==================== design 1
**Design 1: local utilization**

Drawn at 4 px/um. 10 x 10 tiles, from dark blue (low) to red (high), 0 to 100% covered.
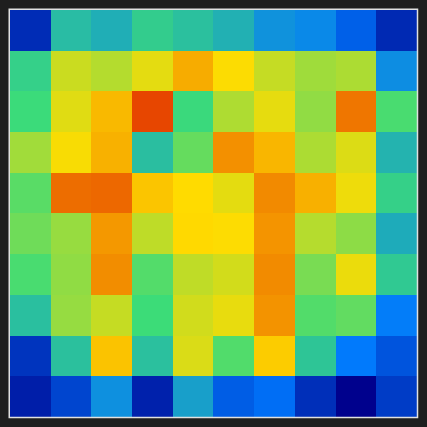
**Design 1: cell classes on the final placement**

Drawn at 4 px/um.
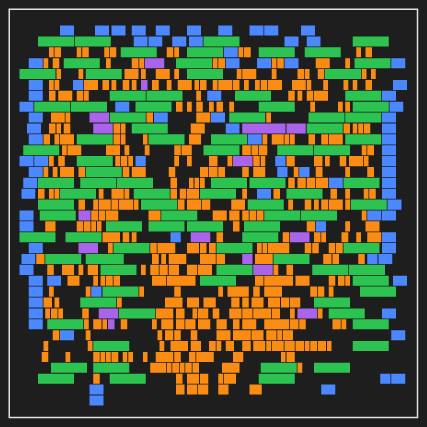
**Design 1: met1 routing**

Drawn at 4 px/um. Supply wires on this layer in grey.
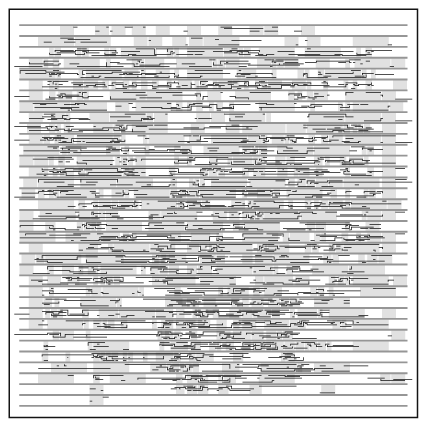
===== src/rtl/seq_divider_pkg.sv =====
// Shared definitions for the sequential divider: FSM encoding, default width
// (common with the shift-add multiplier) and the iteration counter width.
package seq_divider_pkg;

    localparam int unsigned DEF_WIDTH = 12;

    typedef enum logic {
        IDLE = 1'b0,
        CALC = 1'b1
    } state_t;

    // Counter must index 2*w iterations.
    function automatic int unsigned cnt_width(input int unsigned w);
        return $clog2(2 * w);
    endfunction

    localparam int unsigned DEF_CNT_W = cnt_width(DEF_WIDTH);

endpackage


===== src/rtl/seq_divider_if.sv =====
// Request/result bundle between a divider client (master) and seq_divider (slave).
interface seq_divider_if
    import seq_divider_pkg::*;
#(
    parameter int unsigned WIDTH = DEF_WIDTH
) ();

    logic                 start;
    logic [2*WIDTH-1:0]   Dividend;
    logic [WIDTH-1:0]     Divisor;
    logic                 busy;
    logic                 done;
    logic                 dz;
    logic [2*WIDTH-1:0]   Quotient;
    logic [WIDTH-1:0]     Remainder;

    modport master (
        output start, Dividend, Divisor,
        input  busy, done, dz, Quotient, Remainder
    );

    modport slave (
        input  start, Dividend, Divisor,
        output busy, done, dz, Quotient, Remainder
    );

endinterface


===== src/rtl/seq_divider_div_step.sv =====
// One restoring-division step: shift the next dividend bit into the partial
// remainder and subtract the divisor when it fits.
module div_step #(
    parameter int unsigned WIDTH = 12
) (
    input  logic [WIDTH-1:0] p,
    input  logic             din,
    input  logic [WIDTH-1:0] divisor,
    output logic [WIDTH-1:0] p_next_c,
    output logic             q_bit_c
);

    logic [WIDTH:0] p_shift;
    logic           fits;

    // The result is always below the divisor, so it fits back into WIDTH bits.
    always_comb begin
        p_shift  = {p, din};
        fits     = (p_shift >= {1'b0, divisor});
        q_bit_c  = fits;
        p_next_c = fits ? WIDTH'(p_shift - {1'b0, divisor}) : p_shift[WIDTH-1:0];
    end

endmodule


===== src/rtl/seq_divider.sv =====
// Sequential restoring divider: 2*WIDTH-bit dividend by WIDTH-bit divisor,
// one quotient bit per clock, with a one-cycle divide-by-zero path.
module seq_divider
    import seq_divider_pkg::*;
#(
    parameter int unsigned WIDTH = DEF_WIDTH
) (
    input  logic          clk,
    input  logic          rst,
    seq_divider_if.slave  bus
);

    localparam int unsigned DW = 2 * WIDTH;
    localparam int unsigned CW = cnt_width(WIDTH);

    state_t            state_q, state_d;
    logic [DW-1:0]     sr_q, sr_d;
    logic [WIDTH-1:0]  dvs_q, dvs_d;
    logic [WIDTH-1:0]  p_q, p_d;
    logic [CW-1:0]     cnt_q, cnt_d;
    logic              dzp_q, dzp_d;
    logic              busy_q, busy_d;
    logic              done_q, done_d;
    logic              dz_q, dz_d;
    logic [DW-1:0]     quot_q, quot_d;
    logic [WIDTH-1:0]  rem_q, rem_d;

    logic [WIDTH-1:0]  step_p;
    logic              step_q;

    div_step #(.WIDTH(WIDTH)) u_step (
        .p        (p_q),
        .din      (sr_q[DW-1]),
        .divisor  (dvs_q),
        .p_next_c (step_p),
        .q_bit_c  (step_q)
    );

    assign bus.busy      = busy_q;
    assign bus.done      = done_q;
    assign bus.dz        = dz_q;
    assign bus.Quotient  = quot_q;
    assign bus.Remainder = rem_q;

    // State and datapath registers
    always_ff @(posedge clk or negedge rst) begin
        if (!rst) begin
            state_q <= IDLE;
            sr_q    <= '0;
            dvs_q   <= '0;
            p_q     <= '0;
            cnt_q   <= '0;
            dzp_q   <= 1'b0;
            busy_q  <= 1'b0;
            done_q  <= 1'b0;
            dz_q    <= 1'b0;
            quot_q  <= '0;
            rem_q   <= '0;
        end else begin
            state_q <= state_d;
            sr_q    <= sr_d;
            dvs_q   <= dvs_d;
            p_q     <= p_d;
            cnt_q   <= cnt_d;
            dzp_q   <= dzp_d;
            busy_q  <= busy_d;
            done_q  <= done_d;
            dz_q    <= dz_d;
            quot_q  <= quot_d;
            rem_q   <= rem_d;
        end
    end

    // Next-state and next-output logic
    always_comb begin
        state_d = state_q;
        sr_d    = sr_q;
        dvs_d   = dvs_q;
        p_d     = p_q;
        cnt_d   = cnt_q;
        dzp_d   = 1'b0;
        busy_d  = busy_q;
        done_d  = 1'b0;
        dz_d    = dz_q;
        quot_d  = quot_q;
        rem_d   = rem_q;

        case (state_q)
            IDLE: begin
                if (dzp_q) begin
                    // Divide-by-zero result lands one cycle after acceptance.
                    quot_d = '1;
                    rem_d  = sr_q[WIDTH-1:0];
                    dz_d   = 1'b1;
                    done_d = 1'b1;
                end else if (bus.start) begin
                    sr_d  = bus.Dividend;
                    dvs_d = bus.Divisor;
                    p_d   = '0;
                    cnt_d = '0;
                    if (bus.Divisor == '0) begin
                        dzp_d = 1'b1;
                    end else begin
                        busy_d  = 1'b1;
                        state_d = CALC;
                    end
                end
            end
            CALC: begin
                // Quotient bits fill the LSBs vacated by the dividend shift.
                p_d   = step_p;
                sr_d  = {sr_q[DW-2:0], step_q};
                cnt_d = cnt_q + CW'(1);
                if (cnt_q == CW'(DW - 1)) begin
                    quot_d  = {sr_q[DW-2:0], step_q};
                    rem_d   = step_p;
                    dz_d    = 1'b0;
                    done_d  = 1'b1;
                    busy_d  = 1'b0;
                    state_d = IDLE;
                end
            end
            default: begin
                state_d = IDLE;
            end
        endcase
    end

endmodule


===== src/flat_wrapper.sv =====
// flat-port wrapper written by rule: the top's interface ports become plain ports
module seq_divider_flat import seq_divider_pkg::*;
#(
    parameter int unsigned WIDTH = DEF_WIDTH
)
  (clk, rst, bus_start, bus_Dividend, bus_Divisor, bus_busy, bus_done, bus_dz, bus_Quotient, bus_Remainder);
  seq_divider_if #(.WIDTH(WIDTH)) bus_i ();
  input  logic clk;
  input  logic rst;
  input wire logic [$bits(bus_i.start)-1:0] bus_start;
  input wire logic [$bits(bus_i.Dividend)-1:0] bus_Dividend;
  input wire logic [$bits(bus_i.Divisor)-1:0] bus_Divisor;
  output wire logic [$bits(bus_i.busy)-1:0] bus_busy;
  output wire logic [$bits(bus_i.done)-1:0] bus_done;
  output wire logic [$bits(bus_i.dz)-1:0] bus_dz;
  output wire logic [$bits(bus_i.Quotient)-1:0] bus_Quotient;
  output wire logic [$bits(bus_i.Remainder)-1:0] bus_Remainder;
  assign bus_i.start = bus_start;
  assign bus_i.Dividend = bus_Dividend;
  assign bus_i.Divisor = bus_Divisor;
  assign bus_busy = bus_i.busy;
  assign bus_done = bus_i.done;
  assign bus_dz = bus_i.dz;
  assign bus_Quotient = bus_i.Quotient;
  assign bus_Remainder = bus_i.Remainder;
  seq_divider #(.WIDTH(WIDTH)) u_core (.clk(clk), .rst(rst), .bus(bus_i));
endmodule

===== config.mk =====
export PLATFORM = sky130hd
export DESIGN_NAME = seq_divider_flat
export DESIGN_NICKNAME = d
export VERILOG_FILES = /design/src/rtl/seq_divider_pkg.sv /design/src/rtl/seq_divider_if.sv /design/src/rtl/seq_divider_div_step.sv /design/src/rtl/seq_divider.sv /design/src/flat_wrapper.sv
export SDC_FILE = /design/constraint.sdc
export NUM_CORES = 1
export LEC_CHECK = 0
export CAP_MARGIN = 20
export CORE_MARGIN = 2
export CORE_UTILIZATION = 50
export CTS_CLUSTER_SIZE = 16
export DETAILED_ROUTE_END_ITERATION = 8
export PLACE_DENSITY_LB_ADDON = 0.2
export SYNTH_ARGS = -nofsm -noshare
export SYNTH_HDL_FRONTEND = slang
export SYNTH_SLANG_ARGS = --single-unit
export TNS_END_PERCENT = 50

===== constraint.sdc =====
create_clock -name clk -period 3.9 [get_ports clk]
set_clock_uncertainty 0.15 [all_clocks]
set_input_delay 0.39 -clock clk [delete_from_list [all_inputs] [get_ports clk]]
set_output_delay 0.39 -clock clk [all_outputs]
set_load 0.01 [all_outputs]

==> flow_summary.json <==
{
  "status": "complete, no violations",
  "p_leak_nw": 2.602,
  "inverters_excl_clock": 19,
  "routed_via_density": 5.633,
  "clkCellAreaFrac_pct": 3.541,
  "area_growth_syn_to_layout_pct": 22.92,
  "pg_clk_mw": 0.677,
  "antenna_found_initial": 0,
  "final.setup.worst_slack_ns": 1.086,
  "vias": 4033,
  "ys_sh_mux_pct": 7.079,
  "worstPathMaxFanout": 5,
  "hold_depth": 1,
  "regArea_um2": 2354,
  "fp.dieH_um": 101.7,
  "grt-ovfl-total": 0,
  "required_ns": 4.03,
  "most-common-layout-cells": "108 x nand2_1, 93 x dfrtp_1, 80 x o21ai_0",
  "drive_above_1_share_pct": 6.474,
  "layout.area.comb_um2": 2226,
  "rsz0062_at_grt": "no",
  "yosysWarningCount": 0,
  "synth_top_area_share_pct": 49.29,
  "min_delay_worst_endpoint": "u_core.bus.busy",
  "largest_class": "sequential cells",
  "row_count": 35,
  "peakVddDrop_v": 0.0004342,
  "buffer_area_share_pct": 14.42,
  "synth_nets": 568,
  "place_ws_ns": 1.200,
  "max-clock-path-buffers": 2,
  "fin_nets": 635,
  "cp_slowest_cell": "o311ai_0",
  "rr_endpoint": "u_core.p_q[7]",
  "hold_viol": 0,
  "p_switching_mw": 2.338,
  "path_delay_family": "AND-OR/OR-AND gates",
  "dp_cells": 699,
  "path_depth": 7,
  "cts-resized-gates": 0
}
About 'local utilization' of design 1:
nearly empty tiles	1.0%
fullest tile	92%
mean over tiles	55%
tiles over 75% full	21%
emptiest ninth of the die	south-east
final core area utilization: 63.48%
Core ar.: 9240 um^2
fp util: 51.65%

About 'cell classes on the final placement' of design 1:
colour	class	cells	share of their area
purple	clock drivers and dummy loads	16	3.6%
orange	all other logic	390	40%
green	flip-flops	94	41%
blue	other buffers and delay cells	87	15%

About 'met1 routing' of design 1:
share of all routed wire	47%
nets with wire on the layer	555


==================== design 2
===== src/rtl/lib_arb.sv =====
// Shared types for the memory port arbiter: FSM states, owner encoding, counter width.
package lib_arb;

    typedef enum logic [1:0] {
        ARB_IDLE,
        ARB_ACCESS,
        ARB_DONE
    } arb_state_e;

    typedef enum logic {
        OWN_CPU = 1'b0,
        OWN_DBG = 1'b1
    } owner_e;

    localparam int unsigned CNT_W = 4;

endpackage


===== src/rtl/arb_pick.sv =====
// Combinational winner selection between CPU (req[0]) and debug (req[1]).
// MEM_PORT_ARB_RR_EN selects round-robin; otherwise the CPU has fixed priority.
module arb_pick
    import lib_arb::*;
(
    input  logic [1:0] req,
`ifdef MEM_PORT_ARB_RR_EN
    input  owner_e     last_grant,
`endif
    output owner_e     winner,
    output logic       grant_valid
);

    always_comb begin
        grant_valid = |req;
`ifdef MEM_PORT_ARB_RR_EN
        // On contention the requester that did not win last time goes first.
        if (req == 2'b11) begin
            winner = (last_grant == OWN_CPU) ? OWN_DBG : OWN_CPU;
        end else begin
            winner = req[0] ? OWN_CPU : OWN_DBG;
        end
`else
        winner = req[0] ? OWN_CPU : OWN_DBG;
`endif
    end

endmodule


===== src/rtl/mem_port_arbiter.sv =====
// Shares one fixed-latency memory port between the CPU and the debug/loader master.
// Define MEM_PORT_ARB_RR_EN for round-robin arbitration instead of fixed CPU priority.
module mem_port_arbiter
    import lib_arb::*;
#(
    parameter int unsigned ADDR_W  = 32,
    parameter int unsigned DATA_W  = 32,
    parameter int unsigned MEM_LAT = 2
) (
    input  logic              clk,
    input  logic              reset,
    input  logic [1:0]        req,
    input  logic [1:0]        we,
    input  logic [ADDR_W-1:0] addr0,
    input  logic [ADDR_W-1:0] addr1,
    input  logic [DATA_W-1:0] wdata0,
    input  logic [DATA_W-1:0] wdata1,
    output logic [1:0]        done,
    output logic [DATA_W-1:0] rdata,
    output logic              busy,
    output logic [ADDR_W-1:0] mem_addr,
    output logic [DATA_W-1:0] mem_wdata,
    output logic              mem_we,
    input  logic [DATA_W-1:0] mem_rdata
);

    localparam logic [CNT_W-1:0] CntLoad = CNT_W'(MEM_LAT - 1);

    arb_state_e       state;
    owner_e           owner;
    logic [CNT_W-1:0] cnt;
    owner_e           winner;
    logic             grant_valid;
    logic             sel_dbg;

`ifdef MEM_PORT_ARB_RR_EN
    owner_e last_grant;
`endif

    arb_pick u_arb_pick (
        .req         (req),
`ifdef MEM_PORT_ARB_RR_EN
        .last_grant  (last_grant),
`endif
        .winner      (winner),
        .grant_valid (grant_valid)
    );

    assign sel_dbg = (winner == OWN_DBG);

    always_ff @(posedge clk) begin
        if (reset) begin
            state     <= ARB_IDLE;
            owner     <= OWN_CPU;
            cnt       <= '0;
            done      <= 2'b00;
            rdata     <= '0;
            busy      <= 1'b0;
            mem_addr  <= '0;
            mem_wdata <= '0;
            mem_we    <= 1'b0;
`ifdef MEM_PORT_ARB_RR_EN
            last_grant <= OWN_CPU;
`endif
        end else begin
            unique case (state)
                ARB_IDLE: begin
                    if (grant_valid) begin
                        // mem_we is registered here so it is high only in the first ACCESS cycle.
                        mem_addr  <= sel_dbg ? addr1 : addr0;
                        mem_wdata <= sel_dbg ? wdata1 : wdata0;
                        mem_we    <= sel_dbg ? we[1] : we[0];
                        owner     <= winner;
                        cnt       <= CntLoad;
                        busy      <= 1'b1;
                        state     <= ARB_ACCESS;
`ifdef MEM_PORT_ARB_RR_EN
                        last_grant <= winner;
`endif
                    end
                end
                ARB_ACCESS: begin
                    mem_we <= 1'b0;
                    if (cnt == '0) begin
                        rdata <= mem_rdata;
                        done  <= (owner == OWN_DBG) ? 2'b10 : 2'b01;
                        busy  <= 1'b0;
                        state <= ARB_DONE;
                    end else begin
                        cnt <= cnt - 1'b1;
                    end
                end
                ARB_DONE: begin
                    done  <= 2'b00;
                    state <= ARB_IDLE;
                end
                default: begin
                    state <= ARB_IDLE;
                end
            endcase
        end
    end

endmodule


===== config.mk =====
export PLATFORM = sky130hd
export DESIGN_NAME = mem_port_arbiter
export DESIGN_NICKNAME = d
export VERILOG_FILES = /design/src/rtl/lib_arb.sv /design/src/rtl/arb_pick.sv /design/src/rtl/mem_port_arbiter.sv
export SDC_FILE = /design/constraint.sdc
export NUM_CORES = 1
export LEC_CHECK = 0
export CAP_MARGIN = 10
export CORE_ASPECT_RATIO = 0.7
export CORE_MARGIN = 1.5
export CORE_UTILIZATION = 30
export DETAILED_ROUTE_END_ITERATION = 7
export PLACE_DENSITY = 0.66
export SLEW_MARGIN = 20
export SYNTH_ARGS = -nofsm -noshare
export SYNTH_HDL_FRONTEND = slang
export SYNTH_SLANG_ARGS = --single-unit

===== constraint.sdc =====
create_clock -name clk -period 3 [get_ports clk]
set_clock_uncertainty 0.05 [all_clocks]
set_input_delay 0.75 -clock clk [delete_from_list [all_inputs] [get_ports clk]]
set_output_delay 0.75 -clock clk [all_outputs]
set_load 0.02 [all_outputs]

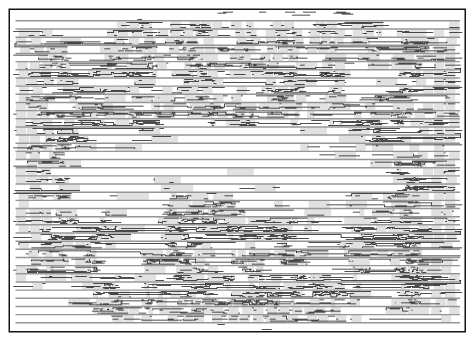
**Above:** design 2 (met1 routing).
Drawn at 3 px/um. Supply wires on this layer in grey.
longest straight run	40.5 um
main direction	horizontal
share of all routed wire	45%
wire length on this layer	6,880 um
nets with wire on the layer	765

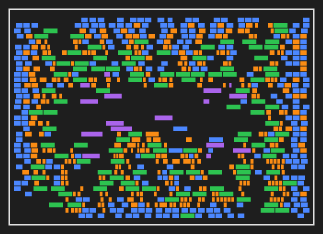
**Above:** design 2 (cell classes on the final placement).
Drawn at 2 px/um.
colour	class	cells	share of their area
green	flip-flops	107	29%
purple	clock drivers and dummy loads	16	4.4%
orange	all other logic	335	30%
blue	other buffers and delay cells	275	37%
final core area utilization: 51.80%
num rows: 37
final instance area: 7721 um^2
Core ar.: 14,910 um^2
flop share of the area: 27.74%

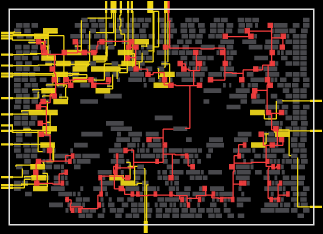
**Above:** design 2 (I/O nets highlighted).
Drawn at 2 px/um.
colour	port	bits	direction	edge	end cells	wire
yellow	`mem_addr`	32	output	15 west, 12 north, 3 east, 2 south	32	1,220 um
red	`reset`	1	input	north	107	975 um

==> flow_summary.json <==
{
  "dp_cells": 912,
  "slew_headroom_pct": 49.58,
  "synth-edff-count": 0,
  "grt.busiest_layer": "met2",
  "syn_inst": 498,
  "ys_cells": 498,
  "p_comb_share_pct": 32.8,
  "met3WireLength_um": 1262,
  "startpoint": "done[1]",
  "wl_per_cell_um": 16.57,
  "chipWidth_um": 151.5,
  "clockPowerShare_pct": 28.9,
  "comb_area_share_pct": 28.91,
  "area_leaders": "dfxtp_1 46%, mux2i_1 14%, a21oi_1 11%",
  "fin_crit_ns": 2.125,
  "timing.fmax_ghz": 0.4707,
  "detail_route.iter0.violations": 176,
  "core_util_floorplan_pct": 31.08,
  "wirelength_um": 15380,
  "num_antenna_cells": 0,
  "status": "complete, no violations",
  "grtUsageMet3_pct": 4.766,
  "whs_ns": 0.4287,
  "max-clock-path-buffers": 2,
  "synth_top_area_share_pct": 46.23,
  "antenna_found_initial": 0,
  "intPower_mw": 3.055,
  "slowest_delay_ns": 0.63,
  "vias": 4703,
  "tritoncts": "done",
  "yosysSeqAreaShare_pct": 46.23,
  "yosys.cell_types.count": 32,
  "most_common_cell": "dfxtp_1",
  "nClkBuffers": 11,
  "fp.dieH_um": 107.0,
  "path_delay_family": "buffers and inverters",
  "final_common_cell": "clkdlybuf4s50_1",
  "grt_usage_pct": 18.11,
  "met2_usage_pct": 30.42,
  "p_total_mw": 4.437,
  "report.final.slew_viol_count": 0,
  "openroad.warnings": 27,
  "largestPowerGroup": "sequential cells"
}

==================== design 3
`src/rtl/mfp_sprite_table_scanner_pkg.sv`:
```
// Shared constants for the sprite table scanner: table geometry, entry field
// layout and scan sequencer state encoding.
package mfp_sprite_table_scanner_pkg;

    localparam int SPR_ADDR_W = 6;
    localparam int SPR_H_DEF  = 32;

    localparam int ENT_EN_BIT  = 31;
    localparam int ENT_IMG_MSB = 30;
    localparam int ENT_IMG_LSB = 24;
    localparam int ENT_X_MSB   = 19;
    localparam int ENT_X_LSB   = 10;
    localparam int ENT_Y_MSB   = 9;
    localparam int ENT_Y_LSB   = 0;

    typedef enum logic [1:0] {
        ST_IDLE  = 2'd0,
        ST_FETCH = 2'd1,
        ST_EVAL  = 2'd2,
        ST_DONE  = 2'd3
    } scan_state_t;

endpackage

```
`src/rtl/sprite_line_match.sv`:
```
// Tests one sprite table entry against a scanline and yields the row
// inside the sprite that the scanline crosses.
module sprite_line_match
    import mfp_sprite_table_scanner_pkg::*;
#(
    parameter int SPR_H = SPR_H_DEF
) (
    input  logic [31:0]                entry,
    input  logic [9:0]                 line_y,
    output logic                       hit,
    output logic [$clog2(SPR_H)-1:0]   row
);

    localparam int          ROW_W   = $clog2(SPR_H);
    localparam logic [10:0] SPR_H_L = 11'(SPR_H);

    logic [9:0] spr_y;
    logic [9:0] diff;
    logic       unused_fields;

    assign spr_y = entry[ENT_Y_MSB:ENT_Y_LSB];
    assign diff  = line_y - spr_y;

    // The line_y >= spr_y term rules out wrap-around hits for sprites below the line.
    assign hit = entry[ENT_EN_BIT] && (line_y >= spr_y) && ({1'b0, diff} < SPR_H_L);
    assign row = diff[ROW_W-1:0];

    assign unused_fields = ^entry[ENT_IMG_MSB:ENT_X_LSB];

endmodule

```
`src/rtl/mfp_sprite_table_scanner.sv`:
```
// Per-scanline sprite table walker: reads every entry through the table read
// port and streams hits to the line renderer over valid/ready.
module mfp_sprite_table_scanner
    import mfp_sprite_table_scanner_pkg::*;
#(
    parameter int ADDR_W    = SPR_ADDR_W,
    parameter int N_ENTRIES = 64,
    parameter int SPR_H     = SPR_H_DEF,
    parameter int MAX_HITS  = 8
) (
    input  logic                       HCLK,
    input  logic                       HRESETn,
    input  logic                       line_start,
    input  logic [9:0]                 line_y,
    output logic [ADDR_W-1:0]          tbl_addr,
    input  logic [31:0]                tbl_rdata,
    output logic                       out_valid,
    input  logic                       out_ready,
    output logic [9:0]                 out_x,
    output logic [$clog2(SPR_H)-1:0]   out_row,
    output logic [6:0]                 out_img,
    output logic                       busy,
    output logic                       done,
    output logic                       line_full,
    output logic                       overrun
);

    localparam int                ROW_W     = $clog2(SPR_H);
    localparam int                CNT_W     = $clog2(MAX_HITS + 1);
    localparam logic [ADDR_W-1:0] LAST_IDX  = ADDR_W'(N_ENTRIES - 1);
    localparam logic [CNT_W-1:0]  HIT_LIMIT = CNT_W'(MAX_HITS);

    scan_state_t       state, state_next;
    logic [ADDR_W-1:0] idx, idx_next;
    logic [CNT_W-1:0]  hit_cnt, hit_cnt_next, cnt_inc;
    logic [9:0]        cur_y, cur_y_next;
    logic              line_full_next;
    logic              hit;
    logic [ROW_W-1:0]  row;

    sprite_line_match #(
        .SPR_H (SPR_H)
    ) u_match (
        .entry  (tbl_rdata),
        .line_y (cur_y),
        .hit    (hit),
        .row    (row)
    );

    assign out_x   = tbl_rdata[ENT_X_MSB:ENT_X_LSB];
    assign out_img = tbl_rdata[ENT_IMG_MSB:ENT_IMG_LSB];
    assign out_row = row;

    always_ff @(posedge HCLK or negedge HRESETn) begin
        if (!HRESETn) begin
            state     <= ST_IDLE;
            idx       <= '0;
            hit_cnt   <= '0;
            cur_y     <= '0;
            line_full <= 1'b0;
        end else begin
            state     <= state_next;
            idx       <= idx_next;
            hit_cnt   <= hit_cnt_next;
            cur_y     <= cur_y_next;
            line_full <= line_full_next;
        end
    end

    always_comb begin
        state_next     = state;
        idx_next       = idx;
        hit_cnt_next   = hit_cnt;
        cur_y_next     = cur_y;
        line_full_next = line_full;
        cnt_inc        = hit_cnt + CNT_W'(hit);
        tbl_addr       = '0;
        busy           = 1'b0;
        done           = 1'b0;
        out_valid      = 1'b0;
        overrun        = 1'b0;

        case (state)
            ST_IDLE: state_next = ST_IDLE;
            ST_FETCH: begin
                busy       = 1'b1;
                tbl_addr   = idx;
                state_next = ST_EVAL;
            end
            ST_EVAL: begin
                // Address is held while stalled so the read data stays stable.
                busy      = 1'b1;
                tbl_addr  = idx;
                out_valid = hit;
                if (!hit || out_ready) begin
                    hit_cnt_next = cnt_inc;
                    if (hit && (cnt_inc == HIT_LIMIT)) begin
                        line_full_next = 1'b1;
                        state_next     = ST_DONE;
                    end else if (idx == LAST_IDX) begin
                        state_next = ST_DONE;
                    end else begin
                        idx_next   = idx + ADDR_W'(1);
                        state_next = ST_FETCH;
                    end
                end
            end
            ST_DONE: begin
                done       = 1'b1;
                state_next = ST_IDLE;
            end
            default: state_next = ST_IDLE;
        endcase

        // A new line always wins: restart from entry 0, dropping any pending handshake.
        if (line_start) begin
            overrun        = busy;
            state_next     = ST_FETCH;
            cur_y_next     = line_y;
            idx_next       = '0;
            hit_cnt_next   = '0;
            line_full_next = 1'b0;
        end
    end

endmodule

```
`config.mk`:
```
export PLATFORM = sky130hd
export DESIGN_NAME = mfp_sprite_table_scanner
export DESIGN_NICKNAME = d
export VERILOG_FILES = /design/src/rtl/mfp_sprite_table_scanner_pkg.sv /design/src/rtl/sprite_line_match.sv /design/src/rtl/mfp_sprite_table_scanner.sv
export SDC_FILE = /design/constraint.sdc
export NUM_CORES = 1
export LEC_CHECK = 0
export ABC_AREA = 0
export CORE_MARGIN = 2
export CORE_UTILIZATION = 29
export DETAILED_ROUTE_END_ITERATION = 12
export PLACE_DENSITY_LB_ADDON = 0.3
export SETUP_SLACK_MARGIN = 0.02
export SYNTH_ARGS = -nofsm -noshare
export SYNTH_HDL_FRONTEND = slang
export SYNTH_SLANG_ARGS = --single-unit
```
`constraint.sdc`:
```
create_clock -name HCLK -period 8.1 [get_ports HCLK]
set_input_delay 2.43 -clock HCLK [delete_from_list [all_inputs] [get_ports HCLK]]
set_output_delay 2.43 -clock HCLK [all_outputs]
set_load 0.005 [all_outputs]
```
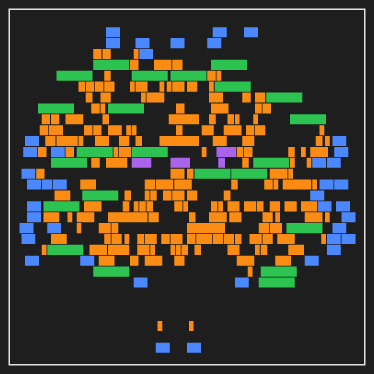
**Above:** design 3 (cell classes on the final placement).
Drawn at 4 px/um.
colour	class	cells	share of their area
blue	other buffers and delay cells	41	17%
purple	clock drivers and dummy loads	4	2.0%
orange	all other logic	175	56%
green	flip-flops	23	25%
flop share of the area: 23.39%
num rows: 30

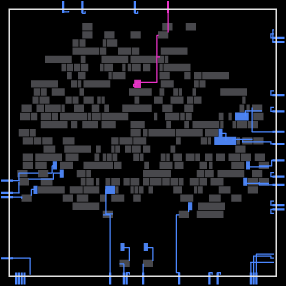
**Above:** design 3 (I/O nets highlighted).
Drawn at 3 px/um.
colour	port	bits	direction	edge	end cells	wire
magenta	`out_valid`	1	output	north	1	34.1 um
blue	`tbl_rdata`	32	input	14 south, 11 east, 4 west, 3 north	12	281 um
I/O Buffers: 40
Ports: 79

==> flow_summary.json <==
{
  "drive_above_1_share_pct": 13.58,
  "max-clock-path-buffers": 2,
  "dp_cells": 335,
  "rsz0062_at_grt": "no",
  "yosys.cell_types.count": 60,
  "grt.busiest_layer": "met1",
  "detail_route.iter0.violations": 50,
  "p_total_mw": 0.3383,
  "status": "complete, no violations",
  "ys_cells": 222,
  "cts_hold_buf": 0,
  "p_sw_share_pct": 33.49,
  "htree_levels": 1,
  "seq_power_share_pct": 37.3,
  "comb_area_share_pct": 49.92,
  "place_congestion": 0.7730,
  "syn_inst": 222,
  "core_util_floorplan_pct": 30.16,
  "clkCellAreaFrac_pct": 1.881,
  "tritoncts": "done",
  "timing.fmax_ghz": 0.1276,
  "insertion_delay_ns": 0.27,
  "required_ns": 5.67,
  "largest_class": "logic gates",
  "p_leak_nw": 1.024,
  "antenna_found_initial": 0,
  "cts_buffers": 3,
  "compound_area_share_pct": 19.02,
  "fin_crit_ns": 7.836,
  "most-common-layout-cells": "40 x clkdlybuf4s50_1, 23 x dfrtp_1, 22 x inv_1",
  "p_comb_share_pct": 41.0,
  "p_switching_mw": 0.1133,
  "synth_top_cell_by_area": "dfrtp_1",
  "ys_chip_area_um2": 2072,
  "worst_path_most_repeated_cell": "clkdlybuf4s50_1",
  "worstPathMaxFanout": 4,
  "syn_avg_cell_area_um2": 9.333,
  "rr_endpoint": "idx[0]",
  "top_register": "cur_y"
}

==================== design 4
**Design 4: met1 routing**

Drawn at 6 px/um. Supply wires on this layer in grey.
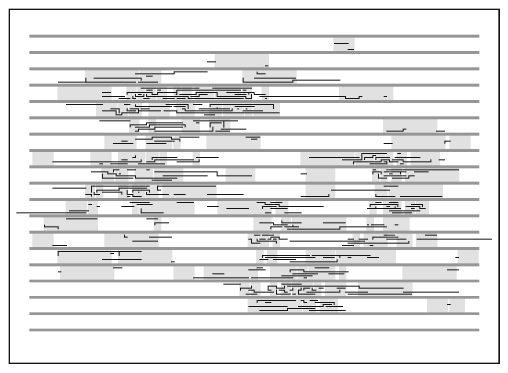
**Design 4: cell classes on the final placement**

Drawn at 4 px/um.
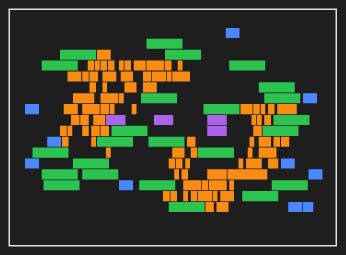
$ cat config.mk
export PLATFORM = sky130hd
export DESIGN_NAME = ped_request
export DESIGN_NICKNAME = d
export VERILOG_FILES = /design/src/rtl/ped_request_pkg.sv /design/src/rtl/ped_channel.sv /design/src/rtl/ped_request.sv
export SDC_FILE = /design/constraint.sdc
export NUM_CORES = 1
export LEC_CHECK = 0
export CORE_ASPECT_RATIO = 0.7
export CORE_MARGIN = 3
export CORE_UTILIZATION = 30
export CTS_CLUSTER_DIAMETER = 40
export DETAILED_ROUTE_END_ITERATION = 16
export PLACE_DENSITY = 0.47
export SLEW_MARGIN = 20
export SYNTH_ARGS = -nofsm -noshare
export SYNTH_HDL_FRONTEND = slang
export SYNTH_SLANG_ARGS = --single-unit
$ cat constraint.sdc
create_clock -name clk -period 2.5 [get_ports clk]
set_input_delay 0.25 -clock clk [delete_from_list [all_inputs] [get_ports clk]]
set_output_delay 0.25 -clock clk [all_outputs]
set_load 0.005 [all_outputs]
$ cat src/rtl/ped_request_pkg.sv
// Shared pedestrian-request definitions: channel FSM states and default timing constants.
package ped_request_pkg;

  localparam int unsigned DefDebounce = 20;
  localparam int unsigned DefWalk     = 20;

  typedef enum logic [2:0] {
    StIdle,
    StDeb,
    StLatched,
    StServing,
    StDone
  } ped_state_e;

  function automatic int unsigned max_u(input int unsigned a, input int unsigned b);
    return (a > b) ? a : b;
  endfunction

endpackage

$ cat src/rtl/ped_channel.sv
// One pedestrian crossing channel: button synchronizer, debounce/serve FSM and a shared
// saturating counter used both for debouncing and for timing the walk phase.
module ped_channel
  import ped_request_pkg::*;
#(
  parameter int unsigned DEBOUNCE = DefDebounce,
  parameter int unsigned WALK     = DefWalk
) (
  input  logic clk,
  input  logic rst,
  input  logic btn,
  input  logic red,
  output logic ped,
  output logic walk
);

  localparam int unsigned CntW = $clog2(max_u(DEBOUNCE, WALK) + 1);
  localparam logic [CntW-1:0] DebCnt  = CntW'(DEBOUNCE);
  localparam logic [CntW-1:0] WalkCnt = CntW'(WALK);
  localparam logic [CntW-1:0] CntOne  = CntW'(1);
  localparam logic [CntW-1:0] CntMax  = {CntW{1'b1}};

  logic            sync1_q, sync2_q;
  ped_state_e      state_q, state_d;
  logic [CntW-1:0] cnt_q, cnt_d, cnt_inc;
  logic            ped_q, walk_q;

  assign cnt_inc = (cnt_q == CntMax) ? cnt_q : cnt_q + 1'b1;

  always_comb begin
    state_d = state_q;
    cnt_d   = cnt_q;
    case (state_q)
      StIdle: begin
        if (sync2_q) begin
          state_d = StDeb;
          cnt_d   = CntOne;
        end
      end
      StDeb: begin
        // A low sample always wins, so a press must be seen DEBOUNCE+1 times to latch.
        if (!sync2_q) begin
          state_d = StIdle;
          cnt_d   = '0;
        end else if (cnt_q == DebCnt) begin
          state_d = StLatched;
          cnt_d   = '0;
        end else begin
          cnt_d = cnt_inc;
        end
      end
      StLatched: begin
        if (red) begin
          state_d = StServing;
          cnt_d   = CntOne;
        end
      end
      StServing: begin
        if (cnt_q == WalkCnt) begin
          state_d = StDone;
          cnt_d   = '0;
        end else if (!red) begin
          state_d = StLatched;
          cnt_d   = '0;
        end else begin
          cnt_d = cnt_inc;
        end
      end
      StDone: begin
        if (!sync2_q) state_d = StIdle;
      end
      default: begin
        state_d = StIdle;
        cnt_d   = '0;
      end
    endcase
  end

  always_ff @(posedge clk or negedge rst) begin
    if (!rst) begin
      sync1_q <= 1'b0;
      sync2_q <= 1'b0;
      state_q <= StIdle;
      cnt_q   <= '0;
      ped_q   <= 1'b0;
      walk_q  <= 1'b0;
    end else begin
      sync1_q <= btn;
      sync2_q <= sync1_q;
      state_q <= state_d;
      cnt_q   <= cnt_d;
      ped_q   <= (state_d == StLatched) || (state_d == StServing);
      walk_q  <= (state_d == StServing);
    end
  end

  assign ped  = ped_q;
  assign walk = walk_q;

endmodule

$ cat src/rtl/ped_request.sv
// Pedestrian request front end: two independent channels feeding the traffic controller.
module ped_request
  import ped_request_pkg::*;
#(
  parameter int unsigned DEBOUNCE = DefDebounce,
  parameter int unsigned WALK     = DefWalk
) (
  input  logic clk,
  input  logic rst,
  input  logic btn_ns,
  input  logic btn_ew,
  input  logic ns_red,
  input  logic ew_red,
  output logic ped_NS,
  output logic ped_EW,
  output logic walk_ns,
  output logic walk_ew
);

  ped_channel #(
    .DEBOUNCE(DEBOUNCE),
    .WALK    (WALK)
  ) u_ns (
    .clk (clk),
    .rst (rst),
    .btn (btn_ns),
    .red (ns_red),
    .ped (ped_NS),
    .walk(walk_ns)
  );

  ped_channel #(
    .DEBOUNCE(DEBOUNCE),
    .WALK    (WALK)
  ) u_ew (
    .clk (clk),
    .rst (rst),
    .btn (btn_ew),
    .red (ew_red),
    .ped (ped_EW),
    .walk(walk_ew)
  );

endmodule
==> flow_summary.json <==
{
  "tns_ns": 0,
  "antenna_found_initial": 0,
  "status": "complete, no violations",
  "area_growth_syn_to_layout_pct": 17.61,
  "setup_viol": 0,
  "startpoint": "u_ew.cnt_q[0]",
  "dr.pass1.iters": 4,
  "chipWidth_um": 81.39,
  "p_switching_mw": 0.1708,
  "reg2reg_depth": 6,
  "area_leaders": "dfrtp_1 50%, a21oi_1 5.0%, ha_1 4.2%",
  "cp_slowest_cell": "dfrtp_1",
  "top_layer": "met4",
  "place_area_um2": 1349,
  "final_core_util_pct": 38.24,
  "antenna_left": 0,
  "most_common_cell": "dfrtp_1",
  "crit_path_end_kind": "flop",
  "grt.busiest_layer": "met2",
  "synth_area_um2": 1194,
  "synthTopLogicFamily": "AND-OR/OR-AND gates",
  "route.detailed.drc": 0,
  "p_leak_nw": 0.6027,
  "intPower_mw": 0.5744,
  "seq_share_pct": 42.78
}
Notes on 'met1 routing' of design 4 above:
wire length on this layer	1,090 um
nets with wire on the layer	119
Vias: 860
total wire length: 2073 um
met1 Track Usage GR: 13.71%

Notes on 'cell classes on the final placement' of design 4 above:
colour	class	cells	share of their area
purple	clock drivers and dummy loads	4	4.1%
green	flip-flops	24	45%
orange	all other logic	84	44%
blue	other buffers and delay cells	10	7.3%


==================== design 5
### config.mk
export PLATFORM = sky130hd
export DESIGN_NAME = id_stage
export DESIGN_NICKNAME = d
export VERILOG_FILES = /design/src/rtl/id_stage.sv
export SDC_FILE = /design/constraint.sdc
export NUM_CORES = 2
export LEC_CHECK = 0
export CAP_MARGIN = 20
export CORE_ASPECT_RATIO = 1.75
export CORE_UTILIZATION = 25
export CTS_BUF_LIST = sky130_fd_sc_hd__clkbuf_8
export DETAILED_ROUTE_END_ITERATION = 12
export SLEW_MARGIN = 20
export SYNTH_ARGS = -nofsm -noshare
export SYNTH_HDL_FRONTEND = slang
export SYNTH_SLANG_ARGS = --single-unit
### constraint.sdc
create_clock -name clk -period 7.8 [get_ports clk]
set_input_delay 2.34 -clock clk [delete_from_list [all_inputs] [get_ports clk]]
set_output_delay 2.34 -clock clk [all_outputs]
set_load 0.005 [all_outputs]
### src/rtl/id_stage.sv
// Instruction decode stage: IF/ID pipeline register, 32x32 register file with
// optional write-to-read forwarding, field/immediate decode and branch/jump resolution.
module id_stage #(
  parameter bit BYPASS = 1'b1
) (
  input  logic        clk,
  input  logic        rst,
  input  logic [31:0] if_instr,
  input  logic [31:0] pc_out,
  input  logic        if_valid,
  input  logic        stall,
  input  logic        flush,
  input  logic        wb_we,
  input  logic [4:0]  wb_addr,
  input  logic [31:0] wb_data,
  output logic        id_valid,
  output logic [31:0] id_pc,
  output logic [5:0]  id_opcode,
  output logic [4:0]  id_rs,
  output logic [4:0]  id_rt,
  output logic [4:0]  id_rd,
  output logic [4:0]  id_shamt,
  output logic [5:0]  id_funct,
  output logic [31:0] id_rs_data,
  output logic [31:0] id_rt_data,
  output logic [31:0] id_imm_sext,
  output logic [31:0] id_imm_zext,
  output logic        id_br,
  output logic [31:0] id_br_target,
  output logic        id_jump,
  output logic [31:0] id_jtarget
);

  localparam int unsigned XLEN  = 32;
  localparam int unsigned NREGS = 32;

  localparam logic [5:0] OP_J   = 6'b000010;
  localparam logic [5:0] OP_JAL = 6'b000011;
  localparam logic [5:0] OP_BEQ = 6'b000100;
  localparam logic [5:0] OP_BNE = 6'b000101;

  logic [XLEN-1:0] r_instr;
  logic [XLEN-1:0] r_pc;
  logic            r_valid;
  logic [XLEN-1:0] r_rf [NREGS];

  logic [XLEN-1:0] w_pc4;
  logic            w_rs_byp;
  logic            w_rt_byp;
  logic            w_eq;

  // IF/ID register: flush outranks stall
  always_ff @(posedge clk) begin
    if (rst) begin
      r_instr <= '0;
      r_pc    <= '0;
      r_valid <= 1'b0;
    end else if (flush) begin
      r_instr <= '0;
      r_pc    <= '0;
      r_valid <= 1'b0;
    end else if (!stall) begin
      r_instr <= if_instr;
      r_pc    <= pc_out;
      r_valid <= if_valid;
    end
  end

  // Write-back is independent of stall/flush; r0 is never written
  always_ff @(posedge clk) begin
    if (rst) begin
      for (int i = 0; i < NREGS; i++) begin
        r_rf[i] <= '0;
      end
    end else if (wb_we && (wb_addr != 5'd0)) begin
      r_rf[wb_addr] <= wb_data;
    end
  end

  assign id_valid    = r_valid;
  assign id_pc       = r_pc;
  assign id_opcode   = r_instr[31:26];
  assign id_rs       = r_instr[25:21];
  assign id_rt       = r_instr[20:16];
  assign id_rd       = r_instr[15:11];
  assign id_shamt    = r_instr[10:6];
  assign id_funct    = r_instr[5:0];
  assign id_imm_sext = {{16{r_instr[15]}}, r_instr[15:0]};
  assign id_imm_zext = {16'h0000, r_instr[15:0]};

  assign w_rs_byp = BYPASS && wb_we && (wb_addr == id_rs);
  assign w_rt_byp = BYPASS && wb_we && (wb_addr == id_rt);

  assign id_rs_data = (id_rs == 5'd0) ? '0 : (w_rs_byp ? wb_data : r_rf[id_rs]);
  assign id_rt_data = (id_rt == 5'd0) ? '0 : (w_rt_byp ? wb_data : r_rf[id_rt]);

  assign w_pc4 = r_pc + 32'd4;
  assign w_eq  = (id_rs_data == id_rt_data);

  assign id_br_target = w_pc4 + {id_imm_sext[29:0], 2'b00};
  assign id_jtarget   = {w_pc4[31:28], r_instr[25:0], 2'b00};

  assign id_br   = r_valid && (((id_opcode == OP_BEQ) && w_eq) ||
                               ((id_opcode == OP_BNE) && !w_eq));
  assign id_jump = r_valid && ((id_opcode == OP_J) || (id_opcode == OP_JAL));

endmodule

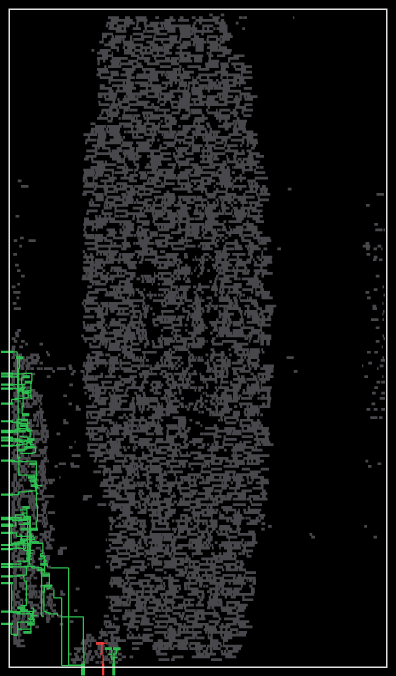
**Above:** design 5 (I/O nets highlighted).
Drawn at 1 px/um.
colour	port	bits	direction	edge	end cells	wire
red	`id_valid`	1	output	south	1	29.8 um
green	`id_pc`	32	output	27 west, 5 south	32	2,320 um
I/O Buffers: 347
Ports: 366

==> flow_summary.json <==
{
  "status": "finished with violations",
  "violations": "setup timing",
  "final_core_util_pct": 30.27,
  "pg_clk_mw": 4.63,
  "startpoint_type": "primary input",
  "fp.dieH_um": 656.4,
  "final.setup.worst_slack_ns": -0.4393,
  "area_leaders": "edfxtp_1 50%, mux4_2 17%, and2_1 10%",
  "setup_viol": 1,
  "cts-resized-gates": 70,
  "core_region_area_um2": 242800,
  "largest_class": "sequential cells",
  "required_ns": 5.46,
  "antenna_found_initial": 46,
  "startpoint": "wb_addr[2]",
  "grt.busiest_layer": "met2"
}

==================== design 6
===== src/rtl/tc2sm_serial.sv =====
// -----------------------------------------------------------------------------
// tc2sm_serial
//
// Slice-serial two's-complement to sign-magnitude converter. A word accepted
// in IDLE is negated (when negative) LSB-first, STEP bits per cycle, using a
// running OR of the lower source bits:
//
//   mag_i = sign ? x_i ^ (x_0 | ... | x_{i-1}) : x_i
//
// The OR carry crosses slice boundaries through r_or_acc. Latency is a fixed
// N = WIDTH/STEP cycles from accept to out_valid, regardless of data.
//
// States:
//   S_IDLE | waiting for an input word, in_ready=1
//   S_CONV | processing slice r_cnt, one slice per cycle
//   S_DONE | result presented, out_valid=1, held until out_ready
//
// Ports:
//   sys_clk    in   clock, rising edge
//   sys_rst_n  in   synchronous active-low reset
//   in_valid   in   in_data is valid
//   in_ready   out  block accepts input (IDLE only)
//   in_data    in   WIDTH-bit two's-complement word
//   out_valid  out  result valid (DONE only)
//   out_ready  in   consumer accepts result
//   out_sign   out  sign of accepted word
//   out_mag    out  WIDTH-bit unsigned magnitude
// -----------------------------------------------------------------------------
module tc2sm_serial #(
    parameter int WIDTH = 32,
    parameter int STEP  = 4
) (
    input  logic             sys_clk,
    input  logic             sys_rst_n,
    input  logic             in_valid,
    output logic             in_ready,
    input  logic [WIDTH-1:0] in_data,
    output logic             out_valid,
    input  logic             out_ready,
    output logic             out_sign,
    output logic [WIDTH-1:0] out_mag
);

    localparam int N  = WIDTH / STEP;
    localparam int CW = (N > 1) ? $clog2(N) : 1;
    localparam logic [CW-1:0] LAST = CW'(N - 1);

    typedef enum logic [1:0] {
        S_IDLE = 2'd0,
        S_CONV = 2'd1,
        S_DONE = 2'd2
    } state_t;

    state_t            r_state;
    state_t            w_state_next;

    logic [WIDTH-1:0]  r_src;
    logic              r_sign;
    logic              r_or_acc;
    logic [CW-1:0]     r_cnt;
    logic [WIDTH-1:0]  r_result;

    logic              w_accept;
    logic              w_step;
    logic [STEP-1:0]   w_slice;
    logic [STEP-1:0]   w_mag;
    logic              w_run;
    logic              w_or_next;
    logic [WIDTH-1:0]  w_result_next;

    // Slice select as a constant-index mux so every part-select is static.
    always_comb begin
        w_slice = '0;
        for (int s = 0; s < N; s++) begin
            if (r_cnt == CW'(s)) begin
                w_slice = r_src[s*STEP +: STEP];
            end
        end
    end

    // Within a slice the running OR starts from the carry of all lower
    // slices, then picks up each source bit after that bit is converted.
    always_comb begin
        w_mag = '0;
        w_run = r_or_acc;
        for (int b = 0; b < STEP; b++) begin
            w_mag[b] = r_sign ? (w_slice[b] ^ w_run) : w_slice[b];
            w_run    = w_run | w_slice[b];
        end
        w_or_next = r_or_acc | (|w_slice);
    end

    always_comb begin
        w_result_next = r_result;
        for (int s = 0; s < N; s++) begin
            if (r_cnt == CW'(s)) begin
                w_result_next[s*STEP +: STEP] = w_mag;
            end
        end
    end

    always_comb begin
        w_state_next = r_state;
        w_accept     = 1'b0;
        w_step       = 1'b0;
        case (r_state)
            S_IDLE: begin
                if (in_valid) begin
                    w_accept     = 1'b1;
                    w_state_next = S_CONV;
                end
            end
            S_CONV: begin
                w_step = 1'b1;
                if (r_cnt == LAST) begin
                    w_state_next = S_DONE;
                end
            end
            S_DONE: begin
                if (out_ready) begin
                    w_state_next = S_IDLE;
                end
            end
            default: begin
                w_state_next = S_IDLE;
            end
        endcase
    end

    always_ff @(posedge sys_clk) begin
        if (!sys_rst_n) begin
            r_state  <= S_IDLE;
            r_src    <= '0;
            r_sign   <= 1'b0;
            r_or_acc <= 1'b0;
            r_cnt    <= '0;
            r_result <= '0;
        end else begin
            r_state <= w_state_next;
            if (w_accept) begin
                r_src    <= in_data;
                r_sign   <= in_data[WIDTH-1];
                r_or_acc <= 1'b0;
                r_cnt    <= '0;
            end
            if (w_step) begin
                r_result <= w_result_next;
                r_or_acc <= w_or_next;
                // Explicit wrap keeps the counter correct when N is not a power of two.
                r_cnt    <= (r_cnt == LAST) ? '0 : r_cnt + CW'(1);
            end
        end
    end

    // Handshake outputs decode registered state only.
    assign in_ready  = (r_state == S_IDLE);
    assign out_valid = (r_state == S_DONE);
    assign out_sign  = r_sign;
    assign out_mag   = r_result;

endmodule


===== config.mk =====
export PLATFORM = sky130hd
export DESIGN_NAME = tc2sm_serial
export DESIGN_NICKNAME = d
export VERILOG_FILES = /design/src/rtl/tc2sm_serial.sv
export SDC_FILE = /design/constraint.sdc
export NUM_CORES = 1
export LEC_CHECK = 0
export CAP_MARGIN = 20
export CORE_MARGIN = 3
export CORE_UTILIZATION = 23
export CTS_CLUSTER_SIZE = 25
export DETAILED_ROUTE_END_ITERATION = 12
export SYNTH_ARGS = -nofsm -noshare
export SYNTH_HDL_FRONTEND = slang
export SYNTH_SLANG_ARGS = --single-unit

===== constraint.sdc =====
create_clock -name sys_clk -period 3.9 [get_ports sys_clk]
set_input_delay 0.78 -clock sys_clk [delete_from_list [all_inputs] [get_ports sys_clk]]
set_output_delay 0.78 -clock sys_clk [all_outputs]
set_load 0.01 [all_outputs]

==> flow_summary.json <==
{
  "path_depth": 12,
  "area_growth_syn_to_layout_pct": 35.45,
  "grt_use_met1_pct": 15.72,
  "core_util_floorplan_pct": 23.98,
  "layout.area.comb_um2": 1678,
  "required_ns": 4.10,
  "syn_avg_cell_area_um2": 8.400,
  "hold_viol": 0,
  "slowest_delay_ns": 0.57,
  "wl_met2_um": 4265,
  "grt.busiest_layer": "met2",
  "p_comb_share_pct": 12.5,
  "flops": 70,
  "maxCapViolations": 0,
  "grt_pass1_wl_um": 15350,
  "status": "complete, no violations",
  "comb_area_share_pct": 38.40
}
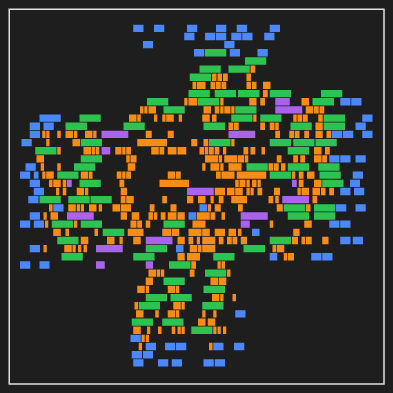
**Above:** design 6 (cell classes on the final placement).
Drawn at 3 px/um.
colour	class	cells	share of their area
orange	all other logic	289	41%
green	flip-flops	70	34%
purple	clock drivers and dummy loads	16	6.8%
blue	other buffers and delay cells	76	18%
final core area utilization: 32.48%
Core ar.: 13,450 um^2
flop share of the area: 32.07%
final instance area: 4369 um^2
num rows: 42

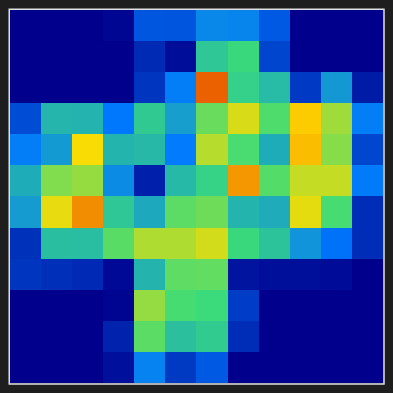
**Above:** design 6 (local utilization).
Drawn at 3 px/um. 12 x 12 tiles, from dark blue (low) to red (high), 0 to 100% covered.
emptiest ninth of the die	south-east
mean over tiles	27%
fullest tile	89%


==================== design 7
**Design 7: cell classes on the final placement**

Drawn at 6 px/um.
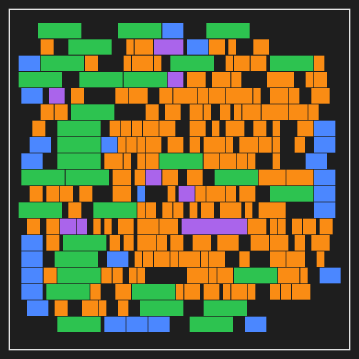
<file path="src/rtl/microwave_pkg.sv">
// Shared types and helpers for the microwave controller.
//  state_t      : controller state encoding
//  bcd_time_t   : displayed cook time M:SS as three BCD digits
//  bcd_dec      : one-digit BCD decrement with borrow out
package microwave_pkg;

  localparam int unsigned BCD_W = 4;

  localparam logic [BCD_W-1:0] BCD_MAX      = 4'd9;
  localparam logic [BCD_W-1:0] SEC_TENS_MAX = 4'd5;
  localparam logic [BCD_W-1:0] KEY_NONE     = 4'hF;

  typedef enum logic [1:0] {
    ENTRY = 2'd0,
    RUN   = 2'd1,
    PAUSE = 2'd2,
    DONE  = 2'd3
  } state_t;

  typedef struct packed {
    logic [BCD_W-1:0] min;
    logic [BCD_W-1:0] tens;
    logic [BCD_W-1:0] ones;
  } bcd_time_t;

  typedef struct packed {
    logic             borrow;
    logic [BCD_W-1:0] digit;
  } bcd_dec_t;

  // Decrement one digit; 0 wraps to 'wrap' and raises borrow.
  function automatic bcd_dec_t bcd_dec(input logic [BCD_W-1:0] d,
                                       input logic [BCD_W-1:0] wrap);
    bcd_dec_t r;
    if (d == '0) begin
      r.borrow = 1'b1;
      r.digit  = wrap;
    end else begin
      r.borrow = 1'b0;
      r.digit  = d - 4'd1;
    end
    return r;
  endfunction

endpackage

</file>
<file path="src/rtl/edge_sync.sv">
// Multi-flop synchroniser followed by a single-cycle edge pulse.
//  clk, clear : clock and synchronous active-high reset
//  din        : asynchronous input level
//  pulse_c    : one-clk pulse on the selected edge of the synchronised level
module edge_sync #(
  parameter int unsigned STAGES = 2,
  parameter bit          IDLE   = 1'b0,
  parameter bit          RISING = 1'b1
) (
  input  logic clk,
  input  logic clear,
  input  logic din,
  output logic pulse_c
);

  logic [STAGES-1:0] sync;
  logic              prev;

  // Synchroniser chain plus one history flop for edge detection.
  always_ff @(posedge clk) begin
    if (clear) begin
      sync <= {STAGES{IDLE}};
      prev <= IDLE;
    end else begin
      sync <= {sync[STAGES-2:0], din};
      prev <= sync[STAGES-1];
    end
  end

  assign pulse_c = RISING ? (sync[STAGES-1] & ~prev) : (~sync[STAGES-1] & prev);

endmodule

</file>
<file path="src/rtl/time_loader.sv">
// Cook-time entry and countdown for the microwave controller.
//  clk, clear          : clock and synchronous active-high reset
//  D, load             : keypad BCD code and all-keys-off level (0 = key held)
//  pgt_1Hz             : 1 Hz tick, rising edge = one second
//  start, stop         : level requests, edge-detected here
//  sec_ones, sec_tens,
//  min_ones            : displayed BCD time M:SS
//  mag_on, done        : high in RUN / DONE respectively
module time_loader import microwave_pkg::*; #(
  parameter int unsigned SYNC_STAGES = 2,
  parameter int unsigned MAX_MIN     = 9
) (
  input  logic             clk,
  input  logic             clear,
  input  logic [BCD_W-1:0] D,
  input  logic             load,
  input  logic             pgt_1Hz,
  input  logic             start,
  input  logic             stop,
  output logic [BCD_W-1:0] sec_ones,
  output logic [BCD_W-1:0] sec_tens,
  output logic [BCD_W-1:0] min_ones,
  output logic             mag_on,
  output logic             done
);

  localparam logic [BCD_W-1:0] MIN_LIMIT = BCD_W'(MAX_MIN);

  logic             key_ev_c;
  logic             tick_ev_c;
  logic             start_prev, stop_prev;
  logic             start_ev, stop_ev;
  logic             key_pend;
  logic [BCD_W-1:0] key_code;

  state_t    state, state_nxt;
  bcd_time_t cnt, cnt_nxt;

  // Key event is the synchronised falling edge of load.
  edge_sync #(.STAGES(SYNC_STAGES), .IDLE(1'b1), .RISING(1'b0)) u_load_sync (
    .clk    (clk),
    .clear  (clear),
    .din    (load),
    .pulse_c(key_ev_c)
  );

  edge_sync #(.STAGES(SYNC_STAGES), .IDLE(1'b0), .RISING(1'b1)) u_tick_sync (
    .clk    (clk),
    .clear  (clear),
    .din    (pgt_1Hz),
    .pulse_c(tick_ev_c)
  );

  // State, digits, registered outputs and event capture.
  always_ff @(posedge clk) begin
    if (clear) begin
      state      <= ENTRY;
      cnt        <= '0;
      mag_on     <= 1'b0;
      done       <= 1'b0;
      start_prev <= 1'b0;
      stop_prev  <= 1'b0;
      start_ev   <= 1'b0;
      stop_ev    <= 1'b0;
      key_pend   <= 1'b0;
      key_code   <= KEY_NONE;
    end else begin
      state      <= state_nxt;
      cnt        <= cnt_nxt;
      mag_on     <= (state_nxt == RUN);
      done       <= (state_nxt == DONE);
      start_prev <= start;
      stop_prev  <= stop;
      start_ev   <= start & ~start_prev;
      stop_ev    <= stop & ~stop_prev;
      // D is captured with the key event and acted on the following cycle.
      key_pend   <= key_ev_c;
      key_code   <= key_ev_c ? D : KEY_NONE;
    end
  end

  bcd_time_t norm, tick_cnt, shifted;
  bcd_dec_t  dec_ones, dec_tens, dec_min;
  logic      cnt_zero, tick_zero, shift_ok;

  // Next time on a tick: fold entered tens >5 into minutes, then decrement.
  always_comb begin
    norm = cnt;
    if (cnt.tens > SEC_TENS_MAX) begin
      norm.tens = cnt.tens - 4'd6;
      norm.min  = (cnt.min >= MIN_LIMIT) ? MIN_LIMIT : cnt.min + 4'd1;
    end
    dec_ones      = bcd_dec(norm.ones, BCD_MAX);
    dec_tens      = bcd_dec(norm.tens, SEC_TENS_MAX);
    dec_min       = bcd_dec(norm.min, BCD_MAX);
    tick_cnt.ones = dec_ones.digit;
    tick_cnt.tens = dec_ones.borrow ? dec_tens.digit : norm.tens;
    tick_cnt.min  = (dec_ones.borrow && dec_tens.borrow) ? dec_min.digit : norm.min;
    tick_zero     = (tick_cnt == '0);
    cnt_zero      = (cnt == '0);
    shifted       = '{min: cnt.tens, tens: cnt.ones, ones: key_code};
    shift_ok      = (key_code <= BCD_MAX) && (cnt.tens <= MIN_LIMIT);
  end

  // Next-state: priority stop > start > tick > key within each state.
  always_comb begin
    state_nxt = state;
    cnt_nxt   = cnt;
    case (state)
      ENTRY: begin
        if (stop_ev) begin
          cnt_nxt = '0;
        end else if (start_ev) begin
          if (!cnt_zero) state_nxt = RUN;
        end else if (tick_ev_c) begin
          state_nxt = ENTRY;
        end else if (key_pend && shift_ok) begin
          cnt_nxt = shifted;
        end
      end
      RUN: begin
        if (stop_ev) begin
          state_nxt = PAUSE;
        end else if (start_ev) begin
          state_nxt = RUN;
        end else if (tick_ev_c) begin
          cnt_nxt = tick_cnt;
          if (tick_zero) state_nxt = DONE;
        end
      end
      PAUSE: begin
        if (stop_ev) begin
          cnt_nxt   = '0;
          state_nxt = ENTRY;
        end else if (start_ev) begin
          state_nxt = RUN;
        end
      end
      DONE: begin
        cnt_nxt = '0;
        if (stop_ev || start_ev || key_pend) state_nxt = ENTRY;
      end
      default: begin
        state_nxt = ENTRY;
        cnt_nxt   = '0;
      end
    endcase
  end

  assign sec_ones = cnt.ones;
  assign sec_tens = cnt.tens;
  assign min_ones = cnt.min;

endmodule
</file>
<file path="config.mk">
export PLATFORM = sky130hd
export DESIGN_NAME = time_loader
export DESIGN_NICKNAME = d
export VERILOG_FILES = /design/src/rtl/microwave_pkg.sv /design/src/rtl/edge_sync.sv /design/src/rtl/time_loader.sv
export SDC_FILE = /design/constraint.sdc
export NUM_CORES = 1
export LEC_CHECK = 0
export CORE_UTILIZATION = 58
export CTS_CLUSTER_SIZE = 12
export DETAILED_ROUTE_END_ITERATION = 10
export GPL_ROUTABILITY_DRIVEN = 1
export HOLD_SLACK_MARGIN = 0.02
export PLACE_DENSITY = 0.93
export RECOVER_POWER = 100
export SYNTH_ARGS = -nofsm -noshare
export SYNTH_HDL_FRONTEND = slang
export SYNTH_HIERARCHICAL = 1
export SYNTH_SLANG_ARGS = --single-unit
</file>
<file path="constraint.sdc">
create_clock -name clk -period 7.9 [get_ports clk]
set_input_delay 0.79 -clock clk [delete_from_list [all_inputs] [get_ports clk]]
set_output_delay 0.79 -clock clk [all_outputs]
set_load 0.02 [all_outputs]
</file>
==> flow_summary.json <==
{
  "p_total_mw": 0.4682,
  "place_area_um2": 1963,
  "common_cells": "31 x dfxtp_1, 22 x nor2_1, 12 x a211oi_1",
  "top_level_ports": 24,
  "compound_area_share_pct": 27.69,
  "synth_area_um2": 1722,
  "path_depth": 11,
  "fin_skew_ns": 0.01462,
  "p_comb_share_pct": 32.2,
  "hold_viol": 0,
  "top_layer": "met4",
  "seq_share_pct": 30.43,
  "fin_nets": 243,
  "status": "complete, no violations",
  "reg2reg_from": "min_ones[1]",
  "drive_above_1_share_pct": 6.140,
  "postSynth.topFlopCell": "dfxtp_1",
  "drt-met1-wl_um": 1642,
  "yosysWarningCount": 6,
  "required_ns": 8.13,
  "ys.flops": 31,
  "slowest_delay_ns": 0.42,
  "cts_root_buf": "clkbuf_4",
  "grt-ovfl-total": 0
}
About 'cell classes on the final placement' of design 7:
colour	class	cells	share of their area
green	flip-flops	31	31%
orange	all other logic	164	53%
blue	other buffers and delay cells	25	12%
purple	clock drivers and dummy loads	8	4.3%


==================== design 8
**Design 8: met1 routing**

Drawn at 3 px/um. Supply wires on this layer in grey.
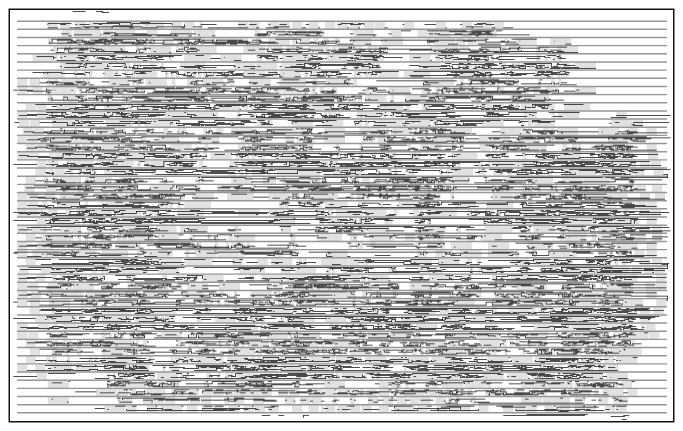
**Design 8: I/O nets highlighted**

Drawn at 1.5 px/um.
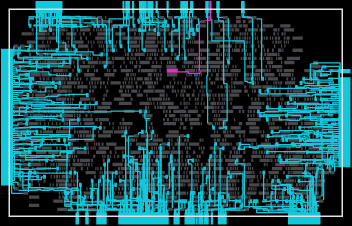
File: src/rtl/lcd_pkg.sv
// Shared types and constants for the HD44780 text driver.
// FSM encoding, LCD command bytes and a few character codes.
package lcd_pkg;

    typedef enum logic [3:0] {
        PWR_WAIT,
        FUNC_SET,
        DISP_ON,
        ENTRY,
        CLEAR,
        CLR_WAIT,
        L1_ADDR,
        L1_CHAR,
        L2_ADDR,
        L2_CHAR
    } lcd_state_e;

    localparam logic [7:0] CMD_FUNC_SET = 8'h38;
    localparam logic [7:0] CMD_DISP_ON  = 8'h0C;
    localparam logic [7:0] CMD_ENTRY    = 8'h06;
    localparam logic [7:0] CMD_CLEAR    = 8'h01;
    localparam logic [7:0] CMD_L1_ADDR  = 8'h80;
    localparam logic [7:0] CMD_L2_ADDR  = 8'hC0;

    localparam logic [7:0] CH_SPACE = 8'h20;
    localparam logic [7:0] CH_COLON = 8'h3A;
    localparam logic [7:0] CH_A     = 8'h41;
    localparam logic [7:0] CH_P     = 8'h50;
    localparam logic [7:0] CH_M     = 8'h4D;

    // Idle states put nothing on the bus and never pulse E.
    function automatic logic is_write(input lcd_state_e s);
        return !(s == PWR_WAIT || s == CLR_WAIT);
    endfunction

    function automatic logic is_char(input lcd_state_e s);
        return (s == L1_CHAR || s == L2_CHAR);
    endfunction

    function automatic logic [7:0] cmd_byte(input lcd_state_e s);
        logic [7:0] b;
        b = 8'h00;
        case (s)
            FUNC_SET: b = CMD_FUNC_SET;
            DISP_ON:  b = CMD_DISP_ON;
            ENTRY:    b = CMD_ENTRY;
            CLEAR:    b = CMD_CLEAR;
            L1_ADDR:  b = CMD_L1_ADDR;
            L2_ADDR:  b = CMD_L2_ADDR;
            default:  b = 8'h00;
        endcase
        return b;
    endfunction

endpackage

File: src/rtl/lcd_text_driver_if.sv
// Text buffer in, HD44780 parallel bus and frame pulse out.
// master = the driver, slave = the host/panel side.
interface lcd_text_driver_if;

    logic [255:0] LCD_DATA;
    logic         LCD_E;
    logic         LCD_RS;
    logic         LCD_RW;
    logic [7:0]   LCD_DB;
    logic         FRAME_DONE;

    modport master (
        input  LCD_DATA,
        output LCD_E,
        output LCD_RS,
        output LCD_RW,
        output LCD_DB,
        output FRAME_DONE
    );

    modport slave (
        output LCD_DATA,
        input  LCD_E,
        input  LCD_RS,
        input  LCD_RW,
        input  LCD_DB,
        input  FRAME_DONE
    );

endinterface

File: src/rtl/lcd_slot_timer.sv
// Free-running slot timebase: cnt counts 0..TICK_CYCLES-1 and wraps.
// e_window marks the cycles where a write slot raises E.
module lcd_slot_timer #(
    parameter int TICK_CYCLES = 100
) (
    input  logic clk,
    input  logic rst,
    output logic slot_start,
    output logic slot_end,
    output logic e_window
);

    localparam int CW = $clog2(TICK_CYCLES);
    localparam logic [CW-1:0] LAST = CW'(TICK_CYCLES - 1);
    localparam logic [CW-1:0] HALF = CW'(TICK_CYCLES / 2);
    localparam logic [CW-1:0] ONE  = CW'(1);
    localparam logic [CW-1:0] ZERO = '0;

    logic [CW-1:0] cnt_q;
    logic [CW-1:0] cnt_d;

    always_comb begin
        slot_start = (cnt_q == ZERO);
        slot_end   = (cnt_q == LAST);
        e_window   = (cnt_q >= ONE) && (cnt_q <= HALF);
        cnt_d      = slot_end ? ZERO : cnt_q + ONE;
    end

    always_ff @(posedge clk) begin
        if (rst) begin
            cnt_q <= ZERO;
        end else begin
            cnt_q <= cnt_d;
        end
    end

endmodule

File: src/rtl/lcd_text_driver.sv
// HD44780 8-bit driver: init sequence, then refreshes both 16-char lines
// forever from a per-frame snapshot of the 32-char text buffer.
module lcd_text_driver
    import lcd_pkg::*;
#(
    parameter int TICK_CYCLES   = 100,
    parameter int POWERUP_SLOTS = 200,
    parameter int CLEAR_SLOTS   = 20
) (
    input  logic               CLK,
    input  logic               RESET,
    lcd_text_driver_if.master  bus
);

    localparam logic [15:0] PWR_LAST = 16'(POWERUP_SLOTS - 1);
    localparam logic [15:0] CLR_LAST = 16'(CLEAR_SLOTS - 1);

    logic slot_start;
    logic slot_end;
    logic e_window;

    lcd_slot_timer #(
        .TICK_CYCLES(TICK_CYCLES)
    ) u_timer (
        .clk       (CLK),
        .rst       (RESET),
        .slot_start(slot_start),
        .slot_end  (slot_end),
        .e_window  (e_window)
    );

    lcd_state_e   state_q, state_d;
    logic [15:0]  slot_cnt_q, slot_cnt_d;
    logic [3:0]   char_q, char_d;
    logic [255:0] snap_q, snap_d;
    logic         e_q, e_d;
    logic         rs_q, rs_d;
    logic [7:0]   db_q, db_d;
    logic         done_q, done_d;

    logic [4:0]   ch_idx;
    logic [7:0]   ch_byte;

    always_comb begin
        ch_idx  = {state_q == L2_CHAR, char_q};
        ch_byte = snap_q[{ch_idx, 3'b000} +: 8];
    end

    always_comb begin
        state_d    = state_q;
        slot_cnt_d = slot_cnt_q;
        char_d     = char_q;
        snap_d     = snap_q;
        rs_d       = rs_q;
        db_d       = db_q;
        e_d        = is_write(state_q) && e_window;
        done_d     = 1'b0;

        // One snapshot per frame keeps both lines coherent.
        if (slot_start && state_q == L1_ADDR) begin
            snap_d = bus.LCD_DATA;
        end

        if (slot_start && is_write(state_q)) begin
            rs_d = is_char(state_q);
            db_d = is_char(state_q) ? ch_byte : cmd_byte(state_q);
        end

        if (slot_end) begin
            unique case (state_q)
                PWR_WAIT: begin
                    if (slot_cnt_q == PWR_LAST) begin
                        slot_cnt_d = '0;
                        state_d    = FUNC_SET;
                    end else begin
                        slot_cnt_d = slot_cnt_q + 16'd1;
                    end
                end
                FUNC_SET: state_d = DISP_ON;
                DISP_ON:  state_d = ENTRY;
                ENTRY:    state_d = CLEAR;
                CLEAR:    state_d = CLR_WAIT;
                CLR_WAIT: begin
                    if (slot_cnt_q == CLR_LAST) begin
                        slot_cnt_d = '0;
                        state_d    = L1_ADDR;
                    end else begin
                        slot_cnt_d = slot_cnt_q + 16'd1;
                    end
                end
                L1_ADDR:  state_d = L1_CHAR;
                L1_CHAR: begin
                    char_d = char_q + 4'd1;
                    if (char_d == 4'd0) begin
                        state_d = L2_ADDR;
                    end
                end
                L2_ADDR:  state_d = L2_CHAR;
                L2_CHAR: begin
                    char_d = char_q + 4'd1;
                    if (char_d == 4'd0) begin
                        state_d = L1_ADDR;
                        done_d  = 1'b1;
                    end
                end
                default:  state_d = PWR_WAIT;
            endcase
        end
    end

    always_ff @(posedge CLK) begin
        if (RESET) begin
            state_q    <= PWR_WAIT;
            slot_cnt_q <= '0;
            char_q     <= '0;
            snap_q     <= '0;
            e_q        <= 1'b0;
            rs_q       <= 1'b0;
            db_q       <= 8'h00;
            done_q     <= 1'b0;
        end else begin
            state_q    <= state_d;
            slot_cnt_q <= slot_cnt_d;
            char_q     <= char_d;
            snap_q     <= snap_d;
            e_q        <= e_d;
            rs_q       <= rs_d;
            db_q       <= db_d;
            done_q     <= done_d;
        end
    end

    assign bus.LCD_E      = e_q;
    assign bus.LCD_RS     = rs_q;
    assign bus.LCD_RW     = 1'b0;
    assign bus.LCD_DB     = db_q;
    assign bus.FRAME_DONE = done_q;

endmodule

File: src/flat_wrapper.sv
// flat-port wrapper written by rule: the top's interface ports become plain ports
module lcd_text_driver_flat import lcd_pkg::*;
#(
    parameter int TICK_CYCLES   = 100,
    parameter int POWERUP_SLOTS = 200,
    parameter int CLEAR_SLOTS   = 20
)
  (CLK, RESET, bus_LCD_DATA, bus_LCD_E, bus_LCD_RS, bus_LCD_RW, bus_LCD_DB, bus_FRAME_DONE);
  lcd_text_driver_if bus_i ();
  input  logic CLK;
  input  logic RESET;
  input wire logic [$bits(bus_i.LCD_DATA)-1:0] bus_LCD_DATA;
  output wire logic [$bits(bus_i.LCD_E)-1:0] bus_LCD_E;
  output wire logic [$bits(bus_i.LCD_RS)-1:0] bus_LCD_RS;
  output wire logic [$bits(bus_i.LCD_RW)-1:0] bus_LCD_RW;
  output wire logic [$bits(bus_i.LCD_DB)-1:0] bus_LCD_DB;
  output wire logic [$bits(bus_i.FRAME_DONE)-1:0] bus_FRAME_DONE;
  assign bus_i.LCD_DATA = bus_LCD_DATA;
  assign bus_LCD_E = bus_i.LCD_E;
  assign bus_LCD_RS = bus_i.LCD_RS;
  assign bus_LCD_RW = bus_i.LCD_RW;
  assign bus_LCD_DB = bus_i.LCD_DB;
  assign bus_FRAME_DONE = bus_i.FRAME_DONE;
  lcd_text_driver #(.TICK_CYCLES(TICK_CYCLES), .POWERUP_SLOTS(POWERUP_SLOTS), .CLEAR_SLOTS(CLEAR_SLOTS)) u_core (.CLK(CLK), .RESET(RESET), .bus(bus_i));
endmodule
File: config.mk
export PLATFORM = sky130hd
export DESIGN_NAME = lcd_text_driver_flat
export DESIGN_NICKNAME = d
export VERILOG_FILES = /design/src/rtl/lcd_pkg.sv /design/src/rtl/lcd_text_driver_if.sv /design/src/rtl/lcd_slot_timer.sv /design/src/rtl/lcd_text_driver.sv /design/src/flat_wrapper.sv
export SDC_FILE = /design/constraint.sdc
export NUM_CORES = 1
export LEC_CHECK = 0
export ABC_AREA = 1
export CAP_MARGIN = 40
export CORE_AREA = 2 2 219 135
export CTS_BUF_LIST = sky130_fd_sc_hd__clkbuf_16
export CTS_CLUSTER_DIAMETER = 50
export DETAILED_ROUTE_END_ITERATION = 12
export DIE_AREA = 0 0 221 137
export HOLD_SLACK_MARGIN = 0.02
export PLACE_DENSITY = 0.76
export SYNTH_ARGS = -nofsm -noshare
export SYNTH_HDL_FRONTEND = slang
export SYNTH_SLANG_ARGS = --single-unit
File: constraint.sdc
create_clock -name CLK -period 3 [get_ports CLK]
set_input_delay 0.9 -clock CLK [delete_from_list [all_inputs] [get_ports CLK]]
set_output_delay 0.9 -clock CLK [all_outputs]
set_load 0.05 [all_outputs]
==> flow_summary.json <==
{
  "crit_path_end_kind": "primary output",
  "drt-met1-wl_um": 20560,
  "clockPowerShare_pct": 43.9,
  "comb.multi_input.count": 1320,
  "status": "complete, no violations",
  "dp_cells": 2560,
  "fill_cells": 2607,
  "hold_viol": 0,
  "insertion_delay_ns": 0.57,
  "yosysSeqAreaShare_pct": 43.01,
  "path_depth": 1,
  "ys_sh_adder_pct": 0.5413,
  "nClkBuffers": 31,
  "slew_headroom_pct": 16.24,
  "pg_clk_mw": 3.52,
  "met3WireLength_um": 3319,
  "worst-path-buf-inv": 1,
  "routed_via_density": 5.285,
  "ys.flops": 298,
  "required_ns": 2.10,
  "core_region_area_um2": 28290,
  "buffers": 286,
  "detail_route.iter0.violations": 1338,
  "min_delay_worst_endpoint": "u_core.snap_q[11]",
  "p_comb_share_pct": 6.8,
  "final_core_util_pct": 61.73,
  "dpl.hpwl_um": 29420,
  "grt_pass1_wl_um": 67320,
  "pg_seq_mw": 3.96,
  "tritoncts": "done",
  "cts_sinks": 298,
  "most-common-layout-cells": "342 x nand2_1, 295 x dfxtp_1, 272 x inv_1",
  "drive_above_1_share_pct": 3.891,
  "tightest_slew_ns": 1.256,
  "crit_chain": "clkdlybuf4s50_1"
}
Notes on 'met1 routing' of design 8 above:
wire length on this layer	20.6 mm
share of all routed wire	48%
longest straight run	65.8 um
nets with wire on the layer	2,275
main direction	horizontal
total wire length: 42,710 um
Vias: 13,800
met1 Track Usage GR: 40.88%

Notes on 'I/O nets highlighted' of design 8 above:
colour	port	bits	direction	edge	end cells	wire
magenta	`bus_LCD_E`	1	output	north	1	61.8 um
cyan	`bus_LCD_DATA`	256	input	95 south, 67 west, 48 north, 46 east	256	8,670 um
I/O Buffers: 268
Ports: 270


==================== design 9
**Design 9: local utilization**

Drawn at 4 px/um. 7 x 7 tiles, from dark blue (low) to red (high), 0 to 100% covered.
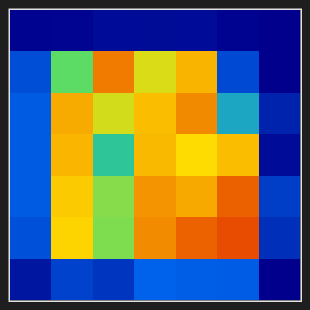
**Design 9: I/O nets highlighted**

Drawn at 4 px/um.
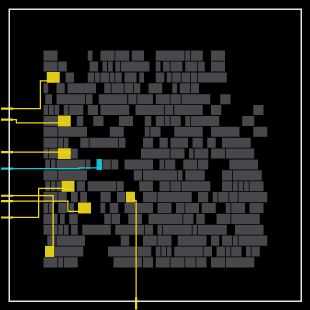
File: src/rtl/regmap_pkg.sv
// Shared constants and types for the SPI register-map access arbiter.
// Config registers sit at the bottom of the map, status registers directly above.
package regmap_pkg;

  localparam int unsigned ADDR_WIDTH     = 7;
  localparam int unsigned DATA_WIDTH     = 8;
  localparam int unsigned NUM_CONFIG_REG = 96;
  localparam int unsigned NUM_STATUS_REG = 32;
  localparam int unsigned STATUS_BASE    = NUM_CONFIG_REG;

  typedef enum logic [1:0] {
    IDLE  = 2'd0,
    ISSUE = 2'd1,
    RESP  = 2'd2
  } state_e;

  typedef enum logic {
    PORT_SPI  = 1'b0,
    PORT_CORE = 1'b1
  } port_e;

  // SPI owns the config region, the core owns the status region.
  function automatic logic wr_permitted(input port_e port, input int unsigned addr,
                                        input int unsigned ncfg, input int unsigned nstat);
    if (port == PORT_SPI) return addr < ncfg;
    else                  return (addr >= ncfg) && (addr < ncfg + nstat);
  endfunction

endpackage

File: src/rtl/regmap_rr_arb.sv
// Two-requester round-robin arbiter: on a tie the port not granted last wins.
// last_grant only advances when the caller strobes update.
module regmap_rr_arb
  import regmap_pkg::*;
(
  input  logic       clk,
  input  logic       rst_n,
  input  logic [1:0] req,
  input  logic       update,
  output logic [1:0] gnt
);

  port_e last_grant;

  always_comb begin
    gnt = req;
    if (req == 2'b11)
      gnt = (last_grant == PORT_CORE) ? 2'b01 : 2'b10;
  end

  always_ff @(posedge clk) begin
    if (!rst_n)
      last_grant <= PORT_CORE;
    else if (update && (gnt != 2'b00))
      last_grant <= gnt[1] ? PORT_CORE : PORT_SPI;
  end

endmodule

File: src/rtl/regmap_access_arbiter.sv
// Sequences SPI and core-side accesses onto the single-ported register storage
// through IDLE -> ISSUE -> RESP, with region write protection per port.
module regmap_access_arbiter #(
  parameter int unsigned ADDR_WIDTH     = regmap_pkg::ADDR_WIDTH,
  parameter int unsigned DATA_WIDTH     = regmap_pkg::DATA_WIDTH,
  parameter int unsigned NUM_CONFIG_REG = regmap_pkg::NUM_CONFIG_REG,
  parameter int unsigned NUM_STATUS_REG = regmap_pkg::NUM_STATUS_REG
) (
  input  logic                  clk,
  input  logic                  rst_n,
  input  logic                  spi_req,
  input  logic                  spi_we,
  input  logic [ADDR_WIDTH-1:0] spi_addr,
  input  logic [DATA_WIDTH-1:0] spi_wdata,
  output logic                  spi_ack,
  output logic                  spi_err,
  output logic [DATA_WIDTH-1:0] spi_rdata,
  input  logic                  core_req,
  input  logic                  core_we,
  input  logic [ADDR_WIDTH-1:0] core_addr,
  input  logic [DATA_WIDTH-1:0] core_wdata,
  output logic                  core_ack,
  output logic                  core_err,
  output logic [DATA_WIDTH-1:0] core_rdata,
  output logic                  mem_en,
  output logic                  mem_we,
  output logic [ADDR_WIDTH-1:0] mem_addr,
  output logic [DATA_WIDTH-1:0] mem_wdata,
  input  logic [DATA_WIDTH-1:0] mem_rdata
);

  import regmap_pkg::*;

  typedef struct packed {
    logic                  we;
    logic [ADDR_WIDTH-1:0] addr;
    logic [DATA_WIDTH-1:0] wdata;
  } acc_t;

  state_e     state, state_nx;
  port_e      gnt_port;
  acc_t       cur;
  logic       cur_perm;
  logic [1:0] elig, gnt;
  logic       take, issue_act;
  acc_t       sel;
  port_e      sel_port;

  // A port cannot be re-granted in the cycle its own ack is showing.
  assign elig = {core_req & ~core_ack, spi_req & ~spi_ack};
  assign take = (state == IDLE) && (elig != 2'b00);

  regmap_rr_arb u_arb (
    .clk    (clk),
    .rst_n  (rst_n),
    .req    (elig),
    .update (take),
    .gnt    (gnt)
  );

  always_comb begin
    sel_port = gnt[1] ? PORT_CORE : PORT_SPI;
    sel      = gnt[1] ? acc_t'{core_we, core_addr, core_wdata}
                      : acc_t'{spi_we, spi_addr, spi_wdata};
  end

  always_comb begin
    state_nx = state;
    case (state)
      IDLE:    if (take) state_nx = ISSUE;
      ISSUE:   state_nx = RESP;
      RESP:    state_nx = IDLE;
      default: state_nx = IDLE;
    endcase
  end

  // Gated by rst_n so storage can never be written while reset is asserted.
  assign issue_act = (state == ISSUE) && rst_n;

  always_comb begin
    mem_en    = issue_act;
    mem_we    = issue_act & cur.we & cur_perm;
    mem_addr  = issue_act ? cur.addr  : '0;
    mem_wdata = issue_act ? cur.wdata : '0;
  end

  always_ff @(posedge clk) begin
    if (!rst_n) begin
      state      <= IDLE;
      gnt_port   <= PORT_SPI;
      cur        <= '0;
      cur_perm   <= 1'b0;
      spi_ack    <= 1'b0;
      spi_err    <= 1'b0;
      spi_rdata  <= '0;
      core_ack   <= 1'b0;
      core_err   <= 1'b0;
      core_rdata <= '0;
    end else begin
      state    <= state_nx;
      spi_ack  <= 1'b0;
      spi_err  <= 1'b0;
      core_ack <= 1'b0;
      core_err <= 1'b0;
      if (take) begin
        gnt_port <= sel_port;
        cur      <= sel;
        cur_perm <= wr_permitted(sel_port, 32'(sel.addr), NUM_CONFIG_REG, NUM_STATUS_REG);
      end
      if (state == RESP) begin
        if (gnt_port == PORT_SPI) begin
          spi_ack <= 1'b1;
          spi_err <= cur.we & ~cur_perm;
          if (!cur.we) spi_rdata <= mem_rdata;
        end else begin
          core_ack <= 1'b1;
          core_err <= cur.we & ~cur_perm;
          if (!cur.we) core_rdata <= mem_rdata;
        end
      end
    end
  end

endmodule

File: config.mk
export PLATFORM = sky130hd
export DESIGN_NAME = regmap_access_arbiter
export DESIGN_NICKNAME = d
export VERILOG_FILES = /design/src/rtl/regmap_pkg.sv /design/src/rtl/regmap_rr_arb.sv /design/src/rtl/regmap_access_arbiter.sv
export SDC_FILE = /design/constraint.sdc
export NUM_CORES = 1
export LEC_CHECK = 0
export CAP_MARGIN = 20
export CORE_MARGIN = 8
export CORE_UTILIZATION = 55
export DETAILED_ROUTE_END_ITERATION = 8
export DONT_BUFFER_PORTS = 1
export GPL_TIMING_DRIVEN = 1
export PLACE_DENSITY = 0.79
export SLEW_MARGIN = 20
export SYNTH_ARGS = -nofsm -noshare
export SYNTH_HDL_FRONTEND = slang
export SYNTH_SLANG_ARGS = --single-unit
File: constraint.sdc
create_clock -name clk -period 1.4 [get_ports clk]
set_clock_uncertainty 0.05 [all_clocks]
set_input_delay 0.21 -clock clk [delete_from_list [all_inputs] [get_ports clk]]
set_output_delay 0.21 -clock clk [all_outputs]
set_load 0.005 [all_outputs]
==> flow_summary.json <==
{
  "grt_max_degree": 42,
  "timing.fmax_ghz": 0.6440,
  "setup_viol": 16,
  "final.setup.worst_slack_ns": -0.1528,
  "dpl.hpwl_um": 3213,
  "area_leaders": "dfxtp_1 47%, nand2_1 11%, and2_1 6.4%",
  "p_sw_share_pct": 27.67,
  "hp-start": "rst_n",
  "hp-class": "in2reg",
  "status": "finished with violations",
  "drt-met1-wl_um": 1992,
  "hold_viol": 37,
  "comb_area_share_pct": 41.63,
  "yosysWarningCount": 0,
  "cts_root_buf": "clkbuf_4",
  "openroad.warnings": 30,
  "peakVddDrop_v": 0.0007244,
  "cts_setup_buffers": 1,
  "yosys.cell_types.count": 26,
  "flops": 41,
  "top_layer": "met4",
  "hold_depth": 1,
  "synth-edff-count": 0,
  "comb.multi_input.count": 151,
  "violations": "hold timing, setup timing",
  "whs_ns": -0.1098,
  "cts_hold_buf": 19,
  "nClkBuffers": 6,
  "ys.flops": 41,
  "report.final.slew_viol_count": 0,
  "tritoncts": "done"
}
About 'local utilization' of design 9:
mean over tiles	41%
densest ninth of the die	centre
tiles over 75% full	33%
fullest tile	91%
emptiest ninth of the die	north-east

About 'I/O nets highlighted' of design 9:
colour	port	bits	direction	edge	end cells	wire
cyan	`spi_we`	1	input	west	1	23.5 um
yellow	`mem_addr`	7	output	6 west, 1 south	7	138 um
I/O Buffers: 0
Ports: 81


==================== design 10
--- src/rtl/fetch_prefetch_queue.sv ---
// Instruction-fetch front end: owns the PC, fetches one ROM word per cycle and
// buffers {pc, instruction} in a DEPTH-entry FIFO so fetch runs ahead of IF/ID.
module fetch_prefetch_queue #(
    parameter int ADDR_W  = 8,
    parameter int INSTR_W = 32,
    parameter int DEPTH   = 4,
    parameter int PC_STEP = 4,
    parameter int CNT_W   = $clog2(DEPTH + 1)
) (
    input  logic               clk,
    input  logic               R,
    output logic [ADDR_W-1:0]  rom_addr,
    input  logic [INSTR_W-1:0] rom_data,
    input  logic               LE,
    input  logic               branch,
    input  logic [ADDR_W-1:0]  branch_target,
    output logic               out_valid,
    output logic [INSTR_W-1:0] out_instr,
    output logic [ADDR_W-1:0]  out_pc,
    output logic [ADDR_W-1:0]  out_next_pc,
    output logic [CNT_W-1:0]   count,
    output logic               full
);

    localparam int                PTR_W    = (DEPTH > 1) ? $clog2(DEPTH) : 1;
    localparam logic [ADDR_W-1:0] STEP     = ADDR_W'(PC_STEP);
    localparam logic [CNT_W-1:0]  FULL_CNT = CNT_W'(DEPTH);
    localparam logic [PTR_W-1:0]  LAST_PTR = PTR_W'(DEPTH - 1);

    logic [ADDR_W-1:0]  pc_q, pc_d;
    logic [PTR_W-1:0]   rptr_q, rptr_d;
    logic [PTR_W-1:0]   wptr_q, wptr_d;
    logic [CNT_W-1:0]   count_q, count_d;
    logic [INSTR_W-1:0] mem_instr_q [DEPTH];
    logic [ADDR_W-1:0]  mem_pc_q    [DEPTH];
    logic               push, pop;

    // Explicit wrap so non-power-of-two depths work.
    function automatic logic [PTR_W-1:0] ptr_inc(input logic [PTR_W-1:0] p);
        return (p == LAST_PTR) ? '0 : p + 1'b1;
    endfunction

    assign out_valid = (count_q != '0);
    assign full      = (count_q == FULL_CNT);
    assign count     = count_q;
    assign rom_addr  = pc_q;
    assign pop       = LE & out_valid;
    assign push      = ~branch & (~full | pop);

    always_comb begin
        // NOTE: every next-state signal gets a default first so no path leaves it unassigned (no latch).
        pc_d    = pc_q;
        rptr_d  = rptr_q;
        wptr_d  = wptr_q;
        count_d = count_q;
        if (branch) begin
            // Redirect wins over push/pop: the queue is flushed outright.
            pc_d    = branch_target;
            rptr_d  = '0;
            wptr_d  = '0;
            count_d = '0;
        end else begin
            if (push) begin
                pc_d   = pc_q + STEP;
                wptr_d = ptr_inc(wptr_q);
            end
            if (pop) begin
                rptr_d = ptr_inc(rptr_q);
            end
            case ({push, pop})
                2'b10:   count_d = count_q + 1'b1;
                2'b01:   count_d = count_q - 1'b1;
                default: count_d = count_q;
            endcase
        end
    end

    always_ff @(posedge clk) begin
        // NOTE: sequential state uses non-blocking assignments so every register samples pre-edge values.
        if (R) begin
            pc_q    <= '0;
            rptr_q  <= '0;
            wptr_q  <= '0;
            count_q <= '0;
        end else begin
            pc_q    <= pc_d;
            rptr_q  <= rptr_d;
            wptr_q  <= wptr_d;
            count_q <= count_d;
        end
    end

    // NOTE: storage is deliberately not reset; count_q gates every read, so stale words are never visible.
    always_ff @(posedge clk) begin
        if (push) begin
            mem_instr_q[wptr_q] <= rom_data;
            mem_pc_q[wptr_q]    <= pc_q;
        end
    end

    assign out_instr   = out_valid ? mem_instr_q[rptr_q] : '0;
    assign out_pc      = out_valid ? mem_pc_q[rptr_q] : '0;
    assign out_next_pc = out_valid ? mem_pc_q[rptr_q] + STEP : '0;

endmodule

--- config.mk ---
export PLATFORM = sky130hd
export DESIGN_NAME = fetch_prefetch_queue
export DESIGN_NICKNAME = d
export VERILOG_FILES = /design/src/rtl/fetch_prefetch_queue.sv
export SDC_FILE = /design/constraint.sdc
export NUM_CORES = 1
export LEC_CHECK = 0
export ABC_AREA = 1
export ABC_CLOCK_PERIOD_IN_PS = 3100
export CAP_MARGIN = 5
export CORE_MARGIN = 2
export CORE_UTILIZATION = 35
export DETAILED_ROUTE_END_ITERATION = 16
export GPL_TIMING_DRIVEN = 0
export PLACE_DENSITY = 0.66
export REMOVE_ABC_BUFFERS = 1
export SYNTH_ARGS = -nofsm -noshare
export SYNTH_HDL_FRONTEND = slang
export SYNTH_SLANG_ARGS = --single-unit
--- constraint.sdc ---
create_clock -name clk -period 3.1 [get_ports clk]
set_clock_uncertainty 0.15 [all_clocks]
set_input_delay 0.62 -clock clk [delete_from_list [all_inputs] [get_ports clk]]
set_output_delay 0.62 -clock clk [all_outputs]
set_load 0.05 [all_outputs]
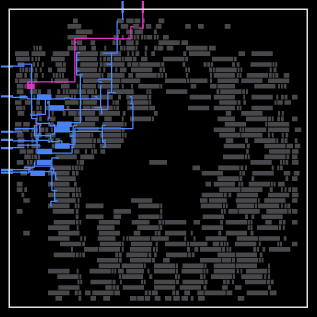
**Above:** design 10 (I/O nets highlighted).
Drawn at 2 px/um.
colour	port	bits	direction	edge	end cells	wire
blue	`rom_addr`	8	output	7 west, 1 north	8	673 um
magenta	`out_valid`	1	output	north	1	95.8 um
Ports: 105
I/O Buffers: 104

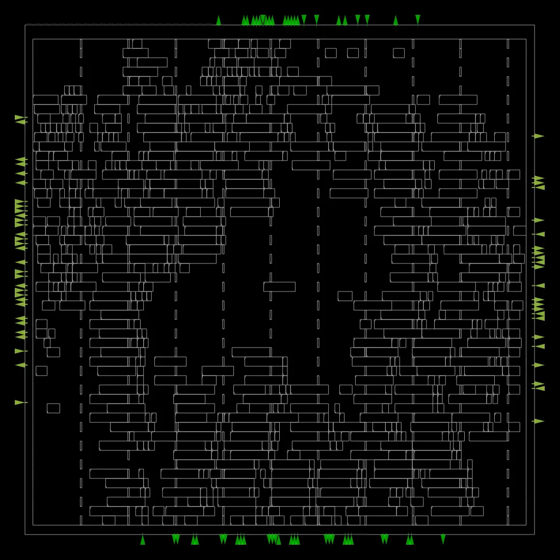
**Above:** design 10 (cell placement).
Core ar.: 20,300 um^2
flop count: 177

==> flow_summary.json <==
{
  "status": "complete, no violations",
  "grt_pass1_wl_um": 25230,
  "dr.pass1.iters": 4,
  "fp.dieH_um": 148.3,
  "met2_usage_pct": 26.11,
  "drt-met1-wl_um": 7382,
  "cts-resized-gates": 82,
  "core_util_floorplan_pct": 35.89,
  "final_common_cell": "edfxtp_1",
  "nClkBuffers": 22,
  "peakVddDrop_v": 0.0003482,
  "grt-ovfl-total": 0,
  "top_register": "mem_instr_q",
  "fin_nets": 787,
  "grt_max_degree": 43,
  "tightest_slew_ns": 0.7771,
  "pg_comb_mw": 0.704,
  "area_leaders": "edfxtp_1 66%, nor2_1 8.4%, o21ai_0 5.2%",
  "drive_above_1_share_pct": 12.57,
  "worstSetupPathType": "reg2out",
  "crit_path_end_kind": "primary output",
  "largestPowerGroup": "sequential cells",
  "ys_sh_adder_pct": 1.477,
  "postSynth.topFlopCell": "edfxtp_1",
  "antenna_found_initial": 0,
  "crit_arrival_ns": 2.21,
  "worst-path-buf-inv": 6,
  "met3WireLength_um": 762,
  "largest_class": "sequential cells",
  "fin_crit_ns": 2.978,
  "ff2ff_setup_slack_ns": 0.86,
  "taps": 270,
  "comb_area_share_pct": 19.83,
  "synth_top_area_share_pct": 65.96,
  "reg2reg_from": "count[0]",
  "clockPowerShare_pct": 39.4,
  "path_depth": 13,
  "grt_use_met1_pct": 19.15,
  "whs_ns": 0.3736,
  "crit_chain": "buf_12 -> clkinv_16 -> nand2_1 -> nand3_1 -> nand2_2 -> inv_1 -> ha_1 -> inv_1 -> nor2_4 -> nand3_1 -> nand3_1 -> inv_1 -> buf_6",
  "worstPathMaxFanout": 20
}

==================== design 11
**src/rtl/bus_capture_fifo.sv**
```systemverilog
// Captures a byte from a shared bus on each falling edge of the sender strobe
// into a 4-deep first-word-fall-through FIFO with a sticky overflow flag.
module bus_capture_fifo (
    input  logic       sysclk,
    input  logic       sys_rst,
    input  logic [7:0] BUS_D,
    input  logic       STB_n,
    input  logic       READY,
    input  logic       CLR_OVF,
    output logic [7:0] DOUT,
    output logic       VALID,
    output logic       FULL,
    output logic       OVF,
    output logic [2:0] COUNT
);

    logic [7:0] mem [4];
    logic [1:0] wr_ptr;
    logic [1:0] rd_ptr;
    logic [2:0] count;
    logic       stb_q;
    logic       ovf;

    logic capture;
    logic pop;
    logic push;
    logic drop;

    // Handshake: a word leaves the FIFO in any cycle where VALID and READY are
    // both high at the rising edge; READY with VALID low has no effect.
    assign VALID   = (count != 3'd0);
    assign FULL    = (count == 3'd4);
    assign capture = stb_q && !STB_n;
    assign pop     = VALID && READY;
    // A pop in the same cycle frees the slot, so a full FIFO still accepts.
    assign push    = capture && (!FULL || pop);
    assign drop    = capture && FULL && !pop;

    always_ff @(posedge sysclk) begin
        if (sys_rst) begin
            stb_q  <= 1'b0;
            wr_ptr <= 2'd0;
            rd_ptr <= 2'd0;
            count  <= 3'd0;
            ovf    <= 1'b0;
        end else begin
            stb_q <= STB_n;
            if (push) begin
                wr_ptr <= wr_ptr + 2'd1;
            end
            if (pop) begin
                rd_ptr <= rd_ptr + 2'd1;
            end
            if (push && !pop) begin
                count <= count + 3'd1;
            end else if (pop && !push) begin
                count <= count - 3'd1;
            end
            if (drop) begin
                ovf <= 1'b1;
            end else if (CLR_OVF) begin
                ovf <= 1'b0;
            end
        end
    end

    // Storage needs no reset; the pointers and count decide what is visible.
    always_ff @(posedge sysclk) begin
        if (!sys_rst && push) begin
            mem[wr_ptr] <= BUS_D;
        end
    end

    assign DOUT  = VALID ? mem[rd_ptr] : 8'h00;
    assign OVF   = ovf;
    assign COUNT = count;

endmodule

```
**config.mk**
```make
export PLATFORM = sky130hd
export DESIGN_NAME = bus_capture_fifo
export DESIGN_NICKNAME = d
export VERILOG_FILES = /design/src/rtl/bus_capture_fifo.sv
export SDC_FILE = /design/constraint.sdc
export NUM_CORES = 1
export LEC_CHECK = 0
export CORE_MARGIN = 1.5
export CORE_UTILIZATION = 40
export CTS_CLUSTER_SIZE = 30
export DETAILED_ROUTE_END_ITERATION = 8
export PLACE_DENSITY = 0.6
export SLEW_MARGIN = 20
export SYNTH_ARGS = -nofsm -noshare
export SYNTH_HDL_FRONTEND = slang
export SYNTH_SLANG_ARGS = --single-unit
```
**constraint.sdc**
```tcl
create_clock -name sysclk -period 2.4 [get_ports sysclk]
set_input_delay 0.48 -clock sysclk [delete_from_list [all_inputs] [get_ports sysclk]]
set_output_delay 0.48 -clock sysclk [all_outputs]
set_load 0.02 [all_outputs]
```
==> flow_summary.json <==
{
  "top_register": "mem",
  "yosysWarningCount": 0,
  "ys_sh_simple_pct": 11.24,
  "fin_crit_ns": 2.272,
  "top_layer": "met4",
  "final.setup.worst_slack_ns": 0.1282,
  "nClkBuffers": 6,
  "synth_area_um2": 1769,
  "cts_setup_buffers": 0,
  "p_sw_share_pct": 33.59,
  "reg2reg_from": "COUNT[0]",
  "ys_sh_adder_pct": 4.668,
  "area_leaders": "edfxtp_1 54%, dfxtp_1 12%, mux4_2 10%",
  "ys_chip_area_um2": 1769,
  "worstSetupEndpoint": "VALID",
  "clkCellAreaFrac_pct": 3.627,
  "rsz0062_at_grt": "no",
  "cts_buffers": 5,
  "taps": 52,
  "worstSetupPathType": "reg2out",
  "status": "complete, no violations",
  "synth_top_cell_by_area": "edfxtp_1",
  "setup_viol": 0,
  "drive_above_1_share_pct": 20.39,
  "layout.area.comb_um2": 555.5,
  "dp_cells": 196,
  "flops": 43,
  "syn_inst": 109,
  "largest_class": "sequential cells",
  "yosysSeqAreaShare_pct": 66.76,
  "chipWidth_um": 69.51,
  "dr.pass1.iters": 3,
  "postSynth.topFlopCell": "edfxtp_1",
  "fill_cells": 367,
  "cts-resized-gates": 8,
  "antenna_left": 0,
  "ff2ff_setup_slack_ns": 0.27
}
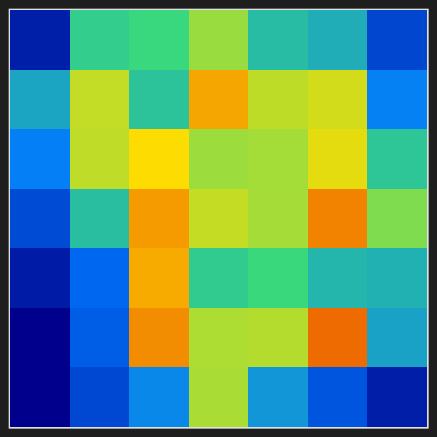
**Above:** design 11 (local utilization).
Drawn at 6 px/um. 7 x 7 tiles, from dark blue (low) to red (high), 0 to 100% covered.
tiles over 75% full	12%
fullest tile	88%
mean over tiles	47%
nearly empty tiles	4.1%
Core ar.: 4294 um^2
final core area utilization: 53.82%
fp util: 41.20%

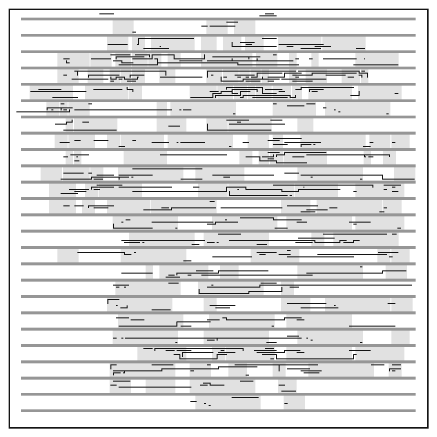
**Above:** design 11 (met1 routing).
Drawn at 6 px/um. Supply wires on this layer in grey.
main direction	horizontal
share of all routed wire	45%
longest straight run	29.3 um
wire length on this layer	1,340 um
met1 Track Usage GR: 17.50%
Vias: 982
total wire length: 2996 um


==================== design 12
`src/rtl/mac_dot_sequencer_pkg.sv`:
```
// rtl/mac_dot_sequencer_pkg.sv - shared widths, limits and state type for the dot-product sequencer
package mac_dot_sequencer_pkg;

    localparam int DATA_W  = 14;
    localparam int ACC_W   = 28;
    localparam int ADDR_W  = 8;
    localparam int LEN_W   = ADDR_W + 1;
    localparam int MAC_LAT = 6;
    localparam int WDOG    = 16;

    localparam logic [LEN_W-1:0] MAX_LEN  = LEN_W'(2 ** ADDR_W);
    localparam logic [7:0]       WD_LIMIT = 8'(MAC_LAT + WDOG);

    typedef enum logic [2:0] {
        IDLE,
        CLEAR,
        FEED,
        DRAIN,
        DONE
    } seq_state_t;

    // Requests longer than the memory can hold are cut to the full address range.
    function automatic logic [LEN_W-1:0] clamp_len(input logic [LEN_W-1:0] len);
        return (len > MAX_LEN) ? MAX_LEN : len;
    endfunction

endpackage

```
`src/rtl/mac_dot_sequencer_if.sv`:
```
// rtl/mac_dot_sequencer_if.sv - memory, MAC and result signals seen by the sequencer
interface mac_dot_sequencer_if;
    import mac_dot_sequencer_pkg::*;

    logic              mem_rd_en;
    logic [ADDR_W-1:0] mem_addr;
    logic [DATA_W-1:0] x_data;
    logic [DATA_W-1:0] w_data;
    logic              mac_reset;
    logic              mac_valid_in;
    logic [DATA_W-1:0] mac_a;
    logic [DATA_W-1:0] mac_b;
    logic [ACC_W-1:0]  mac_f;
    logic              mac_valid_out;
    logic [ACC_W-1:0]  out_data;
    logic              out_valid;
    logic              out_ready;

    modport master (
        output mem_rd_en, mem_addr, mac_reset, mac_valid_in, mac_a, mac_b,
        output out_data, out_valid,
        input  x_data, w_data, mac_f, mac_valid_out, out_ready
    );

    modport slave (
        input  mem_rd_en, mem_addr, mac_reset, mac_valid_in, mac_a, mac_b,
        input  out_data, out_valid,
        output x_data, w_data, mac_f, mac_valid_out, out_ready
    );

endinterface

```
`src/rtl/mac_dot_sequencer.sv`:
```
// rtl/mac_dot_sequencer.sv - drives a pipelined MAC through one dot product and returns the sum
module mac_dot_sequencer
    import mac_dot_sequencer_pkg::*;
(
    input  logic               clk,
    input  logic               reset,
    input  logic               start_i,
    input  logic [LEN_W-1:0]   len_i,
    output logic               busy_o,
    output logic               err_o,
    mac_dot_sequencer_if.master bus
);

    seq_state_t        state_q;
    logic [LEN_W-1:0]  len_q;
    logic [LEN_W-1:0]  issue_q;
    logic [LEN_W-1:0]  ret_q;
    logic [LEN_W-1:0]  ret_d;
    logic [7:0]        wd_q;
    logic              busy_q;
    logic              rd_en_q;
    logic [ADDR_W-1:0] addr_q;
    logic              vin_q;
    logic [ACC_W-1:0]  out_data_q;
    logic              out_valid_q;
    logic              err_q;

    assign ret_d = ret_q + LEN_W'(1);

    // Sequencer FSM with issue, return and watchdog counters and the result register.
    always_ff @(posedge clk) begin
        if (reset) begin
            state_q     <= IDLE;
            len_q       <= '0;
            issue_q     <= '0;
            ret_q       <= '0;
            wd_q        <= '0;
            busy_q      <= 1'b0;
            rd_en_q     <= 1'b0;
            addr_q      <= '0;
            vin_q       <= 1'b0;
            out_data_q  <= '0;
            out_valid_q <= 1'b0;
            err_q       <= 1'b0;
        end else begin
            // Memory data arrives one cycle after the read, so the MAC strobe trails by one.
            vin_q <= rd_en_q;
            case (state_q)
                IDLE: begin
                    if (start_i) begin
                        len_q   <= clamp_len(len_i);
                        err_q   <= 1'b0;
                        busy_q  <= 1'b1;
                        state_q <= CLEAR;
                    end
                end
                CLEAR: begin
                    ret_q   <= '0;
                    wd_q    <= '0;
                    issue_q <= LEN_W'(1);
                    if (len_q == '0) begin
                        out_data_q  <= '0;
                        out_valid_q <= 1'b1;
                        state_q     <= DONE;
                    end else begin
                        rd_en_q <= 1'b1;
                        addr_q  <= '0;
                        state_q <= FEED;
                    end
                end
                FEED, DRAIN: begin
                    if (state_q == FEED) begin
                        if (issue_q == len_q) begin
                            rd_en_q <= 1'b0;
                            state_q <= DRAIN;
                        end else begin
                            addr_q  <= issue_q[ADDR_W-1:0];
                            issue_q <= issue_q + LEN_W'(1);
                        end
                    end else begin
                        wd_q <= wd_q + 8'd1;
                    end
                    // A returning result takes priority over the watchdog on the same edge.
                    if (bus.mac_valid_out) begin
                        ret_q <= ret_d;
                        if (ret_d == len_q) begin
                            out_data_q  <= bus.mac_f;
                            out_valid_q <= 1'b1;
                            rd_en_q     <= 1'b0;
                            state_q     <= DONE;
                        end
                    end else if (state_q == DRAIN && wd_q > WD_LIMIT) begin
                        err_q       <= 1'b1;
                        out_data_q  <= '0;
                        out_valid_q <= 1'b1;
                        state_q     <= DONE;
                    end
                end
                DONE: begin
                    if (out_valid_q && bus.out_ready) begin
                        out_valid_q <= 1'b0;
                        busy_q      <= 1'b0;
                        state_q     <= IDLE;
                    end
                end
                default: state_q <= IDLE;
            endcase
        end
    end

    assign busy_o           = busy_q;
    assign err_o            = err_q;
    assign bus.mem_rd_en    = rd_en_q;
    assign bus.mem_addr     = addr_q;
    assign bus.mac_valid_in = vin_q;
    assign bus.mac_reset    = reset | (state_q == CLEAR);
    assign bus.mac_a        = bus.x_data;
    assign bus.mac_b        = bus.w_data;
    assign bus.out_data     = out_data_q;
    assign bus.out_valid    = out_valid_q;

endmodule
```
`src/flat_wrapper.sv`:
```
// flat-port wrapper written by rule: the top's interface ports become plain ports
module mac_dot_sequencer_flat import mac_dot_sequencer_pkg::*;
  (clk, reset, start_i, len_i, busy_o, err_o, bus_mem_rd_en, bus_mem_addr, bus_mac_reset, bus_mac_valid_in, bus_mac_a, bus_mac_b, bus_out_data, bus_out_valid, bus_x_data, bus_w_data, bus_mac_f, bus_mac_valid_out, bus_out_ready);
  mac_dot_sequencer_if bus_i ();
  input  logic clk;
  input  logic reset;
  input  logic start_i;
  input  logic [LEN_W-1:0] len_i;
  output logic busy_o;
  output logic err_o;
  output wire logic [$bits(bus_i.mem_rd_en)-1:0] bus_mem_rd_en;
  output wire logic [$bits(bus_i.mem_addr)-1:0] bus_mem_addr;
  output wire logic [$bits(bus_i.mac_reset)-1:0] bus_mac_reset;
  output wire logic [$bits(bus_i.mac_valid_in)-1:0] bus_mac_valid_in;
  output wire logic [$bits(bus_i.mac_a)-1:0] bus_mac_a;
  output wire logic [$bits(bus_i.mac_b)-1:0] bus_mac_b;
  output wire logic [$bits(bus_i.out_data)-1:0] bus_out_data;
  output wire logic [$bits(bus_i.out_valid)-1:0] bus_out_valid;
  input wire logic [$bits(bus_i.x_data)-1:0] bus_x_data;
  input wire logic [$bits(bus_i.w_data)-1:0] bus_w_data;
  input wire logic [$bits(bus_i.mac_f)-1:0] bus_mac_f;
  input wire logic [$bits(bus_i.mac_valid_out)-1:0] bus_mac_valid_out;
  input wire logic [$bits(bus_i.out_ready)-1:0] bus_out_ready;
  assign bus_mem_rd_en = bus_i.mem_rd_en;
  assign bus_mem_addr = bus_i.mem_addr;
  assign bus_mac_reset = bus_i.mac_reset;
  assign bus_mac_valid_in = bus_i.mac_valid_in;
  assign bus_mac_a = bus_i.mac_a;
  assign bus_mac_b = bus_i.mac_b;
  assign bus_out_data = bus_i.out_data;
  assign bus_out_valid = bus_i.out_valid;
  assign bus_i.x_data = bus_x_data;
  assign bus_i.w_data = bus_w_data;
  assign bus_i.mac_f = bus_mac_f;
  assign bus_i.mac_valid_out = bus_mac_valid_out;
  assign bus_i.out_ready = bus_out_ready;
  mac_dot_sequencer u_core (.clk(clk), .reset(reset), .start_i(start_i), .len_i(len_i), .busy_o(busy_o), .err_o(err_o), .bus(bus_i));
endmodule
```
`config.mk`:
```
export PLATFORM = sky130hd
export DESIGN_NAME = mac_dot_sequencer_flat
export DESIGN_NICKNAME = d
export VERILOG_FILES = /design/src/rtl/mac_dot_sequencer_pkg.sv /design/src/rtl/mac_dot_sequencer_if.sv /design/src/rtl/mac_dot_sequencer.sv /design/src/flat_wrapper.sv
export SDC_FILE = /design/constraint.sdc
export NUM_CORES = 1
export LEC_CHECK = 0
export ABC_AREA = 0
export CAP_MARGIN = 20
export CELL_PAD_IN_SITES_DETAIL_PLACEMENT = 1
export CELL_PAD_IN_SITES_GLOBAL_PLACEMENT = 2
export CORE_ASPECT_RATIO = 0.6
export CORE_MARGIN = 1.5
export CORE_UTILIZATION = 27
export CTS_CLUSTER_DIAMETER = 120
export DETAILED_ROUTE_END_ITERATION = 16
export GPL_ROUTABILITY_DRIVEN = 0
export PLACE_DENSITY = 0.93
export SLEW_MARGIN = 20
export SYNTH_ARGS = -nofsm -noshare
export SYNTH_HDL_FRONTEND = slang
export SYNTH_SLANG_ARGS = --single-unit
```
`constraint.sdc`:
```
create_clock -name clk -period 5.6 [get_ports clk]
set_clock_uncertainty 0.15 [all_clocks]
set_input_delay 1.12 -clock clk [delete_from_list [all_inputs] [get_ports clk]]
set_output_delay 1.12 -clock clk [all_outputs]
set_load 0.005 [all_outputs]
```
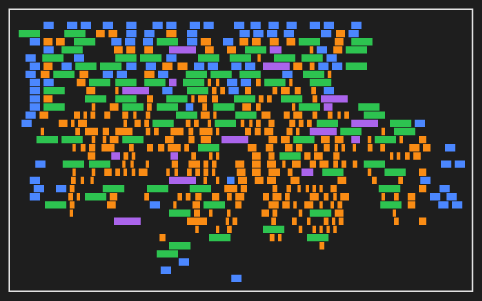
**Above:** design 12 (cell classes on the final placement).
Drawn at 3 px/um.
colour	class	cells	share of their area
purple	clock drivers and dummy loads	16	6.5%
blue	other buffers and delay cells	85	19%
orange	all other logic	282	39%
green	flip-flops	79	35%

==> flow_summary.json <==
{
  "grt.busiest_layer": "met2",
  "comb.multi_input.count": 275,
  "crit_chain": "clkdlybuf4s50_1 -> inv_1 -> o21ai_0 -> buf_4 -> clkdlybuf4s50_1",
  "stdcell_count": 632,
  "hold_depth": 2,
  "yosysSeqAreaShare_pct": 42.88,
  "fp.dieH_um": 93.54,
  "synth_nets": 485,
  "reg2reg_depth": 7,
  "synth_area_um2": 3689,
  "clk_pin_slew_worst_paths_ns": 0.06,
  "num_antenna_cells": 0,
  "required_ns": 4.33,
  "detail_route.iter0.violations": 174,
  "place_area_um2": 4389,
  "worstSetupEndpoint": "bus_mac_reset",
  "maxCapViolations": 0,
  "route.detailed.drc": 0,
  "top_level_ports": 140,
  "taps": 170,
  "dpl.hpwl_um": 7757,
  "status": "complete, no violations",
  "clkCellAreaFrac_pct": 6.172,
  "p_comb_share_pct": 15.1,
  "antenna_found_initial": 0,
  "layout.area.comb_um2": 1728,
  "synthTopLogicFamily": "simple AND/OR/NAND/NOR gates",
  "peakVddDrop_v": 0.0001399,
  "common_cells": "79 x dfxtp_1, 40 x nor2_1, 35 x a21oi_1",
  "cts_root_buf": "clkbuf_16",
  "inverters_excl_clock": 7,
  "final_core_util_pct": 35.77,
  "ys_sh_adder_pct": 1.357,
  "slowest_delay_ns": 0.53,
  "most_common_cell": "dfxtp_1",
  "cts_setup_buffers": 0,
  "fin_crit_ns": 3.864,
  "startpoint_type": "primary input"
}


==> notes/layouts.md <==
Pictures saved along the way, in no particular order.

I/O nets highlighted.
image #1
Drawn at 4 px/um.
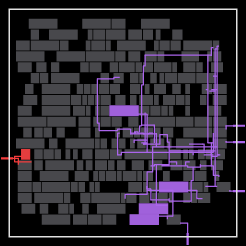
image #2
Drawn at 4 px/um.
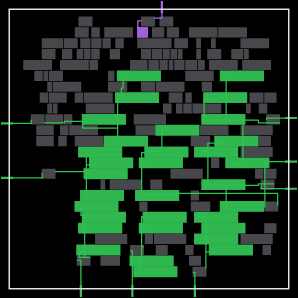
image #3
Drawn at 3 px/um.
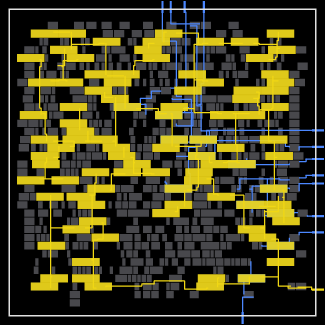
image #4
Drawn at 2 px/um.
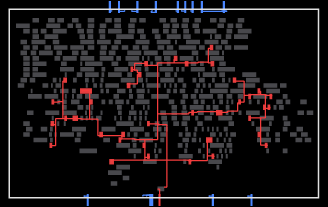
image #5
Drawn at 3 px/um.
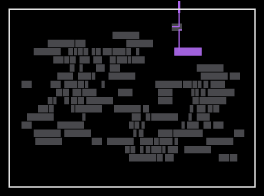
image #6
Drawn at 2 px/um.
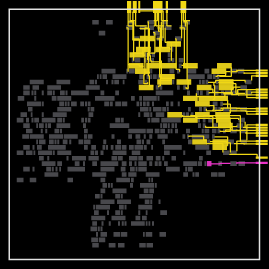
Image #5 is design 4.
Image #2 is design 11.
Image #4 is design 12.
Image #3 is design 1.
Image #1 is design 7.
Image #6 is design 6.


==> gallery <==
Cell placement.
(a)
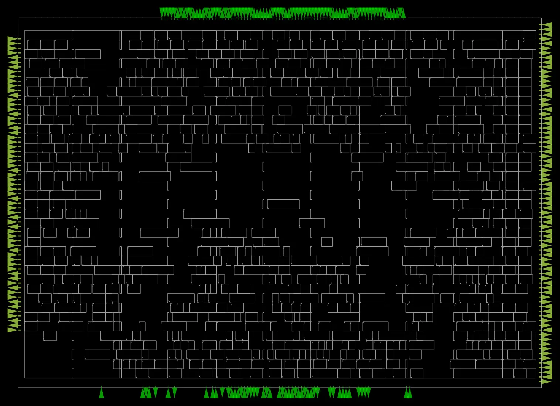
(b)
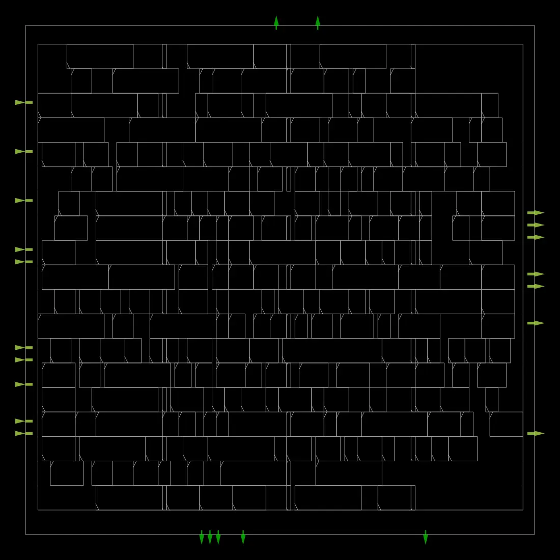
(c)
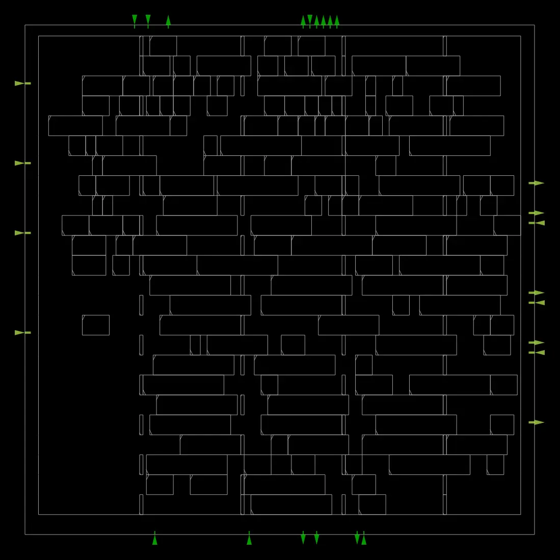
(d)
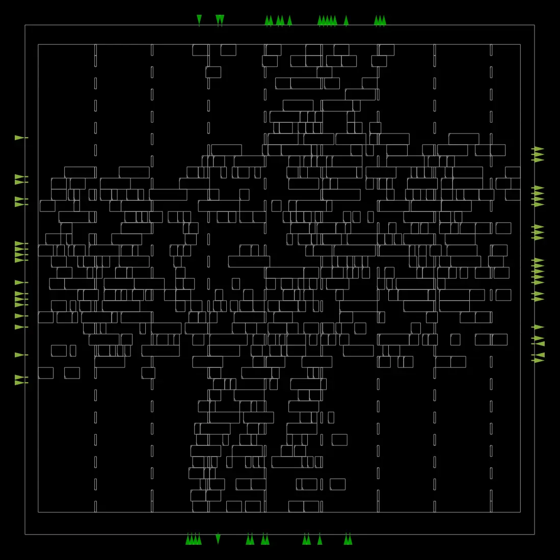
(e)
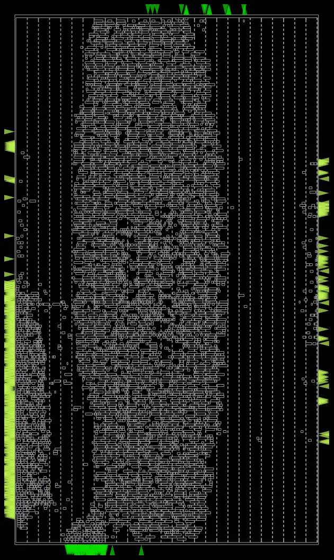
(f)
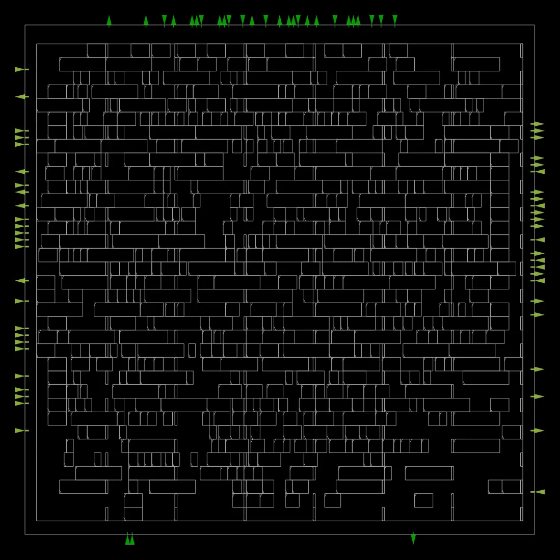
Of these, most cells: (e)
Of these, fewest cells: (c)
- design 1 = (f)
- design 5 = (e)
- design 6 = (d)
- design 11 = (c)
- design 7 = (b)
- design 2 = (a)

